######## edulent_sequencer ########
Figure 1. The clock network (edulent_sequencer).
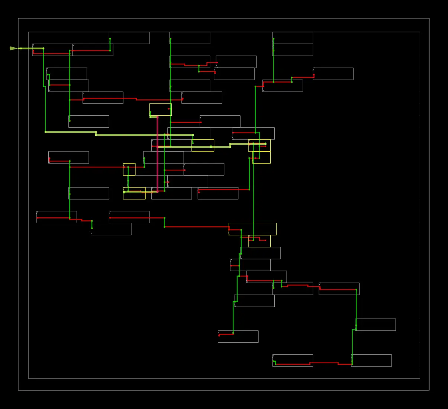

## src/rtl/edulent_sequencer.sv

```systemverilog
// Control sequencer for the Edulent 8-bit CPU: fetch/decode/execute FSM with a
// memory req/ready handshake, stack bookkeeping, traps and a retired-instruction counter.
module edulent_sequencer #(
   parameter int unsigned STACK_DEPTH  = 16,
   parameter int unsigned WAIT_TIMEOUT = 15,
   parameter int unsigned CNT_W        = 16
) (
   input  logic                             i_clk,
   input  logic                             i_rstn,
   input  logic [7:0]                       i_opcode,
   input  logic                             i_mem_ready,
   output logic [3:0]                       o_transfer_cmd,
   output logic                             o_dst_ap,
   output logic [2:0]                       o_alu_cmd,
   output logic                             o_inc_pc,
   output logic [1:0]                       o_inc_dec_sp,
   output logic                             o_mem_req,
   output logic                             o_mem_we,
   output logic                             o_instr_done,
   output logic [CNT_W-1:0]                 o_instr_count,
   output logic [$clog2(STACK_DEPTH+1)-1:0] o_stack_level,
   output logic                             o_halted,
   output logic                             o_fault,
   output logic [2:0]                       o_fault_code
);

   localparam int unsigned LVL_W  = $clog2(STACK_DEPTH + 1);
   localparam int unsigned WAIT_W = (WAIT_TIMEOUT > 0) ? $clog2(WAIT_TIMEOUT + 1) : 1;
   localparam logic [WAIT_W-1:0] WAIT_LAST = WAIT_W'((WAIT_TIMEOUT > 0) ? WAIT_TIMEOUT - 1 : 0);

   localparam logic [3:0] CMD_NONE   = 4'h0, CMD_MA_PC  = 4'h1, CMD_MD_MEM = 4'h2,
                          CMD_IR_MD  = 4'h3, CMD_MA_MD  = 4'h4, CMD_REG_MD = 4'h5,
                          CMD_MA_AP  = 4'h6, CMD_MA_SP  = 4'h7, CMD_MD_REG = 4'h8,
                          CMD_MEM_MD = 4'h9, CMD_REG_R  = 4'hA, CMD_PC_MD  = 4'hB,
                          CMD_A_IN   = 4'hC, CMD_OUT_A  = 4'hD, CMD_PC_AP  = 4'hE,
                          CMD_MD_PC  = 4'hF;
   localparam logic [1:0] SP_HOLD = 2'b00, SP_POP = 2'b01, SP_PUSH = 2'b10;

   typedef enum logic [4:0] {
      RESET, FETCH_ADDR, FETCH_WAIT, DECODE, DISPATCH, OPR_ADDR, OPR_WAIT,
      MEM_WAIT, MEM_WRITE, LD, ALU, WB, MA_MD, MA_AP, MD_REG, JMP, DEC_SP,
      MA_SP, AP_LD, MD_PC, PC_AP, IN_ST, OUT_ST, DONE, HALTED, FAULT
   } state_e;

   typedef enum logic [4:0] {
      K_NOP, K_LDI, K_ALUI, K_LDM, K_LDA, K_ALUA, K_ALUR, K_ST, K_JMP,
      K_PUSH, K_POP, K_CALL, K_RET, K_IN, K_OUT, K_HALT, K_ILL
   } kind_e;

   // Instruction class selects the micro-sequence taken after DISPATCH.
   function automatic kind_e decode_kind(input logic [7:0] op);
      kind_e k;
      case (op)
         8'h00:                                          k = K_NOP;
         8'h19, 8'h1B:                                   k = K_LDI;
         8'h39, 8'h49, 8'h69, 8'h79, 8'h89, 8'h3B, 8'h4B: k = K_ALUI;
         8'h11, 8'h13:                                   k = K_LDM;
         8'h14:                                          k = K_LDA;
         8'h34, 8'h44, 8'h64, 8'h74, 8'h84:              k = K_ALUA;
         8'h50, 8'h90:                                   k = K_ALUR;
         8'h21, 8'h23:                                   k = K_ST;
         8'hA1:                                          k = K_JMP;
         8'h2C, 8'h2E:                                   k = K_PUSH;
         8'h1C, 8'h1E:                                   k = K_POP;
         8'hC1:                                          k = K_CALL;
         8'hB0:                                          k = K_RET;
         8'hD0:                                          k = K_IN;
         8'hE0:                                          k = K_OUT;
         8'hF0:                                          k = K_HALT;
         default:                                        k = K_ILL;
      endcase
      return k;
   endfunction

   function automatic logic [2:0] alu_map(input logic [3:0] hi);
      logic [2:0] a;
      case (hi)
         4'h3:    a = 3'b001;
         4'h4:    a = 3'b010;
         4'h6:    a = 3'b011;
         4'h7:    a = 3'b100;
         4'h8:    a = 3'b101;
         4'h5:    a = 3'b110;
         4'h9:    a = 3'b111;
         default: a = 3'b000;
      endcase
      return a;
   endfunction

   state_e            state, next_state;
   kind_e             kind_q, disp_kind;
   logic              ap_q;
   logic [2:0]        alu_q;
   logic [WAIT_W-1:0] wait_cnt;
   logic [LVL_W-1:0]  level;
   logic [CNT_W-1:0]  count;
   logic [2:0]        fault_code;

   logic [3:0] cmd;
   logic       mem_req, mem_we, inc_pc, dst_ap, done, in_wait;
   logic [1:0] sp_op;
   logic [2:0] alu, set_code;
   logic       stack_full, stack_empty, timeout_hit;

   assign disp_kind   = decode_kind(i_opcode);
   assign stack_full  = (level == LVL_W'(STACK_DEPTH));
   assign stack_empty = (level == '0);
   assign timeout_hit = (WAIT_TIMEOUT > 0) && (wait_cnt == WAIT_LAST);

   // State register.
   always_ff @(posedge i_clk or negedge i_rstn) begin
      if (!i_rstn) state <= RESET;
      else         state <= next_state;
   end

   // Next state and Moore command decode; step pulses in wait states gate on ready.
   always_comb begin
      next_state = state;
      cmd        = CMD_NONE;
      mem_req    = 1'b0;
      mem_we     = 1'b0;
      inc_pc     = 1'b0;
      sp_op      = SP_HOLD;
      alu        = 3'b000;
      dst_ap     = 1'b0;
      done       = 1'b0;
      in_wait    = 1'b0;
      set_code   = 3'd0;
      case (state)
         RESET:      next_state = FETCH_ADDR;
         FETCH_ADDR: begin cmd = CMD_MA_PC; next_state = FETCH_WAIT; end
         FETCH_WAIT: begin
            cmd = CMD_MD_MEM; mem_req = 1'b1; in_wait = 1'b1;
            if (i_mem_ready) begin inc_pc = 1'b1; next_state = DECODE; end
         end
         DECODE:     begin cmd = CMD_IR_MD; next_state = DISPATCH; end
         DISPATCH: begin
            case (disp_kind)
               K_NOP:                            next_state = DONE;
               K_LDI, K_ALUI, K_LDM, K_ST, K_JMP: next_state = OPR_ADDR;
               K_LDA, K_ALUA:                    next_state = MA_AP;
               K_ALUR:                           next_state = ALU;
               K_IN:                             next_state = IN_ST;
               K_OUT:                            next_state = OUT_ST;
               K_HALT:                           next_state = HALTED;
               K_CALL, K_PUSH: begin
                  if (stack_full) begin next_state = FAULT; set_code = 3'd2; end
                  else next_state = (disp_kind == K_CALL) ? OPR_ADDR : DEC_SP;
               end
               K_POP, K_RET: begin
                  if (stack_empty) begin next_state = FAULT; set_code = 3'd3; end
                  else next_state = MA_SP;
               end
               default: begin next_state = FAULT; set_code = 3'd1; end
            endcase
         end
         OPR_ADDR:   begin cmd = CMD_MA_PC; next_state = OPR_WAIT; end
         OPR_WAIT: begin
            cmd = CMD_MD_MEM; mem_req = 1'b1; in_wait = 1'b1;
            if (i_mem_ready) begin
               inc_pc = 1'b1;
               case (kind_q)
                  K_LDI:   next_state = LD;
                  K_ALUI:  next_state = ALU;
                  K_CALL:  next_state = AP_LD;
                  default: next_state = MA_MD;
               endcase
            end
         end
         MEM_WAIT: begin
            cmd = CMD_MD_MEM; mem_req = 1'b1; in_wait = 1'b1;
            if (i_mem_ready) begin
               if (kind_q == K_POP || kind_q == K_RET) sp_op = SP_POP;
               case (kind_q)
                  K_ALUA:       next_state = ALU;
                  K_JMP, K_RET: next_state = JMP;
                  default:      next_state = LD;
               endcase
            end
         end
         MEM_WRITE: begin
            cmd = CMD_MEM_MD; mem_req = 1'b1; mem_we = 1'b1; in_wait = 1'b1;
            if (i_mem_ready) begin
               if (kind_q == K_CALL) next_state = PC_AP;
               else begin done = 1'b1; next_state = FETCH_ADDR; end
            end
         end
         MA_MD:  begin cmd = CMD_MA_MD; next_state = (kind_q == K_ST) ? MD_REG : MEM_WAIT; end
         MA_AP:  begin cmd = CMD_MA_AP; next_state = MEM_WAIT; end
         MA_SP: begin
            cmd = CMD_MA_SP;
            case (kind_q)
               K_PUSH:  next_state = MD_REG;
               K_CALL:  next_state = MD_PC;
               default: next_state = MEM_WAIT;
            endcase
         end
         MD_REG: begin cmd = CMD_MD_REG; dst_ap = ap_q; next_state = MEM_WRITE; end
         MD_PC:  begin cmd = CMD_MD_PC; next_state = MEM_WRITE; end
         DEC_SP: begin sp_op = SP_PUSH; next_state = MA_SP; end
         AP_LD:  begin cmd = CMD_REG_MD; dst_ap = 1'b1; next_state = DEC_SP; end
         ALU:    begin alu = alu_q; next_state = WB; end
         LD:     begin cmd = CMD_REG_MD; dst_ap = ap_q; done = 1'b1; next_state = FETCH_ADDR; end
         WB:     begin cmd = CMD_REG_R;  dst_ap = ap_q; done = 1'b1; next_state = FETCH_ADDR; end
         JMP:    begin cmd = CMD_PC_MD;  done = 1'b1; next_state = FETCH_ADDR; end
         PC_AP:  begin cmd = CMD_PC_AP;  done = 1'b1; next_state = FETCH_ADDR; end
         IN_ST:  begin cmd = CMD_A_IN;   done = 1'b1; next_state = FETCH_ADDR; end
         OUT_ST: begin cmd = CMD_OUT_A;  done = 1'b1; next_state = FETCH_ADDR; end
         DONE:   begin done = 1'b1; next_state = FETCH_ADDR; end
         HALTED: next_state = HALTED;
         FAULT:  next_state = FAULT;
         default: next_state = RESET;
      endcase
      if (in_wait && !i_mem_ready && timeout_hit) begin
         next_state = FAULT;
         set_code   = 3'd4;
      end
   end

   // Instruction latch, wait timer, stack level, retire counter and fault code.
   always_ff @(posedge i_clk or negedge i_rstn) begin
      if (!i_rstn) begin
         kind_q     <= K_NOP;
         ap_q       <= 1'b0;
         alu_q      <= 3'b000;
         wait_cnt   <= '0;
         level      <= '0;
         count      <= '0;
         fault_code <= 3'd0;
      end else begin
         if (state == DISPATCH) begin
            kind_q <= disp_kind;
            ap_q   <= i_opcode[1];
            alu_q  <= alu_map(i_opcode[7:4]);
         end
         wait_cnt <= (in_wait && !i_mem_ready) ? wait_cnt + WAIT_W'(1) : '0;
         if (sp_op == SP_PUSH)     level <= level + LVL_W'(1);
         else if (sp_op == SP_POP) level <= level - LVL_W'(1);
         if (done) count <= count + CNT_W'(1);
         if (set_code != 3'd0) fault_code <= set_code;
      end
   end

   assign o_transfer_cmd = cmd;
   assign o_dst_ap       = dst_ap;
   assign o_alu_cmd      = alu;
   assign o_inc_pc       = inc_pc;
   assign o_inc_dec_sp   = sp_op;
   assign o_mem_req      = mem_req;
   assign o_mem_we       = mem_we;
   assign o_instr_done   = done;
   assign o_instr_count  = count;
   assign o_stack_level  = level;
   assign o_halted       = (state == HALTED);
   assign o_fault        = (state == FAULT);
   assign o_fault_code   = fault_code;

endmodule
```

## config.mk

```make
export PLATFORM = sky130hd
export DESIGN_NAME = edulent_sequencer
export DESIGN_NICKNAME = d
export VERILOG_FILES = /design/src/rtl/edulent_sequencer.sv
export SDC_FILE = /design/constraint.sdc
export NUM_CORES = 1
export LEC_CHECK = 0
export ABC_AREA = 1
export CAP_MARGIN = 25
export CORE_ASPECT_RATIO = 0.9
export CORE_MARGIN = 2
export CORE_UTILIZATION = 47
export DETAILED_ROUTE_END_ITERATION = 12
export GPL_ROUTABILITY_DRIVEN = 0
export PLACE_DENSITY = 0.77
export SLEW_MARGIN = 5
export SYNTH_ARGS = -nofsm -noshare
export SYNTH_HDL_FRONTEND = slang
export SYNTH_SLANG_ARGS = --single-unit
```

## constraint.sdc

```tcl
create_clock -name i_clk -period 2.3 [get_ports i_clk]
set_input_delay 0.345 -clock i_clk [delete_from_list [all_inputs] [get_ports i_clk]]
set_output_delay 0.345 -clock i_clk [all_outputs]
set_load 0.1 [all_outputs]
```

######## aes_core_arbiter ########
==> src/rtl/aes_core_arbiter_pkg.sv <==
// Shared types for the AES core arbiter: FSM encoding, cipher op / key length
// enums and the round-robin pointer advance helper.
package aes_core_arbiter_pkg;

    typedef enum logic [2:0] {
        ARB_IDLE  = 3'd0,
        ARB_CLEAR = 3'd1,
        ARB_ISSUE = 3'd2,
        ARB_WAIT  = 3'd3,
        ARB_RESP  = 3'd4
    } arb_state_e;

    typedef enum logic {
        CIPH_FWD = 1'b0,
        CIPH_INV = 1'b1
    } ciph_op_e;

    typedef enum logic [2:0] {
        AES_128 = 3'b001,
        AES_192 = 3'b010,
        AES_256 = 3'b100
    } key_len_e;

    localparam int OwnerW = 2;
    localparam int StateW = 128;
    localparam int KeyW   = 256;

    function automatic logic [OwnerW-1:0] rr_next(input logic [OwnerW-1:0] cur, input int n);
        if (int'(cur) >= n - 1) return '0;
        return cur + OwnerW'(1);
    endfunction

endpackage

==> src/rtl/aes_core_arbiter_rr_arbiter.sv <==
// Combinational round-robin pick: first set request at or after ptr_i,
// wrapping to the lowest set request when none lies above the pointer.
module aes_rr_arbiter #(
    parameter int N    = 2,
    parameter int IdxW = 2
) (
    input  logic [N-1:0]    req_i,
    input  logic [IdxW-1:0] ptr_i,
    output logic [N-1:0]    gnt_o,
    output logic [IdxW-1:0] idx_o,
    output logic            valid_o
);

    logic [N-1:0] mask;
    logic [N-1:0] req_hi;
    logic [N-1:0] sel;

    always_comb begin
        mask = '0;
        for (int c = 0; c < N; c++) begin
            mask[c] = (c >= int'(ptr_i));
        end
        req_hi = req_i & mask;
        sel    = (|req_hi) ? req_hi : req_i;
        gnt_o  = '0;
        idx_o  = '0;
        // Descending scan so the lowest set bit of sel wins.
        for (int c = N - 1; c >= 0; c--) begin
            if (sel[c]) begin
                gnt_o    = '0;
                gnt_o[c] = 1'b1;
                idx_o    = IdxW'(c);
            end
        end
    end

    assign valid_o = |req_i;

endmodule

==> src/rtl/aes_core_arbiter.sv <==
// Shares one AES cipher core between NumReq requesters, round-robin, with a
// key-clear handshake whenever ownership moves to a different requester.
module aes_core_arbiter
    import aes_core_arbiter_pkg::*;
#(
    parameter int NumReq        = 2,
    parameter bit ClearOnSwitch = 1'b1
) (
    input  logic                  clk_i,
    input  logic                  rst_i,
    input  logic [NumReq-1:0]     req_valid_i,
    output logic [NumReq-1:0]     req_ready_o,
    input  logic [NumReq-1:0]     req_op_i,
    input  logic [3*NumReq-1:0]   req_key_len_i,
    input  logic [128*NumReq-1:0] req_state_i,
    input  logic [256*NumReq-1:0] req_key_i,
    output logic [NumReq-1:0]     rsp_valid_o,
    input  logic [NumReq-1:0]     rsp_ready_i,
    output logic [127:0]          rsp_data_o,
    output logic                  core_in_valid_o,
    input  logic                  core_in_ready_i,
    output logic                  core_start_o,
    output logic                  core_key_clear_o,
    output logic                  core_op_o,
    output logic [2:0]            core_key_len_o,
    output logic [127:0]          core_state_o,
    output logic [255:0]          core_key_o,
    input  logic                  core_out_valid_i,
    output logic                  core_out_ready_o,
    input  logic [127:0]          core_data_i,
    output logic [1:0]            owner_o,
    output logic                  busy_o
);

    arb_state_e        state_q, state_d;
    logic [OwnerW-1:0] owner_q, owner_d;
    logic [OwnerW-1:0] ptr_q, ptr_d;
    logic [OwnerW-1:0] last_owner_q, last_owner_d;
    logic              last_vld_q, last_vld_d;
    ciph_op_e          op_q, op_d;
    logic [2:0]        key_len_q, key_len_d;
    logic [StateW-1:0] state_init_q, state_init_d;
    logic [KeyW-1:0]   key_q, key_d;
    logic [NumReq-1:0] rsp_valid_q, rsp_valid_d;
    logic [127:0]      rsp_data_q, rsp_data_d;

    logic [NumReq-1:0] gnt_oh;
    logic [OwnerW-1:0] gnt_idx;
    logic              gnt_vld;
    logic              need_clear;
    logic              own_rsp_ready;
    logic [NumReq-1:0] req_ready;
    logic              core_out_ready;
    logic              op_sel;
    logic [2:0]        key_len_sel;
    logic [StateW-1:0] state_sel;
    logic [KeyW-1:0]   key_sel;

    aes_rr_arbiter #(
        .N    (NumReq),
        .IdxW (OwnerW)
    ) u_rr_arbiter (
        .req_i   (req_valid_i),
        .ptr_i   (ptr_q),
        .gnt_o   (gnt_oh),
        .idx_o   (gnt_idx),
        .valid_o (gnt_vld)
    );

    // Granted requester's payload, and the current owner's response ready.
    always_comb begin
        op_sel        = 1'b0;
        key_len_sel   = '0;
        state_sel     = '0;
        key_sel       = '0;
        own_rsp_ready = 1'b0;
        for (int i = 0; i < NumReq; i++) begin
            if (gnt_oh[i]) begin
                op_sel      = req_op_i[i];
                key_len_sel = req_key_len_i[3*i +: 3];
                state_sel   = req_state_i[StateW*i +: StateW];
                key_sel     = req_key_i[KeyW*i +: KeyW];
            end
            if (owner_q == OwnerW'(i)) begin
                own_rsp_ready = rsp_ready_i[i];
            end
        end
    end

    assign need_clear = ClearOnSwitch && (!last_vld_q || (gnt_idx != last_owner_q));

    always_comb begin
        state_d        = state_q;
        owner_d        = owner_q;
        ptr_d          = ptr_q;
        last_owner_d   = last_owner_q;
        last_vld_d     = last_vld_q;
        op_d           = op_q;
        key_len_d      = key_len_q;
        state_init_d   = state_init_q;
        key_d          = key_q;
        rsp_valid_d    = rsp_valid_q;
        rsp_data_d     = rsp_data_q;
        req_ready      = '0;
        core_out_ready = 1'b0;

        unique case (state_q)
            ARB_IDLE: begin
                if (gnt_vld) begin
                    req_ready    = gnt_oh;
                    owner_d      = gnt_idx;
                    op_d         = ciph_op_e'(op_sel);
                    key_len_d    = key_len_sel;
                    state_init_d = state_sel;
                    key_d        = key_sel;
                    state_d      = need_clear ? ARB_CLEAR : ARB_ISSUE;
                end
            end
            ARB_CLEAR: begin
                if (core_in_ready_i) state_d = ARB_ISSUE;
            end
            ARB_ISSUE: begin
                if (core_in_ready_i) state_d = ARB_WAIT;
            end
            ARB_WAIT: begin
                if (core_out_valid_i) begin
                    rsp_data_d = core_data_i;
                    for (int i = 0; i < NumReq; i++) begin
                        rsp_valid_d[i] = (owner_q == OwnerW'(i));
                    end
                    state_d = ARB_RESP;
                end
            end
            ARB_RESP: begin
                // Core keeps its result until the owner takes ours.
                core_out_ready = own_rsp_ready;
                if (own_rsp_ready) begin
                    rsp_valid_d  = '0;
                    rsp_data_d   = '0;
                    state_init_d = '0;
                    key_d        = '0;
                    last_owner_d = owner_q;
                    last_vld_d   = 1'b1;
                    ptr_d        = rr_next(owner_q, NumReq);
                    state_d      = ARB_IDLE;
                end
            end
            default: state_d = ARB_IDLE;
        endcase
    end

    always_ff @(posedge clk_i or posedge rst_i) begin
        if (rst_i) begin
            state_q      <= ARB_IDLE;
            owner_q      <= '0;
            ptr_q        <= '0;
            last_owner_q <= '0;
            last_vld_q   <= 1'b0;
            op_q         <= CIPH_FWD;
            key_len_q    <= '0;
            state_init_q <= '0;
            key_q        <= '0;
            rsp_valid_q  <= '0;
            rsp_data_q   <= '0;
        end else begin
            state_q      <= state_d;
            owner_q      <= owner_d;
            ptr_q        <= ptr_d;
            last_owner_q <= last_owner_d;
            last_vld_q   <= last_vld_d;
            op_q         <= op_d;
            key_len_q    <= key_len_d;
            state_init_q <= state_init_d;
            key_q        <= key_d;
            rsp_valid_q  <= rsp_valid_d;
            rsp_data_q   <= rsp_data_d;
        end
    end

    logic issue;
    assign issue = (state_q == ARB_ISSUE);

    // The grant is combinational in IDLE, so mask it while reset is held.
    assign req_ready_o      = rst_i ? '0 : req_ready;
    assign core_out_ready_o = core_out_ready;
    assign core_in_valid_o  = (state_q == ARB_CLEAR) || issue;
    assign core_key_clear_o = (state_q == ARB_CLEAR);
    assign core_start_o     = issue;
    // Payload only reaches the core while issuing; zero otherwise.
    assign core_op_o        = issue && (op_q == CIPH_INV);
    assign core_key_len_o   = issue ? key_len_q : '0;
    assign core_state_o     = issue ? state_init_q : '0;
    assign core_key_o       = issue ? key_q : '0;
    assign rsp_valid_o      = rsp_valid_q;
    assign rsp_data_o       = rsp_data_q;
    assign owner_o          = owner_q;
    assign busy_o           = (state_q != ARB_IDLE);

endmodule

==> config.mk <==
export PLATFORM = sky130hd
export DESIGN_NAME = aes_core_arbiter
export DESIGN_NICKNAME = d
export VERILOG_FILES = /design/src/rtl/aes_core_arbiter_pkg.sv /design/src/rtl/aes_core_arbiter_rr_arbiter.sv /design/src/rtl/aes_core_arbiter.sv
export SDC_FILE = /design/constraint.sdc
export NUM_CORES = 1
export LEC_CHECK = 0
export CORE_AREA = 3 3 552 554
export DETAILED_ROUTE_END_ITERATION = 6
export DIE_AREA = 0 0 555 557
export SETUP_SLACK_MARGIN = 0.02
export SLEW_MARGIN = 20
export SYNTH_ARGS = -nofsm -noshare
export SYNTH_HDL_FRONTEND = slang
export SYNTH_HIERARCHICAL = 1
export SYNTH_SLANG_ARGS = --single-unit
export TNS_END_PERCENT = 50
==> constraint.sdc <==
create_clock -name clk_i -period 40.9 [get_ports clk_i]
set_input_delay 8.18 -clock clk_i [delete_from_list [all_inputs] [get_ports clk_i]]
set_output_delay 8.18 -clock clk_i [all_outputs]
set_load 0.02 [all_outputs]
######## ps2_kbd_rx ########
File: config.mk
export PLATFORM = sky130hd
export DESIGN_NAME = ps2_kbd_rx
export DESIGN_NICKNAME = d
export VERILOG_FILES = /design/src/rtl/ps2_kbd_rx.sv
export SDC_FILE = /design/constraint.sdc
export NUM_CORES = 1
export LEC_CHECK = 0
export ABC_AREA = 1
export CAP_MARGIN = 15
export CORE_MARGIN = 2
export CORE_UTILIZATION = 39
export DETAILED_ROUTE_END_ITERATION = 10
export GPL_TIMING_DRIVEN = 1
export PLACE_DENSITY = 0.69
export SYNTH_ARGS = -nofsm -noshare
export SYNTH_HDL_FRONTEND = slang
export SYNTH_SLANG_ARGS = --single-unit
File: constraint.sdc
create_clock -name clk_sys -period 3 [get_ports clk_sys]
set_clock_uncertainty 0.2 [all_clocks]
set_input_delay 0.6 -clock clk_sys [delete_from_list [all_inputs] [get_ports clk_sys]]
set_output_delay 0.6 -clock clk_sys [all_outputs]
set_load 0.02 [all_outputs]
File: src/rtl/ps2_kbd_rx.sv
// PS/2 keyboard receiver: frames bytes from the PS/2 pins and decodes E0/F0 prefixes into key events.
// Optional build macro PS2_RX_PARITY_CHECK_EN drops frames whose odd parity is wrong.
module ps2_kbd_rx #(
    parameter int unsigned TIMEOUT = 2000
) (
    input  logic       clk_sys,
    input  logic       reset,
    input  logic       ps2_clk,
    input  logic       ps2_data,
    output logic [7:0] rx_byte,
    output logic       rx_valid,
    output logic [7:0] key_code,
    output logic       key_ext,
    output logic       key_rel,
    output logic       key_strobe,
    output logic       frame_err
);

    typedef enum logic [1:0] {
        S_IDLE   = 2'd0,
        S_DATA   = 2'd1,
        S_PARITY = 2'd2,
        S_STOP   = 2'd3
    } state_t;

    localparam logic [15:0] TMO_LAST = 16'(TIMEOUT - 1);

    function automatic logic parity_ok(input logic [7:0] b, input logic p);
        return ^{b, p};
    endfunction

    logic [1:0]  clk_sync_q;
    logic        clk_prev_q;
    logic [1:0]  data_sync_q;
    logic        fall_s;
    logic        bit_s;
    logic        good_s;

    state_t      state_q, state_d;
    logic [2:0]  cnt_q, cnt_d;
    logic [7:0]  shift_q, shift_d;
    logic        par_q, par_d;
    logic [15:0] tmo_q, tmo_d;
    logic        ext_q, ext_d;
    logic        rel_q, rel_d;
    logic [7:0]  rx_byte_q, rx_byte_d;
    logic        rx_valid_q, rx_valid_d;
    logic [7:0]  key_code_q, key_code_d;
    logic        key_ext_q, key_ext_d;
    logic        key_rel_q, key_rel_d;
    logic        key_strobe_q, key_strobe_d;
    logic        frame_err_q, frame_err_d;

    // Pin synchronizers reset to the idle-high line level so reset never fakes a falling edge.
    always_ff @(posedge clk_sys or posedge reset) begin
        if (reset) begin
            clk_sync_q  <= 2'b11;
            clk_prev_q  <= 1'b1;
            data_sync_q <= 2'b11;
        end else begin
            clk_sync_q  <= {clk_sync_q[0], ps2_clk};
            clk_prev_q  <= clk_sync_q[1];
            data_sync_q <= {data_sync_q[0], ps2_data};
        end
    end

    assign fall_s = clk_prev_q & ~clk_sync_q[1];
    assign bit_s  = data_sync_q[1];

`ifdef PS2_RX_PARITY_CHECK_EN
    assign good_s = bit_s & parity_ok(shift_q, par_q);
`else
    assign good_s = bit_s;
`endif

    // Next-state logic: decoder first, then frame receive / timeout (timeout may override prefix flags).
    always_comb begin
        state_d      = state_q;
        cnt_d        = cnt_q;
        shift_d      = shift_q;
        par_d        = par_q;
        tmo_d        = tmo_q;
        ext_d        = ext_q;
        rel_d        = rel_q;
        rx_byte_d    = rx_byte_q;
        rx_valid_d   = 1'b0;
        key_code_d   = key_code_q;
        key_ext_d    = key_ext_q;
        key_rel_d    = key_rel_q;
        key_strobe_d = 1'b0;
        frame_err_d  = 1'b0;

        if (rx_valid_q) begin
            if (rx_byte_q == 8'hE0) begin
                ext_d = 1'b1;
            end else if (rx_byte_q == 8'hF0) begin
                rel_d = 1'b1;
            end else begin
                key_code_d   = rx_byte_q;
                key_ext_d    = ext_q;
                key_rel_d    = rel_q;
                key_strobe_d = 1'b1;
                ext_d        = 1'b0;
                rel_d        = 1'b0;
            end
        end else begin
            key_strobe_d = 1'b0;
        end

        if (fall_s) begin
            tmo_d = 16'd0;
            case (state_q)
                S_IDLE: begin
                    if (!bit_s) begin
                        state_d = S_DATA;
                        cnt_d   = 3'd0;
                    end else begin
                        state_d = S_IDLE;
                    end
                end
                S_DATA: begin
                    shift_d[cnt_q] = bit_s;
                    if (cnt_q == 3'd7) begin
                        state_d = S_PARITY;
                    end else begin
                        cnt_d = cnt_q + 3'd1;
                    end
                end
                S_PARITY: begin
                    par_d   = bit_s;
                    state_d = S_STOP;
                end
                S_STOP: begin
                    if (good_s) begin
                        rx_byte_d  = shift_q;
                        rx_valid_d = 1'b1;
                    end else begin
                        frame_err_d = 1'b1;
                    end
                    state_d = S_IDLE;
                end
                default: begin
                    state_d = S_IDLE;
                end
            endcase
        end else if (state_q == S_IDLE) begin
            tmo_d = 16'd0;
        end else if (tmo_q == TMO_LAST) begin
            state_d     = S_IDLE;
            tmo_d       = 16'd0;
            frame_err_d = 1'b1;
            ext_d       = 1'b0;
            rel_d       = 1'b0;
        end else begin
            tmo_d = tmo_q + 16'd1;
        end
    end

    // Receive FSM, decoder state and registered outputs.
    always_ff @(posedge clk_sys or posedge reset) begin
        if (reset) begin
            state_q      <= S_IDLE;
            cnt_q        <= 3'd0;
            shift_q      <= 8'd0;
            par_q        <= 1'b0;
            tmo_q        <= 16'd0;
            ext_q        <= 1'b0;
            rel_q        <= 1'b0;
            rx_byte_q    <= 8'd0;
            rx_valid_q   <= 1'b0;
            key_code_q   <= 8'd0;
            key_ext_q    <= 1'b0;
            key_rel_q    <= 1'b0;
            key_strobe_q <= 1'b0;
            frame_err_q  <= 1'b0;
        end else begin
            state_q      <= state_d;
            cnt_q        <= cnt_d;
            shift_q      <= shift_d;
            par_q        <= par_d;
            tmo_q        <= tmo_d;
            ext_q        <= ext_d;
            rel_q        <= rel_d;
            rx_byte_q    <= rx_byte_d;
            rx_valid_q   <= rx_valid_d;
            key_code_q   <= key_code_d;
            key_ext_q    <= key_ext_d;
            key_rel_q    <= key_rel_d;
            key_strobe_q <= key_strobe_d;
            frame_err_q  <= frame_err_d;
        end
    end

    assign rx_byte    = rx_byte_q;
    assign rx_valid   = rx_valid_q;
    assign key_code   = key_code_q;
    assign key_ext    = key_ext_q;
    assign key_rel    = key_rel_q;
    assign key_strobe = key_strobe_q;
    assign frame_err  = frame_err_q;

endmodule
Figure 2. Sequential cells coloured by netlist name (aes_core_arbiter).
Drawn at 1 px/um. Other sequential cells in the stronger grey, the rest of the logic in the fainter grey.
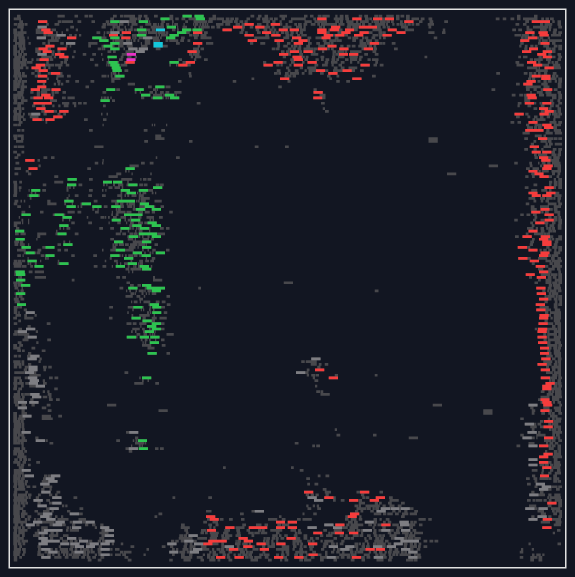
legend:
  cyan:
    signal: state_q
    placed_flops: 3
  magenta:
    signal: ptr_q
    placed_flops: 2
  red:
    signal: key_q
    placed_flops: 256
    where: widely spread
  green:
    signal: rsp_data_o
    placed_flops: 128
not coloured: 139

==> impl_metrics.yaml, aes_core_arbiter <==
# physical design summary
outcome:
  status: "complete, no violations"
global_route:
  use_met2_pct: 23.5
  track_usage_pct: 15.5
cells_and_area:
  seq_area_share_pct: 28.3
  fin_util_pct: 15.6
  mostFrequentLayoutCells: "1436 x clkdlybuf4s50_1, 528 x dfrtp_1, 389 x and2_1"
  regArea_um2: 13200
  fillers: 33500
  largest_register_ffs: 256
  diodes: 145
sta:
  worst_slew_pin_slew_ns: 1.13
  rsz0062_at_grt: "false"
  fin_worst_skew_ns: 0.0883
  slew_viol_final: 0
place:
  hpwl_um: 216000
  dpl-instance-area_um2: 43800
  port-buffer-count: 1438
  dpl_worst_slack_ns: 21.87
route:
  via_count: 27700
  met1_length_um: 87000
  wl_met3_um: 33400
logic_synthesis:
  syn-num-nets: 3316
  synthArstFlopShare_pct: 100
  yosys-top-cells-count: "528 x dfrtp_1, 389 x and2_1, 387 x a22oi_1"
  ys_sh_simple_pct: 14.1
  synth_top_area_share_pct: 51.7
  xor_area_share_pct: 0.0686
  synth_warnings: 6
  synth_seq_share_pct: 51.7
  ys_top_logic_family: "AND-OR/OR-AND gates"
critical_path:
  cp_max_fo: 51
  crit_family: "simple AND/OR/NAND/NOR gates"
clocking:
  cts_made_buffers: 76
  clk_latency_ns: 0.80
  cts_resized: 0
  cts-root-buf: "clkbuf_16"
floorplan:
  top_level_ports: 1439
pwr:
  pg_clk_w: 0.000688
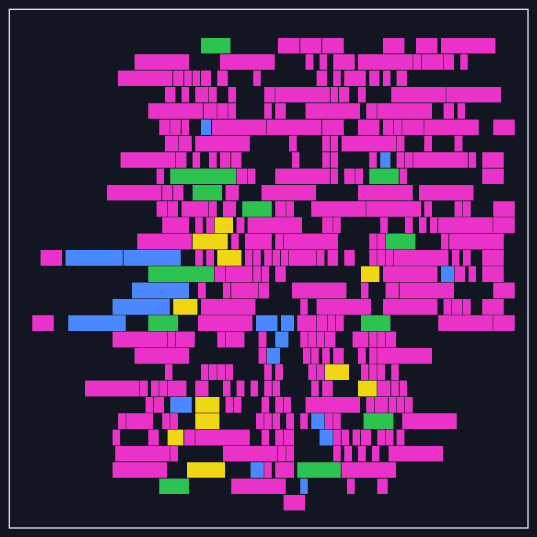
Figure 3: ps2_kbd_rx, drive-strength map.
Drawn at 6 px/um.
legend:
  blue:
    size: _2 cells
    cells: 17
    share: 5.0%
    most_used: dfstp_2
  green:
    size: _6 and larger
    cells: 12
    share: 3.5%
    most_used: clkbuf_8
  magenta:
    size: _0 and _1 cells
    cells: 302
    share: 88%
    most_used: nand2_1
  yellow:
    size: _3 and _4 cells
    cells: 11
    share: 3.2%
    most_used: nor2_4

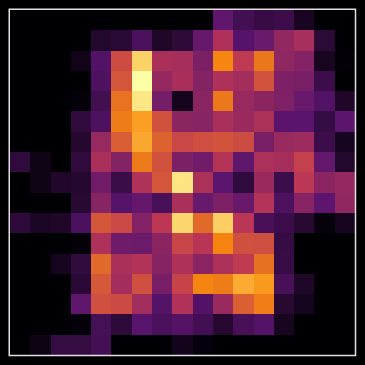
Figure 4: ps2_kbd_rx, wiring heat map.
Drawn at 4 px/um. 17 x 17 tiles, from black (low) to pale yellow (high), scaled to the fullest tile. Values are wire area over tile area, all layers added.
emptiest ninth of the die: upper left
fullest tile: 0.41
densest ninth of the die: centre

==> impl_metrics.yaml, ps2_kbd_rx <==
# physical design summary
clocking:
  clk_pin_slew_ns: 0.07
  cts_tree: "done"
  clk_latency_ns: 0.35
  htreeDepth: 3
  cts_buffer_depth: 2
  cts_made_buffers: 9
critical_path:
  cp_max_fo: 4
  end_kind: "output port"
  crit_path_cell_trace: "clkdlybuf4s50_1"
  max_stage_delay_ns: 0.64
sta:
  relSlewSlack_pct: 76.2
  hold_violations: 0
  slew_viol_final: 0
  rsz0062_at_grt: "false"
  timing.final.ws_setup_ns: 0.814
cells_and_area:
  logic_area_um2: 1060
  clk_share_pct: 6.85
  top_register: "tmo_q"
  diodes: 0
  fin_area_um2: 3200
  dominant_cells: "flip-flops and latches"
  clkbuf_count: 9
  area_growth_pct: 21.3
pwr:
  pg_comb_w: 0.000230
  pg_clk_w: 0.000782
  powerSeq_w: 0.000860
global_route:
  grt_pass1_wl_um: 8620
  grt.overflow.total: 0
logic_synthesis:
  ys_sh_mux_pct: 0
  synth-main-ff-cell: "dfrtp_1"
  synth_area_um2: 2640
  yosys.area_share.adder_pct: 3.32
  yosys-top-cells-count: "85 x nand2_1, 52 x dfrtp_1, 38 x nor2_1"
  synth_cell_type_count: 25
  ys_sh_simple_pct: 28.6
  top_cell: "nand2_1"
  ys_top_logic_family: "simple AND/OR/NAND/NOR gates"
route:
  drtAntennaViolNets: 0
  first_pass_iters: 5
  drtIter0Drc: 114
place:
  dpl_worst_slack_ns: 1.19
outcome:
  status: "complete, no violations"
min_path:
  holdPathEnd: "clk_sync_q[1]"
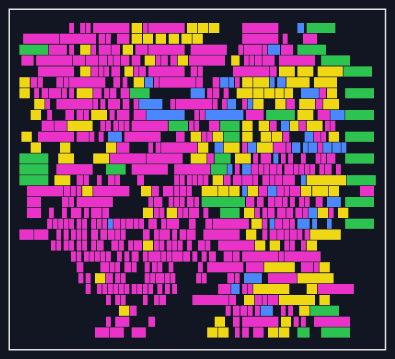
Figure 5: edulent_sequencer, drive-strength map.
Drawn at 4 px/um.
legend:
  yellow:
    size: _3 and _4 cells
    cells: 105
    share: 18%
    most_used: buf_4
  green:
    size: _6 and larger
    cells: 28
    share: 4.7%
    most_used: buf_12
  magenta:
    size: _0 and _1 cells
    cells: 425
    share: 71%
    most_used: nand2_1
  blue:
    size: _2 cells
    cells: 42
    share: 7.0%
    most_used: inv_2

About Figure 1:
Clk Latency, worst-skew pair: 0.31 ns
flip-flops: 42
clock skew: 0.0126 ns
CTS Buf Count: 5

==> impl_metrics.yaml, edulent_sequencer <==
# physical design summary
outcome:
  status: "complete, but fails checks"
  violations: "setup timing"
sta:
  min_period_ns: 2.47
  setup_viol: 2
  timing.final.ws_setup_ns: -0.166
  finalCritPeriodShare_pct: 107
  fin_hold_ws_ns: 0.504
run:
  warning_count: 30
min_path:
  min_path_cells: 2
  holdPathEnd: "alu_q[1]"
route:
  avgRoutedWirePerCell_um: 13.9
  viasPerCell: 5.40
floorplan:
  nWellTaps: 93
logic_synthesis:
  top_cells_by_area: "dfrtp_1 31%, nand2_1 12%, inv_1 7.8%, nor2_1 6.9%, o21ai_0 4.1%"
  xor_area_share_pct: 5.11
  synthArstFlopShare_pct: 100
  yosys_cells: 498
  ys_sh_simple_pct: 38.2
cells_and_area:
  n_all_inverters: 83
  clkbuf_count: 5
  logic_gates: 368
  fillers: 549
  regArea_um2: 1050
  diodes: 0
clocking:
  cts_setup_buffers: 5
  cts_hold_buf: 1
critical_path:
  cp_max_fo: 4
  crit_path_start: "state[4]"
  crit_slowest_cell: "dfrtp_1"
  reg2reg_from: "state[4]"
place:
  dp_cells: 669
  port-buffer-count: 50

######## adder_accum ########
Figure 6. The metal 3 layer (adder_accum).
Drawn at 10 px/um.
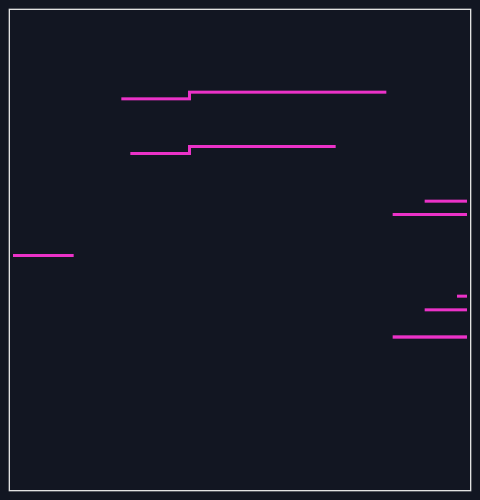

`src/rtl/adder_pkg.sv`:
```
// adder_pkg: shared FSM state type and sum-width helper for the accumulating adder
package adder_pkg;
  typedef enum logic {ACCUM, DONE} accum_state_e;
  function automatic int sum_width(int width, int operands);
    return width + $clog2(operands);
  endfunction
endpackage

```
`src/rtl/adder_accum_ctrl.sv`:
```
// adder_accum_ctrl: ACCUM/DONE handshake FSM plus per-transaction operand counter
//   clk_i, reset_ni : clock, async active-low reset
//   valid_i/ready_o : operand handshake; ready_o decoded from state only
//   valid_o/ready_i : result handshake; valid_o decoded from state only
//   count_o         : operands accepted so far in this transaction
//   first_o, last_o : next accepted operand is the first / the last of the transaction
module adder_accum_ctrl
  import adder_pkg::*;
#(
  parameter  int operands_p = 3,
  localparam int cw = $clog2(operands_p + 1)
) (
  input  logic          clk_i,
  input  logic          reset_ni,
  input  logic          valid_i,
  input  logic          ready_i,
  output logic          ready_o,
  output logic          valid_o,
  output logic [cw-1:0] count_o,
  output logic          first_o,
  output logic          last_o
);
  localparam logic [cw-1:0] last_c = cw'(operands_p - 1);
  accum_state_e state_q, state_d;
  logic [cw-1:0] count_q, count_d;
  logic accept;
  always_comb begin
    ready_o = state_q == ACCUM;
    valid_o = state_q == DONE;
    first_o = count_q == '0;
    last_o  = count_q == last_c;
    accept  = valid_i && ready_o;
    state_d = ready_o ? (accept && last_o ? DONE : ACCUM) : (ready_i ? ACCUM : DONE);
    count_d = accept ? (last_o ? '0 : count_q + 1'b1) : count_q;
    count_o = count_q;
  end
  always_ff @(posedge clk_i or negedge reset_ni)
    if (!reset_ni) begin
      state_q <= ACCUM;
      count_q <= '0;
    end else begin
      state_q <= state_d;
      count_q <= count_d;
    end
endmodule

```
`src/rtl/adder_accum.sv`:
```
// adder_accum: sequential multi-operand adder, operands_p operands in, one full-precision sum out
//   clk_i, reset_ni : clock, async active-low reset
//   valid_i/ready_o : operand handshake, data_i unsigned operand
//   sub_i           : negate this operand (only with ADDER_ACCUM_SUB_EN defined)
//   valid_o/ready_i : result handshake, sum_o is the registered accumulator
//   count_o         : operands accepted in the current transaction
module adder_accum
  import adder_pkg::*;
#(
  parameter  int width_p     = 4,
  parameter  int operands_p  = 3,
  localparam int sum_width_p = sum_width(width_p, operands_p)
) (
  input  logic                              clk_i,
  input  logic                              reset_ni,
  input  logic                              valid_i,
  output logic                              ready_o,
  input  logic [width_p-1:0]                data_i,
`ifdef ADDER_ACCUM_SUB_EN
  input  logic                              sub_i,
`endif
  output logic [$clog2(operands_p+1)-1:0]   count_o,
  output logic                              valid_o,
  input  logic                              ready_i,
  output logic [sum_width_p-1:0]            sum_o
);
  logic [sum_width_p-1:0] acc_q, acc_d, opnd;
  logic first, unused_last;
  adder_accum_ctrl #(.operands_p(operands_p)) u_ctrl (
    .clk_i   (clk_i),
    .reset_ni(reset_ni),
    .valid_i (valid_i),
    .ready_i (ready_i),
    .ready_o (ready_o),
    .valid_o (valid_o),
    .count_o (count_o),
    .first_o (first),
    .last_o  (unused_last)
  );
  always_comb begin
`ifdef ADDER_ACCUM_SUB_EN
    opnd  = sub_i ? -sum_width_p'(data_i) : sum_width_p'(data_i);
`else
    opnd  = sum_width_p'(data_i);
`endif
    // the first operand overwrites, so a stale sum never leaks into a new transaction
    acc_d = valid_i && ready_o ? (first ? opnd : acc_q + opnd) : acc_q;
  end
  always_ff @(posedge clk_i or negedge reset_ni)
    if (!reset_ni) acc_q <= '0;
    else acc_q <= acc_d;
  assign sum_o = acc_q;
`ifdef FORMAL
  hold_a: assert property (@(posedge clk_i) disable iff (!reset_ni)
    valid_o && !ready_i |=> $stable(sum_o) && valid_o);
`endif
endmodule

```
`config.mk`:
```
export PLATFORM = sky130hd
export DESIGN_NAME = adder_accum
export DESIGN_NICKNAME = d
export VERILOG_FILES = /design/src/rtl/adder_pkg.sv /design/src/rtl/adder_accum_ctrl.sv /design/src/rtl/adder_accum.sv
export SDC_FILE = /design/constraint.sdc
export NUM_CORES = 1
export LEC_CHECK = 0
export CAP_MARGIN = 20
export CELL_PAD_IN_SITES_DETAIL_PLACEMENT = 1
export CELL_PAD_IN_SITES_GLOBAL_PLACEMENT = 1
export CORE_AREA = 2 2 44 46
export DETAILED_ROUTE_END_ITERATION = 7
export DIE_AREA = 0 0 46 48
export GPL_TIMING_DRIVEN = 0
export PLACE_DENSITY = 0.87
export SYNTH_ARGS = -nofsm -noshare
export SYNTH_HDL_FRONTEND = slang
export SYNTH_SLANG_ARGS = --single-unit
```
`constraint.sdc`:
```
create_clock -name clk_i -period 5.4 [get_ports clk_i]
set_clock_uncertainty 0.2 [all_clocks]
set_input_delay 0.54 -clock clk_i [delete_from_list [all_inputs] [get_ports clk_i]]
set_output_delay 0.54 -clock clk_i [all_outputs]
set_load 0.02 [all_outputs]
```
######## gsim_host ########
[config.mk]
export PLATFORM = sky130hd
export DESIGN_NAME = gsim_host
export DESIGN_NICKNAME = d
export VERILOG_FILES = /design/src/rtl/gsim_pkg.sv /design/src/rtl/gsim_vec_buf.sv /design/src/rtl/gsim_host.sv
export SDC_FILE = /design/constraint.sdc
export NUM_CORES = 1
export LEC_CHECK = 0
export ABC_AREA = 0
export CAP_MARGIN = 25
export CORE_MARGIN = 2
export CORE_UTILIZATION = 60
export CTS_BUF_LIST = sky130_fd_sc_hd__clkbuf_16
export CTS_CLUSTER_DIAMETER = 30
export DETAILED_ROUTE_END_ITERATION = 6
export PLACE_DENSITY = 0.84
export SKIP_CTS_REPAIR_TIMING = 1
export SYNTH_ARGS = -nofsm -noshare
export SYNTH_HDL_FRONTEND = slang
export SYNTH_SLANG_ARGS = --single-unit
export TNS_END_PERCENT = 1
[constraint.sdc]
create_clock -name clk -period 5.5 [get_ports clk]
set_input_delay 1.1 -clock clk [delete_from_list [all_inputs] [get_ports clk]]
set_output_delay 1.1 -clock clk [all_outputs]
set_load 0.01 [all_outputs]
[src/rtl/gsim_pkg.sv]
// rtl/gsim_pkg.sv - shared sizes and state encoding for the GSIM host sequencer
package gsim_pkg;

  localparam int N     = 16;
  localparam int BW    = 16;
  localparam int XW    = 32;
  localparam int IDX_W = $clog2(N);

  typedef enum logic [2:0] {
    LOAD    = 3'd0,
    PREP    = 3'd1,
    SEND    = 3'd2,
    WAIT    = 3'd3,
    CAPTURE = 3'd4,
    DRAIN   = 3'd5
  } state_t;

endpackage

[src/rtl/gsim_vec_buf.sv]
// rtl/gsim_vec_buf.sv - N-entry vector buffer, one write port and one asynchronous read port
module gsim_vec_buf #(
  parameter int W = 16,
  parameter int N = 16
) (
  input  logic                 clk,
  input  logic                 we,
  input  logic [$clog2(N)-1:0] waddr,
  input  logic [W-1:0]         wdata,
  input  logic [$clog2(N)-1:0] raddr,
  output logic [W-1:0]         rdata
);

  // Contents are always written before being read, so no reset is needed.
  logic [W-1:0] mem [N];

  always_ff @(posedge clk) begin
    if (we) mem[waddr] <= wdata;
  end

  assign rdata = mem[raddr];

endmodule

[src/rtl/gsim_host.sv]
// rtl/gsim_host.sv - host sequencer: load b, reset and feed the solver, capture and drain x
module gsim_host #(
  parameter int N       = gsim_pkg::N,
  parameter int BW      = gsim_pkg::BW,
  parameter int XW      = gsim_pkg::XW,
  parameter int TIMEOUT = 2048
) (
  input  logic          clk,
  input  logic          reset_n,
  input  logic          s_valid,
  output logic          s_ready,
  input  logic [BW-1:0] s_data,
  output logic          gsim_rst,
  output logic          in_en,
  output logic [BW-1:0] b_in,
  input  logic          out_valid,
  input  logic [XW-1:0] x_out,
  output logic          m_valid,
  input  logic          m_ready,
  output logic [XW-1:0] m_data,
  output logic          m_last,
  output logic          busy,
  output logic          err_timeout,
  output logic          err_short
);

  import gsim_pkg::*;

  localparam int AW = $clog2(N);
  localparam int TW = $clog2(TIMEOUT);
  localparam logic [AW:0]   IDX_LAST = (AW+1)'(N - 1);
  localparam logic [AW:0]   IDX_END  = (AW+1)'(N);
  localparam logic [TW-1:0] TO_LAST  = TW'(TIMEOUT - 1);

  state_t        state, state_d;
  // One index serves as write count, send index, capture index and drain pointer.
  logic [AW:0]   idx, idx_d;
  logic [TW-1:0] tcnt, tcnt_d;
  logic          gsim_rst_d, in_en_d, err_timeout_d, err_short_d;
  logic [BW-1:0] b_in_d;

  logic          b_we, x_we;
  logic [AW-1:0] b_raddr, x_waddr;
  logic [BW-1:0] b_rdata;
  logic [XW-1:0] x_rdata;

  gsim_vec_buf #(.W(BW), .N(N)) u_bbuf (
    .clk   (clk),
    .we    (b_we),
    .waddr (idx[AW-1:0]),
    .wdata (s_data),
    .raddr (b_raddr),
    .rdata (b_rdata)
  );

  gsim_vec_buf #(.W(XW), .N(N)) u_xbuf (
    .clk   (clk),
    .we    (x_we),
    .waddr (x_waddr),
    .wdata (x_out),
    .raddr (idx[AW-1:0]),
    .rdata (x_rdata)
  );

  assign s_ready = (state == LOAD);
  assign busy    = (state != LOAD);
  assign m_valid = (state == DRAIN);
  assign m_data  = m_valid ? x_rdata : '0;
  assign m_last  = m_valid && (idx == IDX_LAST);

  always_comb begin
    state_d       = state;
    idx_d         = idx;
    tcnt_d        = tcnt;
    gsim_rst_d    = 1'b0;
    in_en_d       = 1'b0;
    b_in_d        = b_in;
    err_timeout_d = err_timeout;
    err_short_d   = err_short;
    b_we          = 1'b0;
    x_we          = 1'b0;
    b_raddr       = idx[AW-1:0];
    x_waddr       = idx[AW-1:0];

    case (state)
      LOAD: begin
        if (s_valid) begin
          b_we = 1'b1;
          if (idx == '0) begin
            err_timeout_d = 1'b0;
            err_short_d   = 1'b0;
          end
          if (idx == IDX_LAST) begin
            idx_d      = '0;
            gsim_rst_d = 1'b1;
            state_d    = PREP;
          end else begin
            idx_d = idx + (AW+1)'(1);
          end
        end
      end
      PREP: begin
        // The first b word is presented on the same edge that leaves PREP.
        b_raddr = '0;
        in_en_d = 1'b1;
        b_in_d  = b_rdata;
        idx_d   = (AW+1)'(1);
        state_d = SEND;
      end
      SEND: begin
        if (idx == IDX_END) begin
          idx_d   = '0;
          tcnt_d  = '0;
          state_d = WAIT;
        end else begin
          in_en_d = 1'b1;
          b_in_d  = b_rdata;
          idx_d   = idx + (AW+1)'(1);
        end
      end
      WAIT: begin
        if (out_valid) begin
          x_we    = 1'b1;
          x_waddr = '0;
          idx_d   = (AW+1)'(1);
          tcnt_d  = '0;
          state_d = CAPTURE;
        end else if (tcnt == TO_LAST) begin
          err_timeout_d = 1'b1;
          tcnt_d        = '0;
          idx_d         = '0;
          state_d       = LOAD;
        end else begin
          tcnt_d = tcnt + TW'(1);
        end
      end
      CAPTURE: begin
        if (out_valid) begin
          x_we = 1'b1;
          if (idx == IDX_LAST) begin
            idx_d   = '0;
            state_d = DRAIN;
          end else begin
            idx_d = idx + (AW+1)'(1);
          end
        end else begin
          err_short_d = 1'b1;
          idx_d       = '0;
          state_d     = LOAD;
        end
      end
      DRAIN: begin
        if (m_ready) begin
          if (idx == IDX_LAST) begin
            idx_d   = '0;
            state_d = LOAD;
          end else begin
            idx_d = idx + (AW+1)'(1);
          end
        end
      end
      default: begin
        idx_d   = '0;
        state_d = LOAD;
      end
    endcase
  end

  always_ff @(posedge clk or negedge reset_n) begin
    if (!reset_n) begin
      state       <= LOAD;
      idx         <= '0;
      tcnt        <= '0;
      gsim_rst    <= 1'b0;
      in_en       <= 1'b0;
      b_in        <= '0;
      err_timeout <= 1'b0;
      err_short   <= 1'b0;
    end else begin
      state       <= state_d;
      idx         <= idx_d;
      tcnt        <= tcnt_d;
      gsim_rst    <= gsim_rst_d;
      in_en       <= in_en_d;
      b_in        <= b_in_d;
      err_timeout <= err_timeout_d;
      err_short   <= err_short_d;
    end
  end

endmodule

==> screenshots <==
The clock network.
picture 1
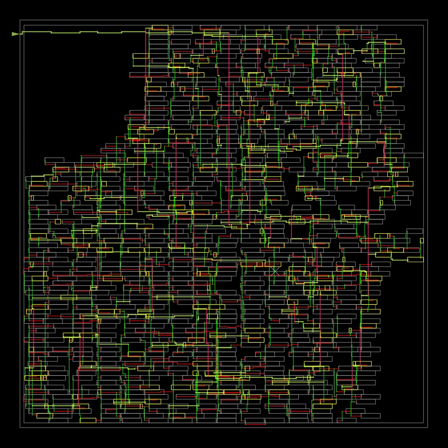
picture 2
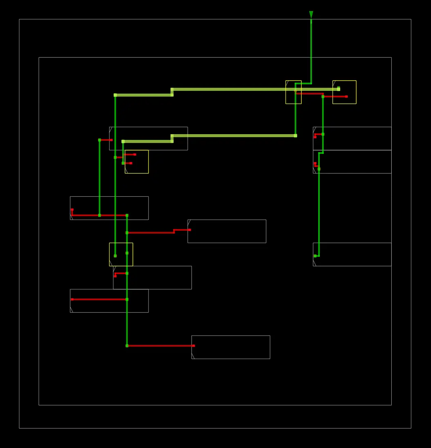
The one with the most clock buffers is picture 1.
The one with the most sequential cells is picture 1.
picture 2: adder_accum
picture 1: gsim_host

Figure 7. Wiring heat map (gsim_host).
Drawn at 1.5 px/um. 23 x 23 tiles, from black (low) to pale yellow (high), scaled to the fullest tile. Values are wire area over tile area, all layers added.
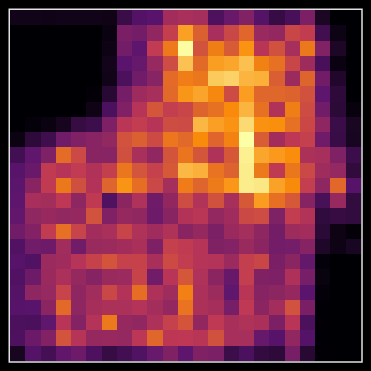
mean over tiles: 0.27
tiles over half the peak: 31%
emptiest ninth of the die: upper left

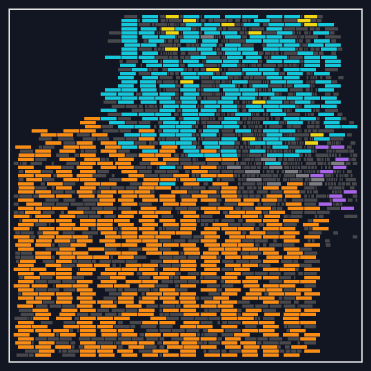
Figure 8: gsim_host, sequential cells coloured by netlist name.
Drawn at 1.5 px/um. Other sequential cells in the stronger grey, the rest of the logic in the fainter grey.
legend:
  orange:
    signal: u_xbuf.mem
    placed_flops: 512
  yellow:
    signal: b_in
    placed_flops: 16
  cyan:
    signal: u_bbuf.mem
    placed_flops: 256
  purple:
    signal: tcnt
    placed_flops: 11
    where: middle right
not coloured: 12

==> impl_metrics.yaml, gsim_host <==
# physical design summary
critical_path:
  worstPathArrival_ns: 3.90
  start_kind: "register"
  reg2reg_slack_ns: 1.24
  r2r_cells: 8
  end_kind: "output port"
  crit_end: "m_data[29]"
  worstPathRequired_ns: 4.40
  cp_max_fo: 35
logic_synthesis:
  synth_cell_type_count: 64
  synthArstFlopShare_pct: 4.83
  synthCells: 1602
  synth-main-ff-cell: "edfxtp_1"
  ys_ff: 807
  xor_area_share_pct: 0.0275
  synth_area_um2: 31800
  ys_sh_simple_pct: 3.85
  top_cell: "edfxtp_1"
route:
  maxUsedRoutingLayer: "met5"
  drc: 1
  drtAntennaViolNets: 0
  via_count: 18600
sta:
  fin_tns_setup_ns: 0
  min_period_ns: 5.00
  fmax_ghz: 0.200
  worst_slew_pin_slew_ns: 1.04
  rsz0062_at_grt: "false"
clocking:
  cts_tree: "done"
  clk_latency_ns: 0.72
  clk_pin_slew_ns: 0.05
place:
  dp_cells: 2360
  hpwl_um: 41100
pwr:
  pwr-share-seq_pct: 37.0
  cellPowerDensity_nw_per_um2: 515
run:
  max_cap_viol_count: 0
global_route:
  grt_pass1_vias: 18800
cells_and_area:
  fillers: 2572
  n_all_inverters: 20
  fin_util_pct: 73.3
  final_cell_count_no_fill: 2610
  reg.largest.list: "u_xbuf.mem: 512 flops, u_bbuf.mem: 256 flops, b_in: 16 flops"
outcome:
  status: "complete, but fails checks"
  violations: "DRC"
floorplan:
  chip_area_um2: 54800
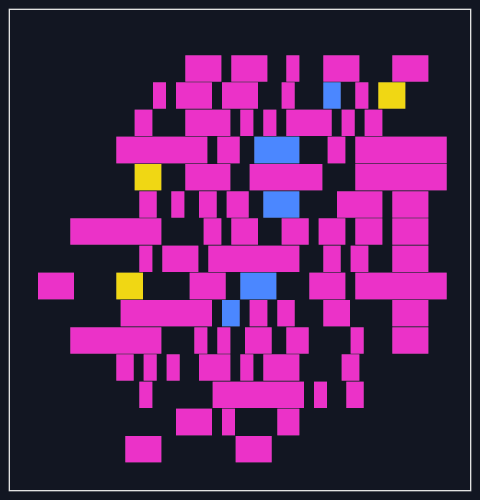
Figure 9: adder_accum, drive-strength map.
Drawn at 10 px/um.
legend:
  blue:
    size: _2 cells
    cells: 5
    share: 6.0%
  magenta:
    size: _0 and _1 cells
    cells: 75
    share: 90%
    most_used: clkdlybuf4s50_1
  yellow:
    size: _3 and _4 cells
    cells: 3
    share: 3.6%
    most_used: clkbuf_4

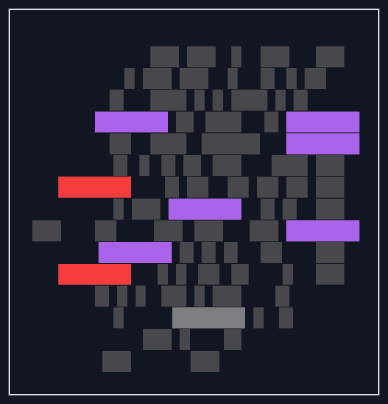
Figure 10: adder_accum, sequential cells coloured by netlist name.
Drawn at 8 px/um. Other sequential cells in the stronger grey, the rest of the logic in the fainter grey.
legend:
  red:
    signal: u_ctrl.count_o
    placed_flops: 2
  purple:
    signal: sum_o
    placed_flops: 6

## Picture notes: Figure 6
wire length on this layer: 76.3 um
share of all routed wire: 5.3%

==> impl_metrics.yaml, adder_accum <==
# physical design summary
outcome:
  status: "complete, no violations"
logic_synthesis:
  yosys.area_share.aoi_pct: 22.0
  synth_cell_type_count: 24
  synth_warnings: 0
  ys_ff: 9
  synthArstFlopShare_pct: 100
  synth_seq_share_pct: 39.9
  edf_count: 0
critical_path:
  r2r_end: "sum_o[5]"
  cp_num_buf_inv: 2
clocking:
  cts-root-buf: "clkbuf_4"
  cts_tree: "done"
  cts_hold_buf: 0
route:
  drtAntennaViolNets: 0
pwr:
  cellPowerDensity_nw_per_um2: 601
  ir_drop_mv: 0.256
sta:
  hold_violations: 0
  fin_tns_setup_ns: 0
cells_and_area:
  area_growth_pct: 38.8
  logic_area_um2: 312
floorplan:
  dieWidth_um: 46
  nWellTaps: 17
place:
  place_congestion: 0.742

######## vga_timing_gen ########
Figure 11. The clock network (vga_timing_gen).
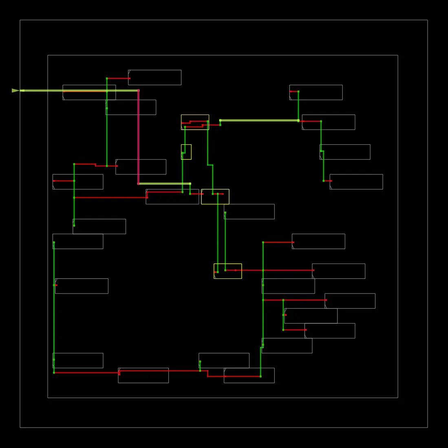

`src/rtl/vga_timing_gen.sv`:
```
// VGA raster timing: pixel-rate divider, h/v counters, registered syncs/blank
// and a once-per-frame tick at the start of vertical blank.
module vga_timing_gen #(
   parameter int CLK_DIV  = 2,
   parameter int H_ACTIVE = 640,
   parameter int H_FP     = 16,
   parameter int H_SYNC   = 96,
   parameter int H_BP     = 48,
   parameter int V_ACTIVE = 480,
   parameter int V_FP     = 10,
   parameter int V_SYNC   = 2,
   parameter int V_BP     = 33,
   parameter bit SYNC_POL = 1'b0
) (
   input  logic       clk,
   input  logic       rst_n,
   output logic [9:0] x,
   output logic [9:0] y,
   output logic       active_pixels,
   output logic       VGA_HS,
   output logic       VGA_VS,
   output logic       VGA_BLANK_N,
   output logic       VGA_SYNC_N,
   output logic       VGA_CLK,
   output logic       pix_en,
   output logic       frame_tick
);

   localparam int H_TOTAL = H_ACTIVE + H_FP + H_SYNC + H_BP;
   localparam int V_TOTAL = V_ACTIVE + V_FP + V_SYNC + V_BP;
   localparam int DIV_W   = $clog2(CLK_DIV);

   localparam logic [DIV_W-1:0] DIV_LAST = DIV_W'(CLK_DIV - 1);
   localparam logic [DIV_W-1:0] DIV_HALF = DIV_W'(CLK_DIV / 2);

   localparam logic [9:0] H_LAST   = 10'(H_TOTAL - 1);
   localparam logic [9:0] V_LAST   = 10'(V_TOTAL - 1);
   localparam logic [9:0] H_ACT    = 10'(H_ACTIVE);
   localparam logic [9:0] V_ACT    = 10'(V_ACTIVE);
   localparam logic [9:0] V_ACT_M1 = 10'(V_ACTIVE - 1);
   localparam logic [9:0] HS_FIRST = 10'(H_ACTIVE + H_FP);
   localparam logic [9:0] HS_LAST  = 10'(H_ACTIVE + H_FP + H_SYNC - 1);
   localparam logic [9:0] VS_FIRST = 10'(V_ACTIVE + V_FP);
   localparam logic [9:0] VS_LAST  = 10'(V_ACTIVE + V_FP + V_SYNC - 1);

   generate
      if (CLK_DIV < 2 || H_TOTAL > 1024 || V_TOTAL > 1024) begin : g_bad_cfg
         $error("vga_timing_gen: CLK_DIV must be >=2 and totals <=1024");
      end
   endgenerate

   logic [DIV_W-1:0] r_div;
   logic [9:0]       r_h;
   logic [9:0]       r_v;
   logic             r_act;
   logic             r_hs;
   logic             r_vs;
   logic             r_ft;

   logic             w_pix;
   logic             w_h_wrap;
   logic [9:0]       w_h_next;
   logic [9:0]       w_v_next;
   logic             w_act_next;
   logic             w_hs_next;
   logic             w_vs_next;
   logic             w_frame_edge;

   assign w_pix    = (r_div == DIV_LAST);
   assign w_h_wrap = (r_h == H_LAST);
   assign w_h_next = w_h_wrap ? 10'd0 : r_h + 10'd1;
   assign w_v_next = !w_h_wrap      ? r_v   :
                     (r_v == V_LAST) ? 10'd0 : r_v + 10'd1;

   // Derived from the next counter values so x/y/syncs/blank land together.
   assign w_act_next   = (w_h_next < H_ACT) && (w_v_next < V_ACT);
   assign w_hs_next    = (w_h_next >= HS_FIRST && w_h_next <= HS_LAST) ? SYNC_POL : ~SYNC_POL;
   assign w_vs_next    = (w_v_next >= VS_FIRST && w_v_next <= VS_LAST) ? SYNC_POL : ~SYNC_POL;
   assign w_frame_edge = w_h_wrap && (r_v == V_ACT_M1);

   always_ff @(posedge clk or negedge rst_n) begin
      if (!rst_n) begin
         r_div <= '0;
         r_h   <= H_LAST;
         r_v   <= V_LAST;
         r_act <= 1'b0;
         r_hs  <= ~SYNC_POL;
         r_vs  <= ~SYNC_POL;
         r_ft  <= 1'b0;
      end else begin
         r_div <= w_pix ? '0 : r_div + 1'b1;
         // Strobe lasts one clock since pix_en never repeats back-to-back.
         r_ft  <= w_pix && w_frame_edge;
         if (w_pix) begin
            r_h   <= w_h_next;
            r_v   <= w_v_next;
            r_act <= w_act_next;
            r_hs  <= w_hs_next;
            r_vs  <= w_vs_next;
         end
      end
   end

   assign x             = r_h;
   assign y             = r_v;
   assign active_pixels = r_act;
   assign VGA_BLANK_N   = r_act;
   assign VGA_HS        = r_hs;
   assign VGA_VS        = r_vs;
   assign VGA_SYNC_N    = 1'b0;
   assign VGA_CLK       = (r_div >= DIV_HALF);
   assign pix_en        = w_pix;
   assign frame_tick    = r_ft;

endmodule

```
`config.mk`:
```
export PLATFORM = sky130hd
export DESIGN_NAME = vga_timing_gen
export DESIGN_NICKNAME = d
export VERILOG_FILES = /design/src/rtl/vga_timing_gen.sv
export SDC_FILE = /design/constraint.sdc
export NUM_CORES = 1
export LEC_CHECK = 0
export CORE_MARGIN = 5
export CORE_UTILIZATION = 40
export CTS_CLUSTER_DIAMETER = 200
export DETAILED_ROUTE_END_ITERATION = 8
export SLEW_MARGIN = 25
export SYNTH_ARGS = -nofsm -noshare
export SYNTH_HDL_FRONTEND = slang
export SYNTH_SLANG_ARGS = --single-unit
```
`constraint.sdc`:
```
create_clock -name clk -period 2.6 [get_ports clk]
set_input_delay 0.39 -clock clk [delete_from_list [all_inputs] [get_ports clk]]
set_output_delay 0.39 -clock clk [all_outputs]
set_load 0.02 [all_outputs]
```
######## tft_draw_sequencer ########
[config.mk]
export PLATFORM = sky130hd
export DESIGN_NAME = tft_draw_sequencer
export DESIGN_NICKNAME = d
export VERILOG_FILES = /design/src/rtl/tft_draw_sequencer.sv
export SDC_FILE = /design/constraint.sdc
export NUM_CORES = 1
export LEC_CHECK = 0
export CAP_MARGIN = 25
export CORE_MARGIN = 2
export CORE_UTILIZATION = 40
export CTS_CLUSTER_SIZE = 8
export DETAILED_ROUTE_END_ITERATION = 6
export MAX_ROUTING_LAYER = met4
export PLACE_DENSITY = 0.66
export SLEW_MARGIN = 20
export SYNTH_ARGS = -nofsm -noshare
export SYNTH_HDL_FRONTEND = slang
export SYNTH_SLANG_ARGS = --single-unit
[constraint.sdc]
create_clock -name clk -period 2.7 [get_ports clk]
set_clock_uncertainty 0.15 [all_clocks]
set_input_delay 0.54 -clock clk [delete_from_list [all_inputs] [get_ports clk]]
set_output_delay 0.54 -clock clk [all_outputs]
set_load 0.01 [all_outputs]
[src/rtl/tft_draw_sequencer.sv]
// Shares one tft_spi transmitter among N_CLIENTS drawing clients: boot clients run once in
// index order, then requesting clients are served by fixed-priority or round-robin arbitration.
module tft_draw_sequencer #(
  parameter int N_CLIENTS    = 3,
  parameter int DATA_W       = 8,
  parameter int BOOT_CLIENTS = 2,
  parameter int MODE         = 0,
  parameter int START_TO     = 4,
  parameter int MAX_GRANT    = 1048576
) (
  input  logic                                          clk,
  input  logic                                          rst,
  input  logic [N_CLIENTS-1:0]                          req,
  input  logic [N_CLIENTS-1:0]                          busy,
  input  logic [N_CLIENTS*DATA_W-1:0]                   cl_data,
  input  logic [N_CLIENTS-1:0]                          cl_dc,
  input  logic [N_CLIENTS-1:0]                          cl_transmit,
  output logic [N_CLIENTS-1:0]                          enable,
  output logic [DATA_W-1:0]                             spi_data,
  output logic                                          spi_dc,
  output logic                                          spi_transmit,
  output logic [(N_CLIENTS > 2 ? $clog2(N_CLIENTS) : 1)-1:0] grant_id,
  output logic                                          boot_done,
  output logic                                          timeout_err
);

  localparam int ID_W    = (N_CLIENTS > 2) ? $clog2(N_CLIENTS) : 1;
  localparam int RUN_N   = N_CLIENTS - BOOT_CLIENTS;
  localparam int CNT_MAX = (START_TO > MAX_GRANT) ? START_TO : MAX_GRANT;
  localparam int CNT_W   = $clog2(CNT_MAX) + 1;

  localparam logic [1:0] S_IDLE       = 2'd0;
  localparam logic [1:0] S_WAIT_START = 2'd1;
  localparam logic [1:0] S_ACTIVE     = 2'd2;
  localparam logic [1:0] S_RELEASE    = 2'd3;

  logic [1:0]       state;
  logic [CNT_W-1:0] cnt;
  logic [CNT_W-1:0] cnt_inc;
  logic [ID_W-1:0]  boot_idx;
  logic [ID_W-1:0]  rr_off;
  logic             busy_sel;
  logic             run_found;
  logic [ID_W-1:0]  run_id;
  logic [ID_W-1:0]  run_off;

  assign busy_sel = busy[grant_id];
  assign cnt_inc  = (&cnt) ? cnt : cnt + 1'b1;

  // Run-phase search over offsets from BOOT_CLIENTS; round-robin starts after the last run grant.
  always_comb begin
    int start;
    int pos;
    start     = (MODE == 1) ? int'(rr_off) : 0;
    pos       = 0;
    run_found = 1'b0;
    run_id    = '0;
    run_off   = '0;
    for (int off = 0; off < RUN_N; off++) begin
      pos = start + off;
      if (pos >= RUN_N) pos = pos - RUN_N;
      if (!run_found && req[BOOT_CLIENTS + pos]) begin
        run_found = 1'b1;
        run_id    = ID_W'(BOOT_CLIENTS + pos);
        run_off   = ID_W'(pos);
      end
    end
  end

  always_comb begin
    spi_data     = '0;
    spi_dc       = 1'b0;
    spi_transmit = 1'b0;
    for (int k = 0; k < N_CLIENTS; k++) begin
      if (enable[k]) begin
        spi_data     = spi_data | cl_data[k*DATA_W +: DATA_W];
        spi_dc       = spi_dc | cl_dc[k];
        spi_transmit = spi_transmit | cl_transmit[k];
      end
    end
  end

  always_ff @(posedge clk) begin
    if (!rst) begin
      state       <= S_IDLE;
      cnt         <= '0;
      boot_idx    <= '0;
      rr_off      <= '0;
      enable      <= '0;
      grant_id    <= '0;
      boot_done   <= 1'b0;
      timeout_err <= 1'b0;
    end else begin
      case (state)
        S_IDLE: begin
          if (!boot_done) begin
            if (BOOT_CLIENTS == 0) begin
              boot_done <= 1'b1;
            end else begin
              enable   <= N_CLIENTS'(1) << boot_idx;
              grant_id <= boot_idx;
              cnt      <= '0;
              state    <= S_WAIT_START;
            end
          end else if (run_found) begin
            enable   <= N_CLIENTS'(1) << run_id;
            grant_id <= run_id;
            cnt      <= '0;
            state    <= S_WAIT_START;
            rr_off   <= (run_off == ID_W'(RUN_N - 1)) ? '0 : run_off + 1'b1;
          end
        end
        S_WAIT_START: begin
          // A client that never starts is treated as having nothing to draw.
          if (busy_sel) begin
            state <= S_ACTIVE;
            cnt   <= '0;
          end else if (cnt == CNT_W'(START_TO - 1)) begin
            state  <= S_RELEASE;
            enable <= '0;
          end else begin
            cnt <= cnt_inc;
          end
        end
        S_ACTIVE: begin
          if (!busy_sel) begin
            state  <= S_RELEASE;
            enable <= '0;
          end else if (cnt == CNT_W'(MAX_GRANT - 1)) begin
            state       <= S_RELEASE;
            enable      <= '0;
            timeout_err <= 1'b1;
          end else begin
            cnt <= cnt_inc;
          end
        end
        default: begin
          state <= S_IDLE;
          if (!boot_done) begin
            boot_idx <= boot_idx + 1'b1;
            if (boot_idx == ID_W'(BOOT_CLIENTS - 1)) boot_done <= 1'b1;
          end
        end
      endcase
    end
  end

endmodule

######## rb_fifo_sched ########
[src/rtl/rb_fifo_pkg.sv]
// rb_fifo_pkg: shared state type, default sizes and level-width helper for rb_fifo_sched
package rb_fifo_pkg;
  typedef enum logic {FLUSH, RUN} state_t;
  localparam int DEF_MSBD = 1;
  localparam int DEF_LAST = 3;
  localparam int DEF_MSBA = 1;
  function automatic int lvl_w(input int msba);
    return msba + 2;
  endfunction
endpackage

[src/rtl/rb_fifo_sched_rr_arbiter.sv]
// rr_arbiter: combinational round-robin pick, searching upward from ptr+1 with wrap
module rr_arbiter #(
  parameter int NREQ = 3,
  localparam int PW = $clog2(NREQ)
) (
  input  logic [NREQ-1:0] req,
  input  logic [PW-1:0]   ptr,
  input  logic            en,
  output logic [NREQ-1:0] gnt,
  output logic [PW-1:0]   winner
);
  int idx;
  logic found;
  always_comb begin
    gnt = '0;
    winner = '0;
    found = 1'b0;
    idx = 0;
    for (int k = 1; k <= NREQ; k++) begin
      idx = (int'(ptr) + k) % NREQ;
      if (!found && req[idx]) begin
        found = 1'b1;
        winner = PW'(idx);
      end
    end
    gnt[winner] = en & found;
  end
endmodule

[src/rtl/rb_fifo_sched.sv]
// rb_fifo_sched: round-robin push sharing and pop scheduling in front of a reset-less ring buffer;
// never issues push and pop together, and drains the buffer after reset or on flush.
module rb_fifo_sched
  import rb_fifo_pkg::*;
#(
  parameter int NREQ = 3,
  parameter int MSBD = DEF_MSBD,
  parameter int LAST = DEF_LAST,
  parameter int MSBA = DEF_MSBA
) (
  input  logic                     clock,
  input  logic                     reset_n,
  input  logic [NREQ-1:0]          req,
  input  logic [NREQ*(MSBD+1)-1:0] req_data,
  output logic [NREQ-1:0]          gnt,
  input  logic                     pop_req,
  output logic                     pop_ack,
  output logic [MSBD:0]            pop_data,
  input  logic                     flush,
  output logic                     busy,
  output logic [lvl_w(MSBA)-1:0]   level,
  output logic                     fifo_push,
  output logic                     fifo_pop,
  output logic [MSBD:0]            fifo_data_in,
  input  logic                     fifo_full,
  input  logic                     fifo_empty,
  input  logic [MSBD:0]            fifo_data_out
);
  localparam int PW = $clog2(NREQ);
  localparam int LW = lvl_w(MSBA);
  localparam int DW = MSBD + 1;
  if (LAST + 1 != 2 ** (MSBA + 1)) begin : g_bad_depth
    $error("rb_fifo_sched: LAST+1 must equal 2**(MSBA+1)");
  end
  state_t state, state_nx;
  logic [PW-1:0] rr_ptr, winner;
  logic turn, act, push_cand, pop_cand, do_push, do_pop;
  rr_arbiter #(.NREQ(NREQ)) u_arb (
    .req    (req),
    .ptr    (rr_ptr),
    .en     (do_push),
    .gnt    (gnt),
    .winner (winner)
  );
  // a flush request consumes its cycle, so no operation can slip past it
  always_comb begin
    act = reset_n & (state == RUN) & ~flush;
    push_cand = act & (|req) & ~fifo_full;
    pop_cand = act & pop_req & ~fifo_empty;
    do_push = push_cand & ~(pop_cand & turn);
    do_pop = pop_cand & ~do_push;
    state_nx = state == FLUSH ? (fifo_empty ? RUN : FLUSH) : (flush ? FLUSH : RUN);
  end
  assign fifo_push = do_push;
  assign fifo_pop = do_pop | (reset_n & (state == FLUSH) & ~fifo_empty);
  assign pop_ack = do_pop;
  assign pop_data = fifo_data_out;
  assign busy = state == FLUSH;
  assign fifo_data_in = do_push ? req_data[int'(winner)*DW +: DW] : '0;
  always_ff @(posedge clock) begin
    if (!reset_n) begin
      state <= FLUSH;
      rr_ptr <= PW'(NREQ - 1);
      turn <= 1'b0;
      level <= '0;
    end else begin
      state <= state_nx;
      rr_ptr <= do_push ? winner : rr_ptr;
      turn <= turn ^ (push_cand & pop_cand);
      level <= (state == FLUSH || flush) ? '0 : level + LW'(do_push) - LW'(do_pop);
    end
  end
endmodule

[config.mk]
export PLATFORM = sky130hd
export DESIGN_NAME = rb_fifo_sched
export DESIGN_NICKNAME = d
export VERILOG_FILES = /design/src/rtl/rb_fifo_pkg.sv /design/src/rtl/rb_fifo_sched_rr_arbiter.sv /design/src/rtl/rb_fifo_sched.sv
export SDC_FILE = /design/constraint.sdc
export NUM_CORES = 1
export LEC_CHECK = 0
export ABC_AREA = 0
export CAP_MARGIN = 20
export CORE_MARGIN = 4
export CORE_UTILIZATION = 40
export DETAILED_ROUTE_END_ITERATION = 16
export PLACE_DENSITY = 0.78
export SETUP_SLACK_MARGIN = 0.2
export SYNTH_ARGS = -nofsm -noshare
export SYNTH_HDL_FRONTEND = slang
export SYNTH_SLANG_ARGS = --single-unit
[constraint.sdc]
create_clock -name clock -period 2.9 [get_ports clock]
set_clock_uncertainty 0.15 [all_clocks]
set_input_delay 0.29 -clock clock [delete_from_list [all_inputs] [get_ports clock]]
set_output_delay 0.29 -clock clock [all_outputs]
set_load 0.02 [all_outputs]
######## vrf_elem_sequencer_flat ########
**src/rtl/vrf_elem_sequencer_if.sv**
```systemverilog
// rtl/vrf_elem_sequencer_if.sv - command, host and VRF port bundle of the element sequencer
// cmd_vx/cmd_scalar exist only when VSEQ_VX_EN is defined.
interface vrf_elem_sequencer_if #(
  parameter int ADDR_WIDTH = 5,
  parameter int DATA_WIDTH = 32
);
  logic                  cmd_valid;
  logic                  cmd_ready;
  logic [2:0]            cmd_op;
  logic [ADDR_WIDTH-1:0] cmd_vs1;
  logic [ADDR_WIDTH-1:0] cmd_vs2;
  logic [ADDR_WIDTH-1:0] cmd_vd;
  logic [ADDR_WIDTH:0]   cmd_vl;
`ifdef VSEQ_VX_EN
  logic                  cmd_vx;
  logic [DATA_WIDTH-1:0] cmd_scalar;
`endif
  logic                  done;
  logic                  busy;

  logic                  host_req;
  logic                  host_we;
  logic [ADDR_WIDTH-1:0] host_vreg;
  logic [ADDR_WIDTH-1:0] host_elem;
  logic [DATA_WIDTH-1:0] host_wdata;
  logic                  host_ack;
  logic [DATA_WIDTH-1:0] host_rdata;

  logic [ADDR_WIDTH-1:0] vrf_rvreg1;
  logic [ADDR_WIDTH-1:0] vrf_relem1;
  logic [ADDR_WIDTH-1:0] vrf_rvreg2;
  logic [ADDR_WIDTH-1:0] vrf_relem2;
  logic [DATA_WIDTH-1:0] vrf_rdata1;
  logic [DATA_WIDTH-1:0] vrf_rdata2;
  logic [ADDR_WIDTH-1:0] vrf_wvreg;
  logic [ADDR_WIDTH-1:0] vrf_welem;
  logic [DATA_WIDTH-1:0] vrf_wdata;
  logic                  vrf_wen;

  // master: decoder/host/VRF environment; slave: the sequencer itself
  modport master (
    output cmd_valid, cmd_op, cmd_vs1, cmd_vs2, cmd_vd, cmd_vl,
`ifdef VSEQ_VX_EN
    output cmd_vx, cmd_scalar,
`endif
    input  cmd_ready, done, busy,
    output host_req, host_we, host_vreg, host_elem, host_wdata,
    input  host_ack, host_rdata,
    input  vrf_rvreg1, vrf_relem1, vrf_rvreg2, vrf_relem2,
    output vrf_rdata1, vrf_rdata2,
    input  vrf_wvreg, vrf_welem, vrf_wdata, vrf_wen
  );

  modport slave (
    input  cmd_valid, cmd_op, cmd_vs1, cmd_vs2, cmd_vd, cmd_vl,
`ifdef VSEQ_VX_EN
    input  cmd_vx, cmd_scalar,
`endif
    output cmd_ready, done, busy,
    input  host_req, host_we, host_vreg, host_elem, host_wdata,
    output host_ack, host_rdata,
    output vrf_rvreg1, vrf_relem1, vrf_rvreg2, vrf_relem2,
    input  vrf_rdata1, vrf_rdata2,
    output vrf_wvreg, vrf_welem, vrf_wdata, vrf_wen
  );
endinterface

```
**src/rtl/vrf_elem_sequencer.sv**
```systemverilog
// rtl/vrf_elem_sequencer.sv - element-wise vector ALU sequencer with idle-time host port
// Optional VSEQ_VX_EN adds a latched scalar operand (cmd_vx/cmd_scalar) replacing vs2.
module vrf_elem_sequencer #(
  parameter int ADDR_WIDTH = 5,
  parameter int DATA_WIDTH = 32,
  parameter int NUM_ELE    = 32
) (
  input logic                 clk,
  input logic                 reset,
  vrf_elem_sequencer_if.slave bus
);
  localparam int SHW = $clog2(DATA_WIDTH);
  localparam logic [ADDR_WIDTH:0] MAX_VL = (ADDR_WIDTH+1)'(NUM_ELE);

  typedef enum logic [1:0] {
    IDLE  = 2'd0,
    RUN   = 2'd1,
    DRAIN = 2'd2
  } state_t;

  state_t                state_q;
  state_t                state_d;

  logic [2:0]            op_q;
  logic [ADDR_WIDTH-1:0] vs1_q;
  logic [ADDR_WIDTH-1:0] vs2_q;
  logic [ADDR_WIDTH-1:0] vd_q;
  logic [ADDR_WIDTH:0]   vl_q;
  logic [ADDR_WIDTH-1:0] cnt_q;

  logic                  pipe_valid_q;
  logic [ADDR_WIDTH-1:0] pipe_elem_q;
  logic [DATA_WIDTH-1:0] pipe_data_q;

  logic                  done_q;
  logic                  host_ack_q;
  logic [DATA_WIDTH-1:0] host_rdata_q;

  logic                  use_scalar;
  logic                  cmd_fire;
  logic                  host_go;
  logic                  last_elem;
  logic [ADDR_WIDTH:0]   vl_clamped;
  logic [DATA_WIDTH-1:0] opb;
  logic [DATA_WIDTH-1:0] alu_res;

`ifdef VSEQ_VX_EN
  logic                  vx_q;
  logic [DATA_WIDTH-1:0] scalar_q;
  assign use_scalar = vx_q;
  assign opb        = vx_q ? scalar_q : bus.vrf_rdata2;
`else
  assign use_scalar = 1'b0;
  assign opb        = bus.vrf_rdata2;
`endif

  assign bus.cmd_ready  = (state_q == IDLE) && !host_ack_q;
  assign bus.busy       = (state_q != IDLE);
  assign bus.done       = done_q;
  assign bus.host_ack   = host_ack_q;
  assign bus.host_rdata = host_rdata_q;

  // A command accepted in the same cycle always wins; the host simply keeps requesting.
  assign cmd_fire   = bus.cmd_valid && bus.cmd_ready;
  assign host_go    = (state_q == IDLE) && bus.host_req && !host_ack_q && !cmd_fire;
  assign vl_clamped = (bus.cmd_vl > MAX_VL) ? MAX_VL : bus.cmd_vl;
  assign last_elem  = ({1'b0, cnt_q} == (vl_q - (ADDR_WIDTH+1)'(1)));

  always_comb begin
    state_d = state_q;
    unique case (state_q)
      IDLE:    if (cmd_fire && (bus.cmd_vl != '0)) state_d = RUN;
      RUN:     if (last_elem) state_d = DRAIN;
      DRAIN:   state_d = IDLE;
      default: state_d = IDLE;
    endcase
  end

  always_comb begin
    alu_res = '0;
    case (op_q)
      3'd0: alu_res = bus.vrf_rdata1 + opb;
      3'd1: alu_res = bus.vrf_rdata1 - opb;
      3'd2: alu_res = bus.vrf_rdata1 & opb;
      3'd3: alu_res = bus.vrf_rdata1 | opb;
      3'd4: alu_res = bus.vrf_rdata1 ^ opb;
      3'd5: alu_res = bus.vrf_rdata1 << opb[SHW-1:0];
      3'd6: alu_res = bus.vrf_rdata1 >> opb[SHW-1:0];
      3'd7: alu_res = bus.vrf_rdata1 * opb;
      default: alu_res = '0;
    endcase
  end

  // Read ports: element walk while running, host read borrows port 1 while idle.
  always_comb begin
    bus.vrf_rvreg1 = '0;
    bus.vrf_relem1 = '0;
    bus.vrf_rvreg2 = '0;
    bus.vrf_relem2 = '0;
    if (state_q == RUN) begin
      bus.vrf_rvreg1 = vs1_q;
      bus.vrf_relem1 = cnt_q;
      if (!use_scalar) begin
        bus.vrf_rvreg2 = vs2_q;
        bus.vrf_relem2 = cnt_q;
      end
    end else if (host_go && !bus.host_we) begin
      bus.vrf_rvreg1 = bus.host_vreg;
      bus.vrf_relem1 = bus.host_elem;
    end
  end

  // Pipe writes only happen in RUN/DRAIN, host writes only in IDLE, so they never collide.
  always_comb begin
    bus.vrf_wen   = 1'b0;
    bus.vrf_wvreg = '0;
    bus.vrf_welem = '0;
    bus.vrf_wdata = '0;
    if (pipe_valid_q) begin
      bus.vrf_wen   = 1'b1;
      bus.vrf_wvreg = vd_q;
      bus.vrf_welem = pipe_elem_q;
      bus.vrf_wdata = pipe_data_q;
    end else if (host_go && bus.host_we) begin
      bus.vrf_wen   = 1'b1;
      bus.vrf_wvreg = bus.host_vreg;
      bus.vrf_welem = bus.host_elem;
      bus.vrf_wdata = bus.host_wdata;
    end
  end

  always_ff @(posedge clk or posedge reset) begin
    if (reset) begin
      state_q <= IDLE;
    end else begin
      state_q <= state_d;
    end
  end

  always_ff @(posedge clk or posedge reset) begin
    if (reset) begin
      op_q         <= '0;
      vs1_q        <= '0;
      vs2_q        <= '0;
      vd_q         <= '0;
      vl_q         <= '0;
      cnt_q        <= '0;
      pipe_valid_q <= 1'b0;
      pipe_elem_q  <= '0;
      pipe_data_q  <= '0;
      done_q       <= 1'b0;
      host_ack_q   <= 1'b0;
      host_rdata_q <= '0;
`ifdef VSEQ_VX_EN
      vx_q         <= 1'b0;
      scalar_q     <= '0;
`endif
    end else begin
      done_q       <= 1'b0;
      host_ack_q   <= host_go;
      pipe_valid_q <= (state_q == RUN);
      if (host_go && !bus.host_we) begin
        host_rdata_q <= bus.vrf_rdata1;
      end
      if (state_q == RUN) begin
        pipe_elem_q <= cnt_q;
        pipe_data_q <= alu_res;
        cnt_q       <= cnt_q + ADDR_WIDTH'(1);
      end
      if (state_q == DRAIN) begin
        done_q <= 1'b1;
      end
      if (cmd_fire) begin
        op_q  <= bus.cmd_op;
        vs1_q <= bus.cmd_vs1;
        vs2_q <= bus.cmd_vs2;
        vd_q  <= bus.cmd_vd;
        vl_q  <= vl_clamped;
        cnt_q <= '0;
`ifdef VSEQ_VX_EN
        vx_q     <= bus.cmd_vx;
        scalar_q <= bus.cmd_scalar;
`endif
        if (bus.cmd_vl == '0) begin
          done_q <= 1'b1;
        end
      end
    end
  end
endmodule
```
**src/flat_wrapper.sv**
```systemverilog
// flat-port wrapper written by rule: the top's interface ports become plain ports
module vrf_elem_sequencer_flat 
#(
  parameter int ADDR_WIDTH = 5,
  parameter int DATA_WIDTH = 32,
  parameter int NUM_ELE    = 32
)
  (clk, reset, bus_cmd_valid, bus_cmd_op, bus_cmd_vs1, bus_cmd_vs2, bus_cmd_vd, bus_cmd_vl, bus_cmd_ready, bus_done, bus_busy, bus_host_req, bus_host_we, bus_host_vreg, bus_host_elem, bus_host_wdata, bus_host_ack, bus_host_rdata, bus_vrf_rvreg1, bus_vrf_relem1, bus_vrf_rvreg2, bus_vrf_relem2, bus_vrf_rdata1, bus_vrf_rdata2, bus_vrf_wvreg, bus_vrf_welem, bus_vrf_wdata, bus_vrf_wen);
  vrf_elem_sequencer_if #(.ADDR_WIDTH(ADDR_WIDTH), .DATA_WIDTH(DATA_WIDTH)) bus_i ();
  input logic clk;
  input logic reset;
  input wire logic [$bits(bus_i.cmd_valid)-1:0] bus_cmd_valid;
  input wire logic [$bits(bus_i.cmd_op)-1:0] bus_cmd_op;
  input wire logic [$bits(bus_i.cmd_vs1)-1:0] bus_cmd_vs1;
  input wire logic [$bits(bus_i.cmd_vs2)-1:0] bus_cmd_vs2;
  input wire logic [$bits(bus_i.cmd_vd)-1:0] bus_cmd_vd;
  input wire logic [$bits(bus_i.cmd_vl)-1:0] bus_cmd_vl;
  output wire logic [$bits(bus_i.cmd_ready)-1:0] bus_cmd_ready;
  output wire logic [$bits(bus_i.done)-1:0] bus_done;
  output wire logic [$bits(bus_i.busy)-1:0] bus_busy;
  input wire logic [$bits(bus_i.host_req)-1:0] bus_host_req;
  input wire logic [$bits(bus_i.host_we)-1:0] bus_host_we;
  input wire logic [$bits(bus_i.host_vreg)-1:0] bus_host_vreg;
  input wire logic [$bits(bus_i.host_elem)-1:0] bus_host_elem;
  input wire logic [$bits(bus_i.host_wdata)-1:0] bus_host_wdata;
  output wire logic [$bits(bus_i.host_ack)-1:0] bus_host_ack;
  output wire logic [$bits(bus_i.host_rdata)-1:0] bus_host_rdata;
  output wire logic [$bits(bus_i.vrf_rvreg1)-1:0] bus_vrf_rvreg1;
  output wire logic [$bits(bus_i.vrf_relem1)-1:0] bus_vrf_relem1;
  output wire logic [$bits(bus_i.vrf_rvreg2)-1:0] bus_vrf_rvreg2;
  output wire logic [$bits(bus_i.vrf_relem2)-1:0] bus_vrf_relem2;
  input wire logic [$bits(bus_i.vrf_rdata1)-1:0] bus_vrf_rdata1;
  input wire logic [$bits(bus_i.vrf_rdata2)-1:0] bus_vrf_rdata2;
  output wire logic [$bits(bus_i.vrf_wvreg)-1:0] bus_vrf_wvreg;
  output wire logic [$bits(bus_i.vrf_welem)-1:0] bus_vrf_welem;
  output wire logic [$bits(bus_i.vrf_wdata)-1:0] bus_vrf_wdata;
  output wire logic [$bits(bus_i.vrf_wen)-1:0] bus_vrf_wen;
  assign bus_i.cmd_valid = bus_cmd_valid;
  assign bus_i.cmd_op = bus_cmd_op;
  assign bus_i.cmd_vs1 = bus_cmd_vs1;
  assign bus_i.cmd_vs2 = bus_cmd_vs2;
  assign bus_i.cmd_vd = bus_cmd_vd;
  assign bus_i.cmd_vl = bus_cmd_vl;
  assign bus_cmd_ready = bus_i.cmd_ready;
  assign bus_done = bus_i.done;
  assign bus_busy = bus_i.busy;
  assign bus_i.host_req = bus_host_req;
  assign bus_i.host_we = bus_host_we;
  assign bus_i.host_vreg = bus_host_vreg;
  assign bus_i.host_elem = bus_host_elem;
  assign bus_i.host_wdata = bus_host_wdata;
  assign bus_host_ack = bus_i.host_ack;
  assign bus_host_rdata = bus_i.host_rdata;
  assign bus_vrf_rvreg1 = bus_i.vrf_rvreg1;
  assign bus_vrf_relem1 = bus_i.vrf_relem1;
  assign bus_vrf_rvreg2 = bus_i.vrf_rvreg2;
  assign bus_vrf_relem2 = bus_i.vrf_relem2;
  assign bus_i.vrf_rdata1 = bus_vrf_rdata1;
  assign bus_i.vrf_rdata2 = bus_vrf_rdata2;
  assign bus_vrf_wvreg = bus_i.vrf_wvreg;
  assign bus_vrf_welem = bus_i.vrf_welem;
  assign bus_vrf_wdata = bus_i.vrf_wdata;
  assign bus_vrf_wen = bus_i.vrf_wen;
  vrf_elem_sequencer #(.ADDR_WIDTH(ADDR_WIDTH), .DATA_WIDTH(DATA_WIDTH), .NUM_ELE(NUM_ELE)) u_core (.clk(clk), .reset(reset), .bus(bus_i));
endmodule
```
**config.mk**
```make
export PLATFORM = sky130hd
export DESIGN_NAME = vrf_elem_sequencer_flat
export DESIGN_NICKNAME = d
export VERILOG_FILES = /design/src/rtl/vrf_elem_sequencer_if.sv /design/src/rtl/vrf_elem_sequencer.sv /design/src/flat_wrapper.sv
export SDC_FILE = /design/constraint.sdc
export NUM_CORES = 2
export LEC_CHECK = 0
export ABC_AREA = 1
export CAP_MARGIN = 10
export CORE_AREA = 2 2 270 272
export DETAILED_ROUTE_END_ITERATION = 10
export DIE_AREA = 0 0 272 274
export PLACE_DENSITY = 0.58
export SYNTH_ARGS = -nofsm -noshare
export SYNTH_HDL_FRONTEND = slang
export SYNTH_SLANG_ARGS = --single-unit
```
**constraint.sdc**
```tcl
create_clock -name clk -period 4.65 [get_ports clk]
set_clock_uncertainty 0.2 [all_clocks]
set_input_delay 0.465 -clock clk [delete_from_list [all_inputs] [get_ports clk]]
set_output_delay 0.465 -clock clk [all_outputs]
set_load 0.01 [all_outputs]
```
Figure 12. Sequential cells coloured by netlist name (vrf_elem_sequencer_flat).
Drawn at 1.5 px/um. Other sequential cells in the stronger grey, the rest of the logic in the fainter grey.
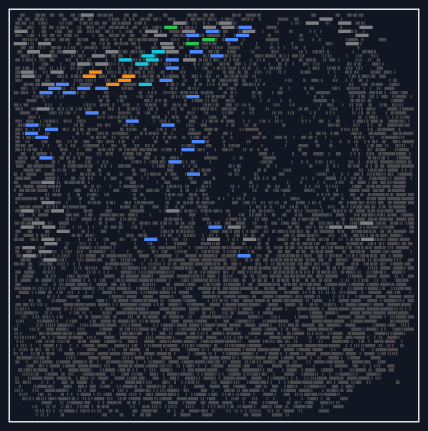
legend:
  blue:
    signal: u_core.pipe_data_q
    placed_flops: 32
  orange:
    signal: u_core.cnt_q
    placed_flops: 5
    where: upper left
  green:
    signal: u_core.op_q
    placed_flops: 3
  cyan:
    signal: u_core.vl_q
    placed_flops: 6

==> impl_metrics.yaml, vrf_elem_sequencer_flat <==
# physical design summary
place:
  dp_cells: 5725
  dpl_worst_slack_ns: -3.17
floorplan:
  chip_area_um2: 74500
outcome:
  violations: "setup timing"
  status: "complete, but fails checks"
sta:
  timing.final.ws_setup_ns: -2.21
  setup_viol: 27
min_path:
  hold_path.startpoint: "u_core.pipe_data_q[24]"
cells_and_area:
  final_cell_count_no_fill: 5883
  n_all_inverters: 953
  bufAreaShareNonClock_pct: 22.7
logic_synthesis:
  synth-main-ff-cell: "dfrtp_1"
clocking:
  cts_tree: "done"
critical_path:
  r2r_cells: 18
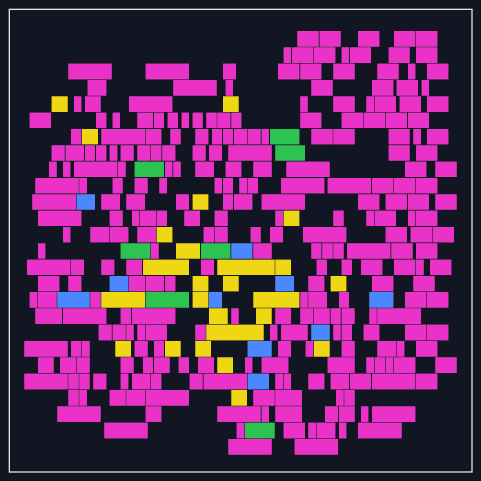
Figure 13: tft_draw_sequencer, drive-strength map.
Drawn at 6 px/um.
legend:
  blue:
    size: _2 cells
    cells: 10
    share: 3.2%
    most_used: o21ai_2
  yellow:
    size: _3 and _4 cells
    cells: 25
    share: 7.9%
    most_used: buf_4
  green:
    size: _6 and larger
    cells: 7
    share: 2.2%
    most_used: clkbuf_8
  magenta:
    size: _0 and _1 cells
    cells: 275
    share: 87%
    most_used: clkdlybuf4s50_1

==> impl_metrics.yaml, tft_draw_sequencer <==
# physical design summary
outcome:
  status: "complete, no violations"
cells_and_area:
  largest_register_ffs: 21
  drive_above_1_share_pct: 13.2
  final_cell_count_no_fill: 387
  regArea_um2: 641
  fillers: 490
  clk_share_pct: 3.11
sta:
  timing.final.ws_setup_ns: 0.148
  min_period_ns: 2.55
  fmax_ghz: 0.392
route:
  met1_length_um: 2600
clocking:
  cts_buffer_depth: 2
  cts-root-buf: "clkbuf_8"
  cts_resized: 0
  htreeDepth: 2
  cts_setup_buffers: 0
min_path:
  hold_path.startpoint: "timeout_err"
logic_synthesis:
  synth_top_cell_by_area: "dfxtp_1"
  synth_seq_share_pct: 30.2
  yosys_cells: 252
  ys_sh_mux_pct: 2.36
  synthCells: 252
  ys_ff: 32
critical_path:
  crit_slowest_cell: "clkdlybuf4s50_1"
  crit_end: "spi_data[2]"
  worstPathArrival_ns: 1.86
floorplan:
  top_level_ports: 55
place:
  dp_cells: 379
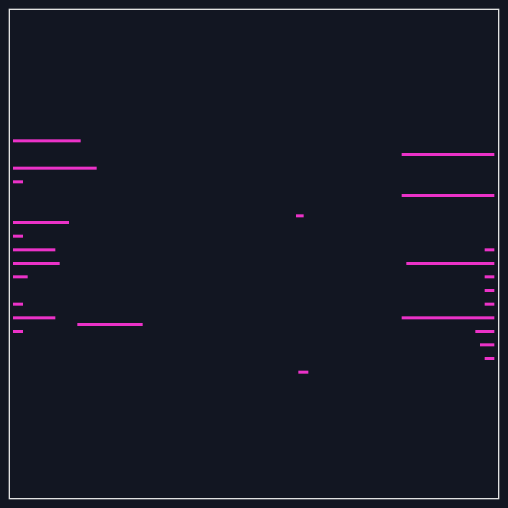
Figure 14: rb_fifo_sched, the metal 3 layer.
Drawn at 10 px/um.
share of all routed wire: 5.3%
wire length on this layer: 84.6 um
main direction: horizontal

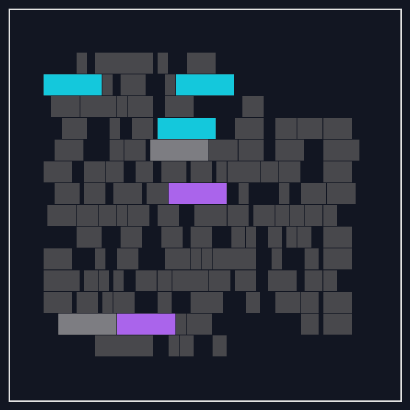
Figure 15: rb_fifo_sched, sequential cells coloured by netlist name.
Drawn at 8 px/um. Other sequential cells in the stronger grey, the rest of the logic in the fainter grey.
legend:
  cyan:
    signal: level
    placed_flops: 3
  purple:
    signal: rr_ptr
    placed_flops: 2
not coloured: 2

==> impl_metrics.yaml, rb_fifo_sched <==
# physical design summary
critical_path:
  crit_path_cell_trace: "clkdlybuf4s50_1 > nand3b_4 > or4_1 > a2111o_1 > nor2_1 > clkdlybuf4s15_2"
  r2r_end: "level[2]"
  crit_slowest_cell: "or4_1"
  worstPathRequired_ns: 2.46
route:
  drc: 0
clocking:
  cts_made_buffers: 3
  cts_setup_buffers: 0
  cts-root-buf: "clkbuf_4"
global_route:
  use_met2_pct: 22.6
  grt_pass1_vias: 710
cells_and_area:
  flops: 7
  logic_area_um2: 439
  seq_area_share_pct: 14.3
  fin_area_um2: 981
min_path:
  hp-class: "in2reg"
place:
  dp_cells: 127
  dpl_worst_slack_ns: -0.211
sta:
  hold_violations: 0
  setup_viol: 0
logic_synthesis:
  synthArstFlopShare_pct: 0
  ys_top_logic_family: "simple AND/OR/NAND/NOR gates"
  yosys-top-cells-count: "10 x nor2_1, 8 x inv_1, 7 x dfxtp_1"
outcome:
  status: "complete, no violations"
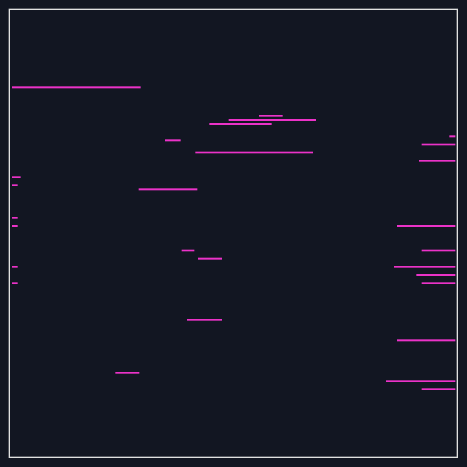
Figure 16: vga_timing_gen, the metal 3 layer.
Drawn at 6 px/um.
main direction: horizontal
longest straight run: 21.2 um
wire length on this layer: 173 um
nets with wire on the layer: 27
share of all routed wire: 4.1%

## Picture notes: Figure 11
flip-flops: 25
Clk Latency, worst-skew pair: 0.27 ns
clock skew: 0.00267 ns

==> impl_metrics.yaml, vga_timing_gen <==
# physical design summary
outcome:
  status: "complete, no violations"
global_route:
  busiest_layer: "met2"
  antenna_found_initial: 0
  grt.overflow.total: 0
  track_usage_pct: 15.6
  use_met2_pct: 24.0
  use_met1_pct: 22.6
  use_met3_pct: 2.16
logic_synthesis:
  ys_ff: 25
  synth_top_cell_by_area: "dfrtp_1"
  avgSynthCellArea_um2: 8.69
  yosys.area_share.aoi_pct: 19.7
  top_cell: "nand2_1"
  ys_top_logic_family: "simple AND/OR/NAND/NOR gates"
cells_and_area:
  diodes: 0
  logic_area_um2: 898
  logic_gates: 143
  fin_util_pct: 50.0
  clk_share_pct: 2.32
  bufAreaShareNonClock_pct: 16.3
  nNonClkBuffers: 34
sta:
  fin_hold_ws_ns: 0.477
  setup_viol: 0
route:
  drt-total-wl_um: 4190
  met1_length_um: 2090
  via_count: 1507
  wl_met3_um: 173
clocking:
  cts_made_buffers: 3
critical_path:
  max_stage_delay_ns: 0.59
  r2r_end: "VGA_BLANK_N"
  worstSetupPathType: "reg2reg"
floorplan:
  top_level_ports: 30
place:
  place_congestion: 0.857


## Gallery

The metal 3 layer.
Plate I
Drawn at 1 px/um.
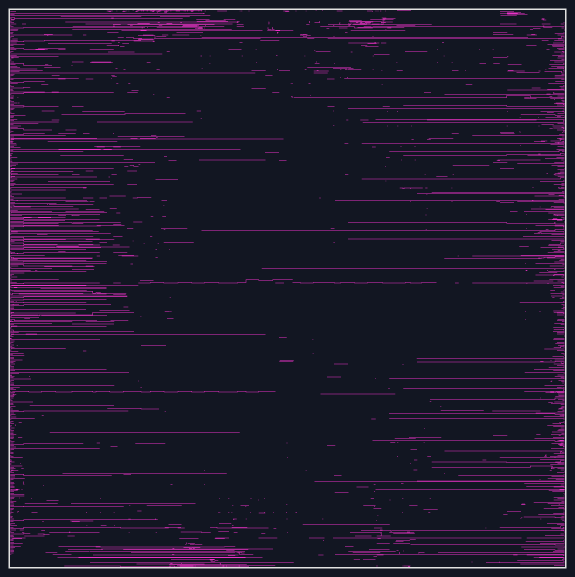
Plate II
Drawn at 6 px/um.
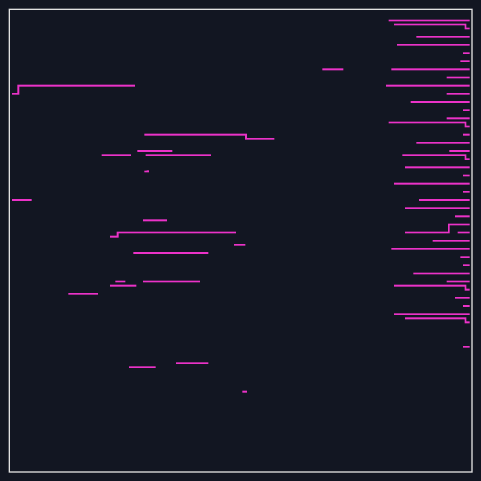
Plate III
Drawn at 1.5 px/um.
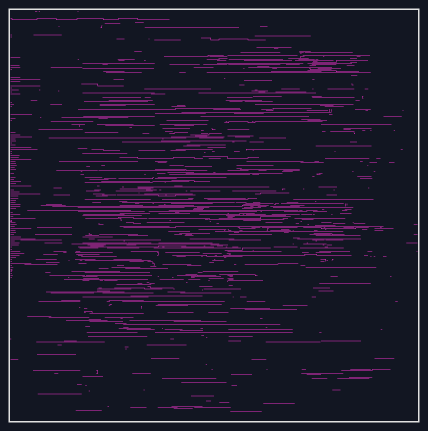
Plate IV
Drawn at 4 px/um.
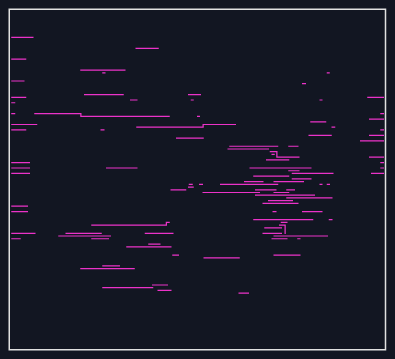
Plate V
Drawn at 6 px/um.
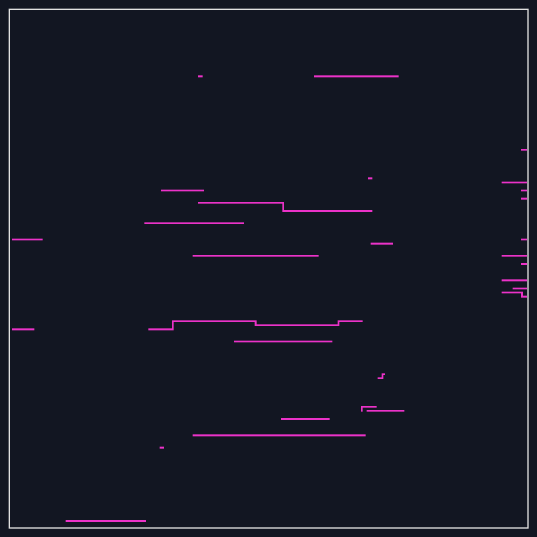
Plate VI
Drawn at 2 px/um.
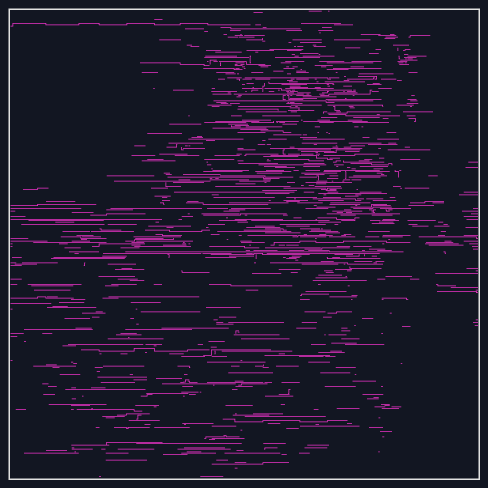
| from | picture |
|---|---|
| edulent_sequencer | Plate IV |
| aes_core_arbiter | Plate I |
| tft_draw_sequencer | Plate II |
| vrf_elem_sequencer_flat | Plate III |
| ps2_kbd_rx | Plate V |
| gsim_host | Plate VI |
- smallest die: Plate II
- largest die: Plate I

Key to Plate II:
nets with wire on the layer: 52
longest straight run: 19.5 um
main direction: horizontal
wire length on this layer: 405 um


==> layout pictures side by side <==
Drive-strength map.
shot_01.png
Drawn at 6 px/um.
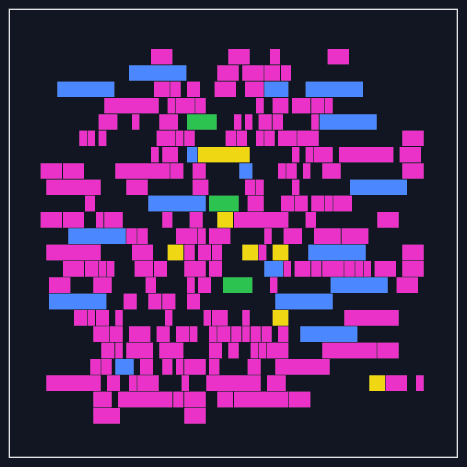
shot_02.png
Drawn at 1.5 px/um.
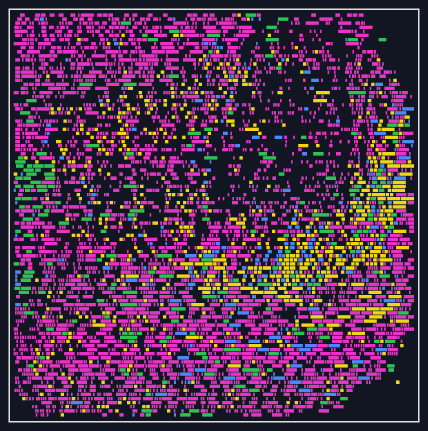
shot_03.png
Drawn at 10 px/um.
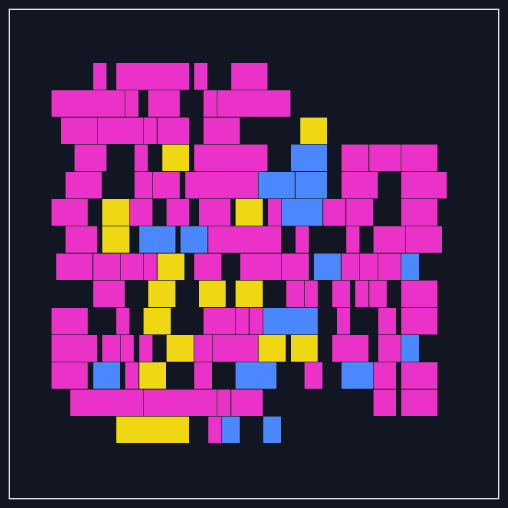
shot_03.png: rb_fifo_sched
shot_02.png: vrf_elem_sequencer_flat
shot_01.png: vga_timing_gen
The one with the most cells is shot_02.png.
The one with the fewest cells is shot_03.png.

Power and IR drop assume default switching activity.
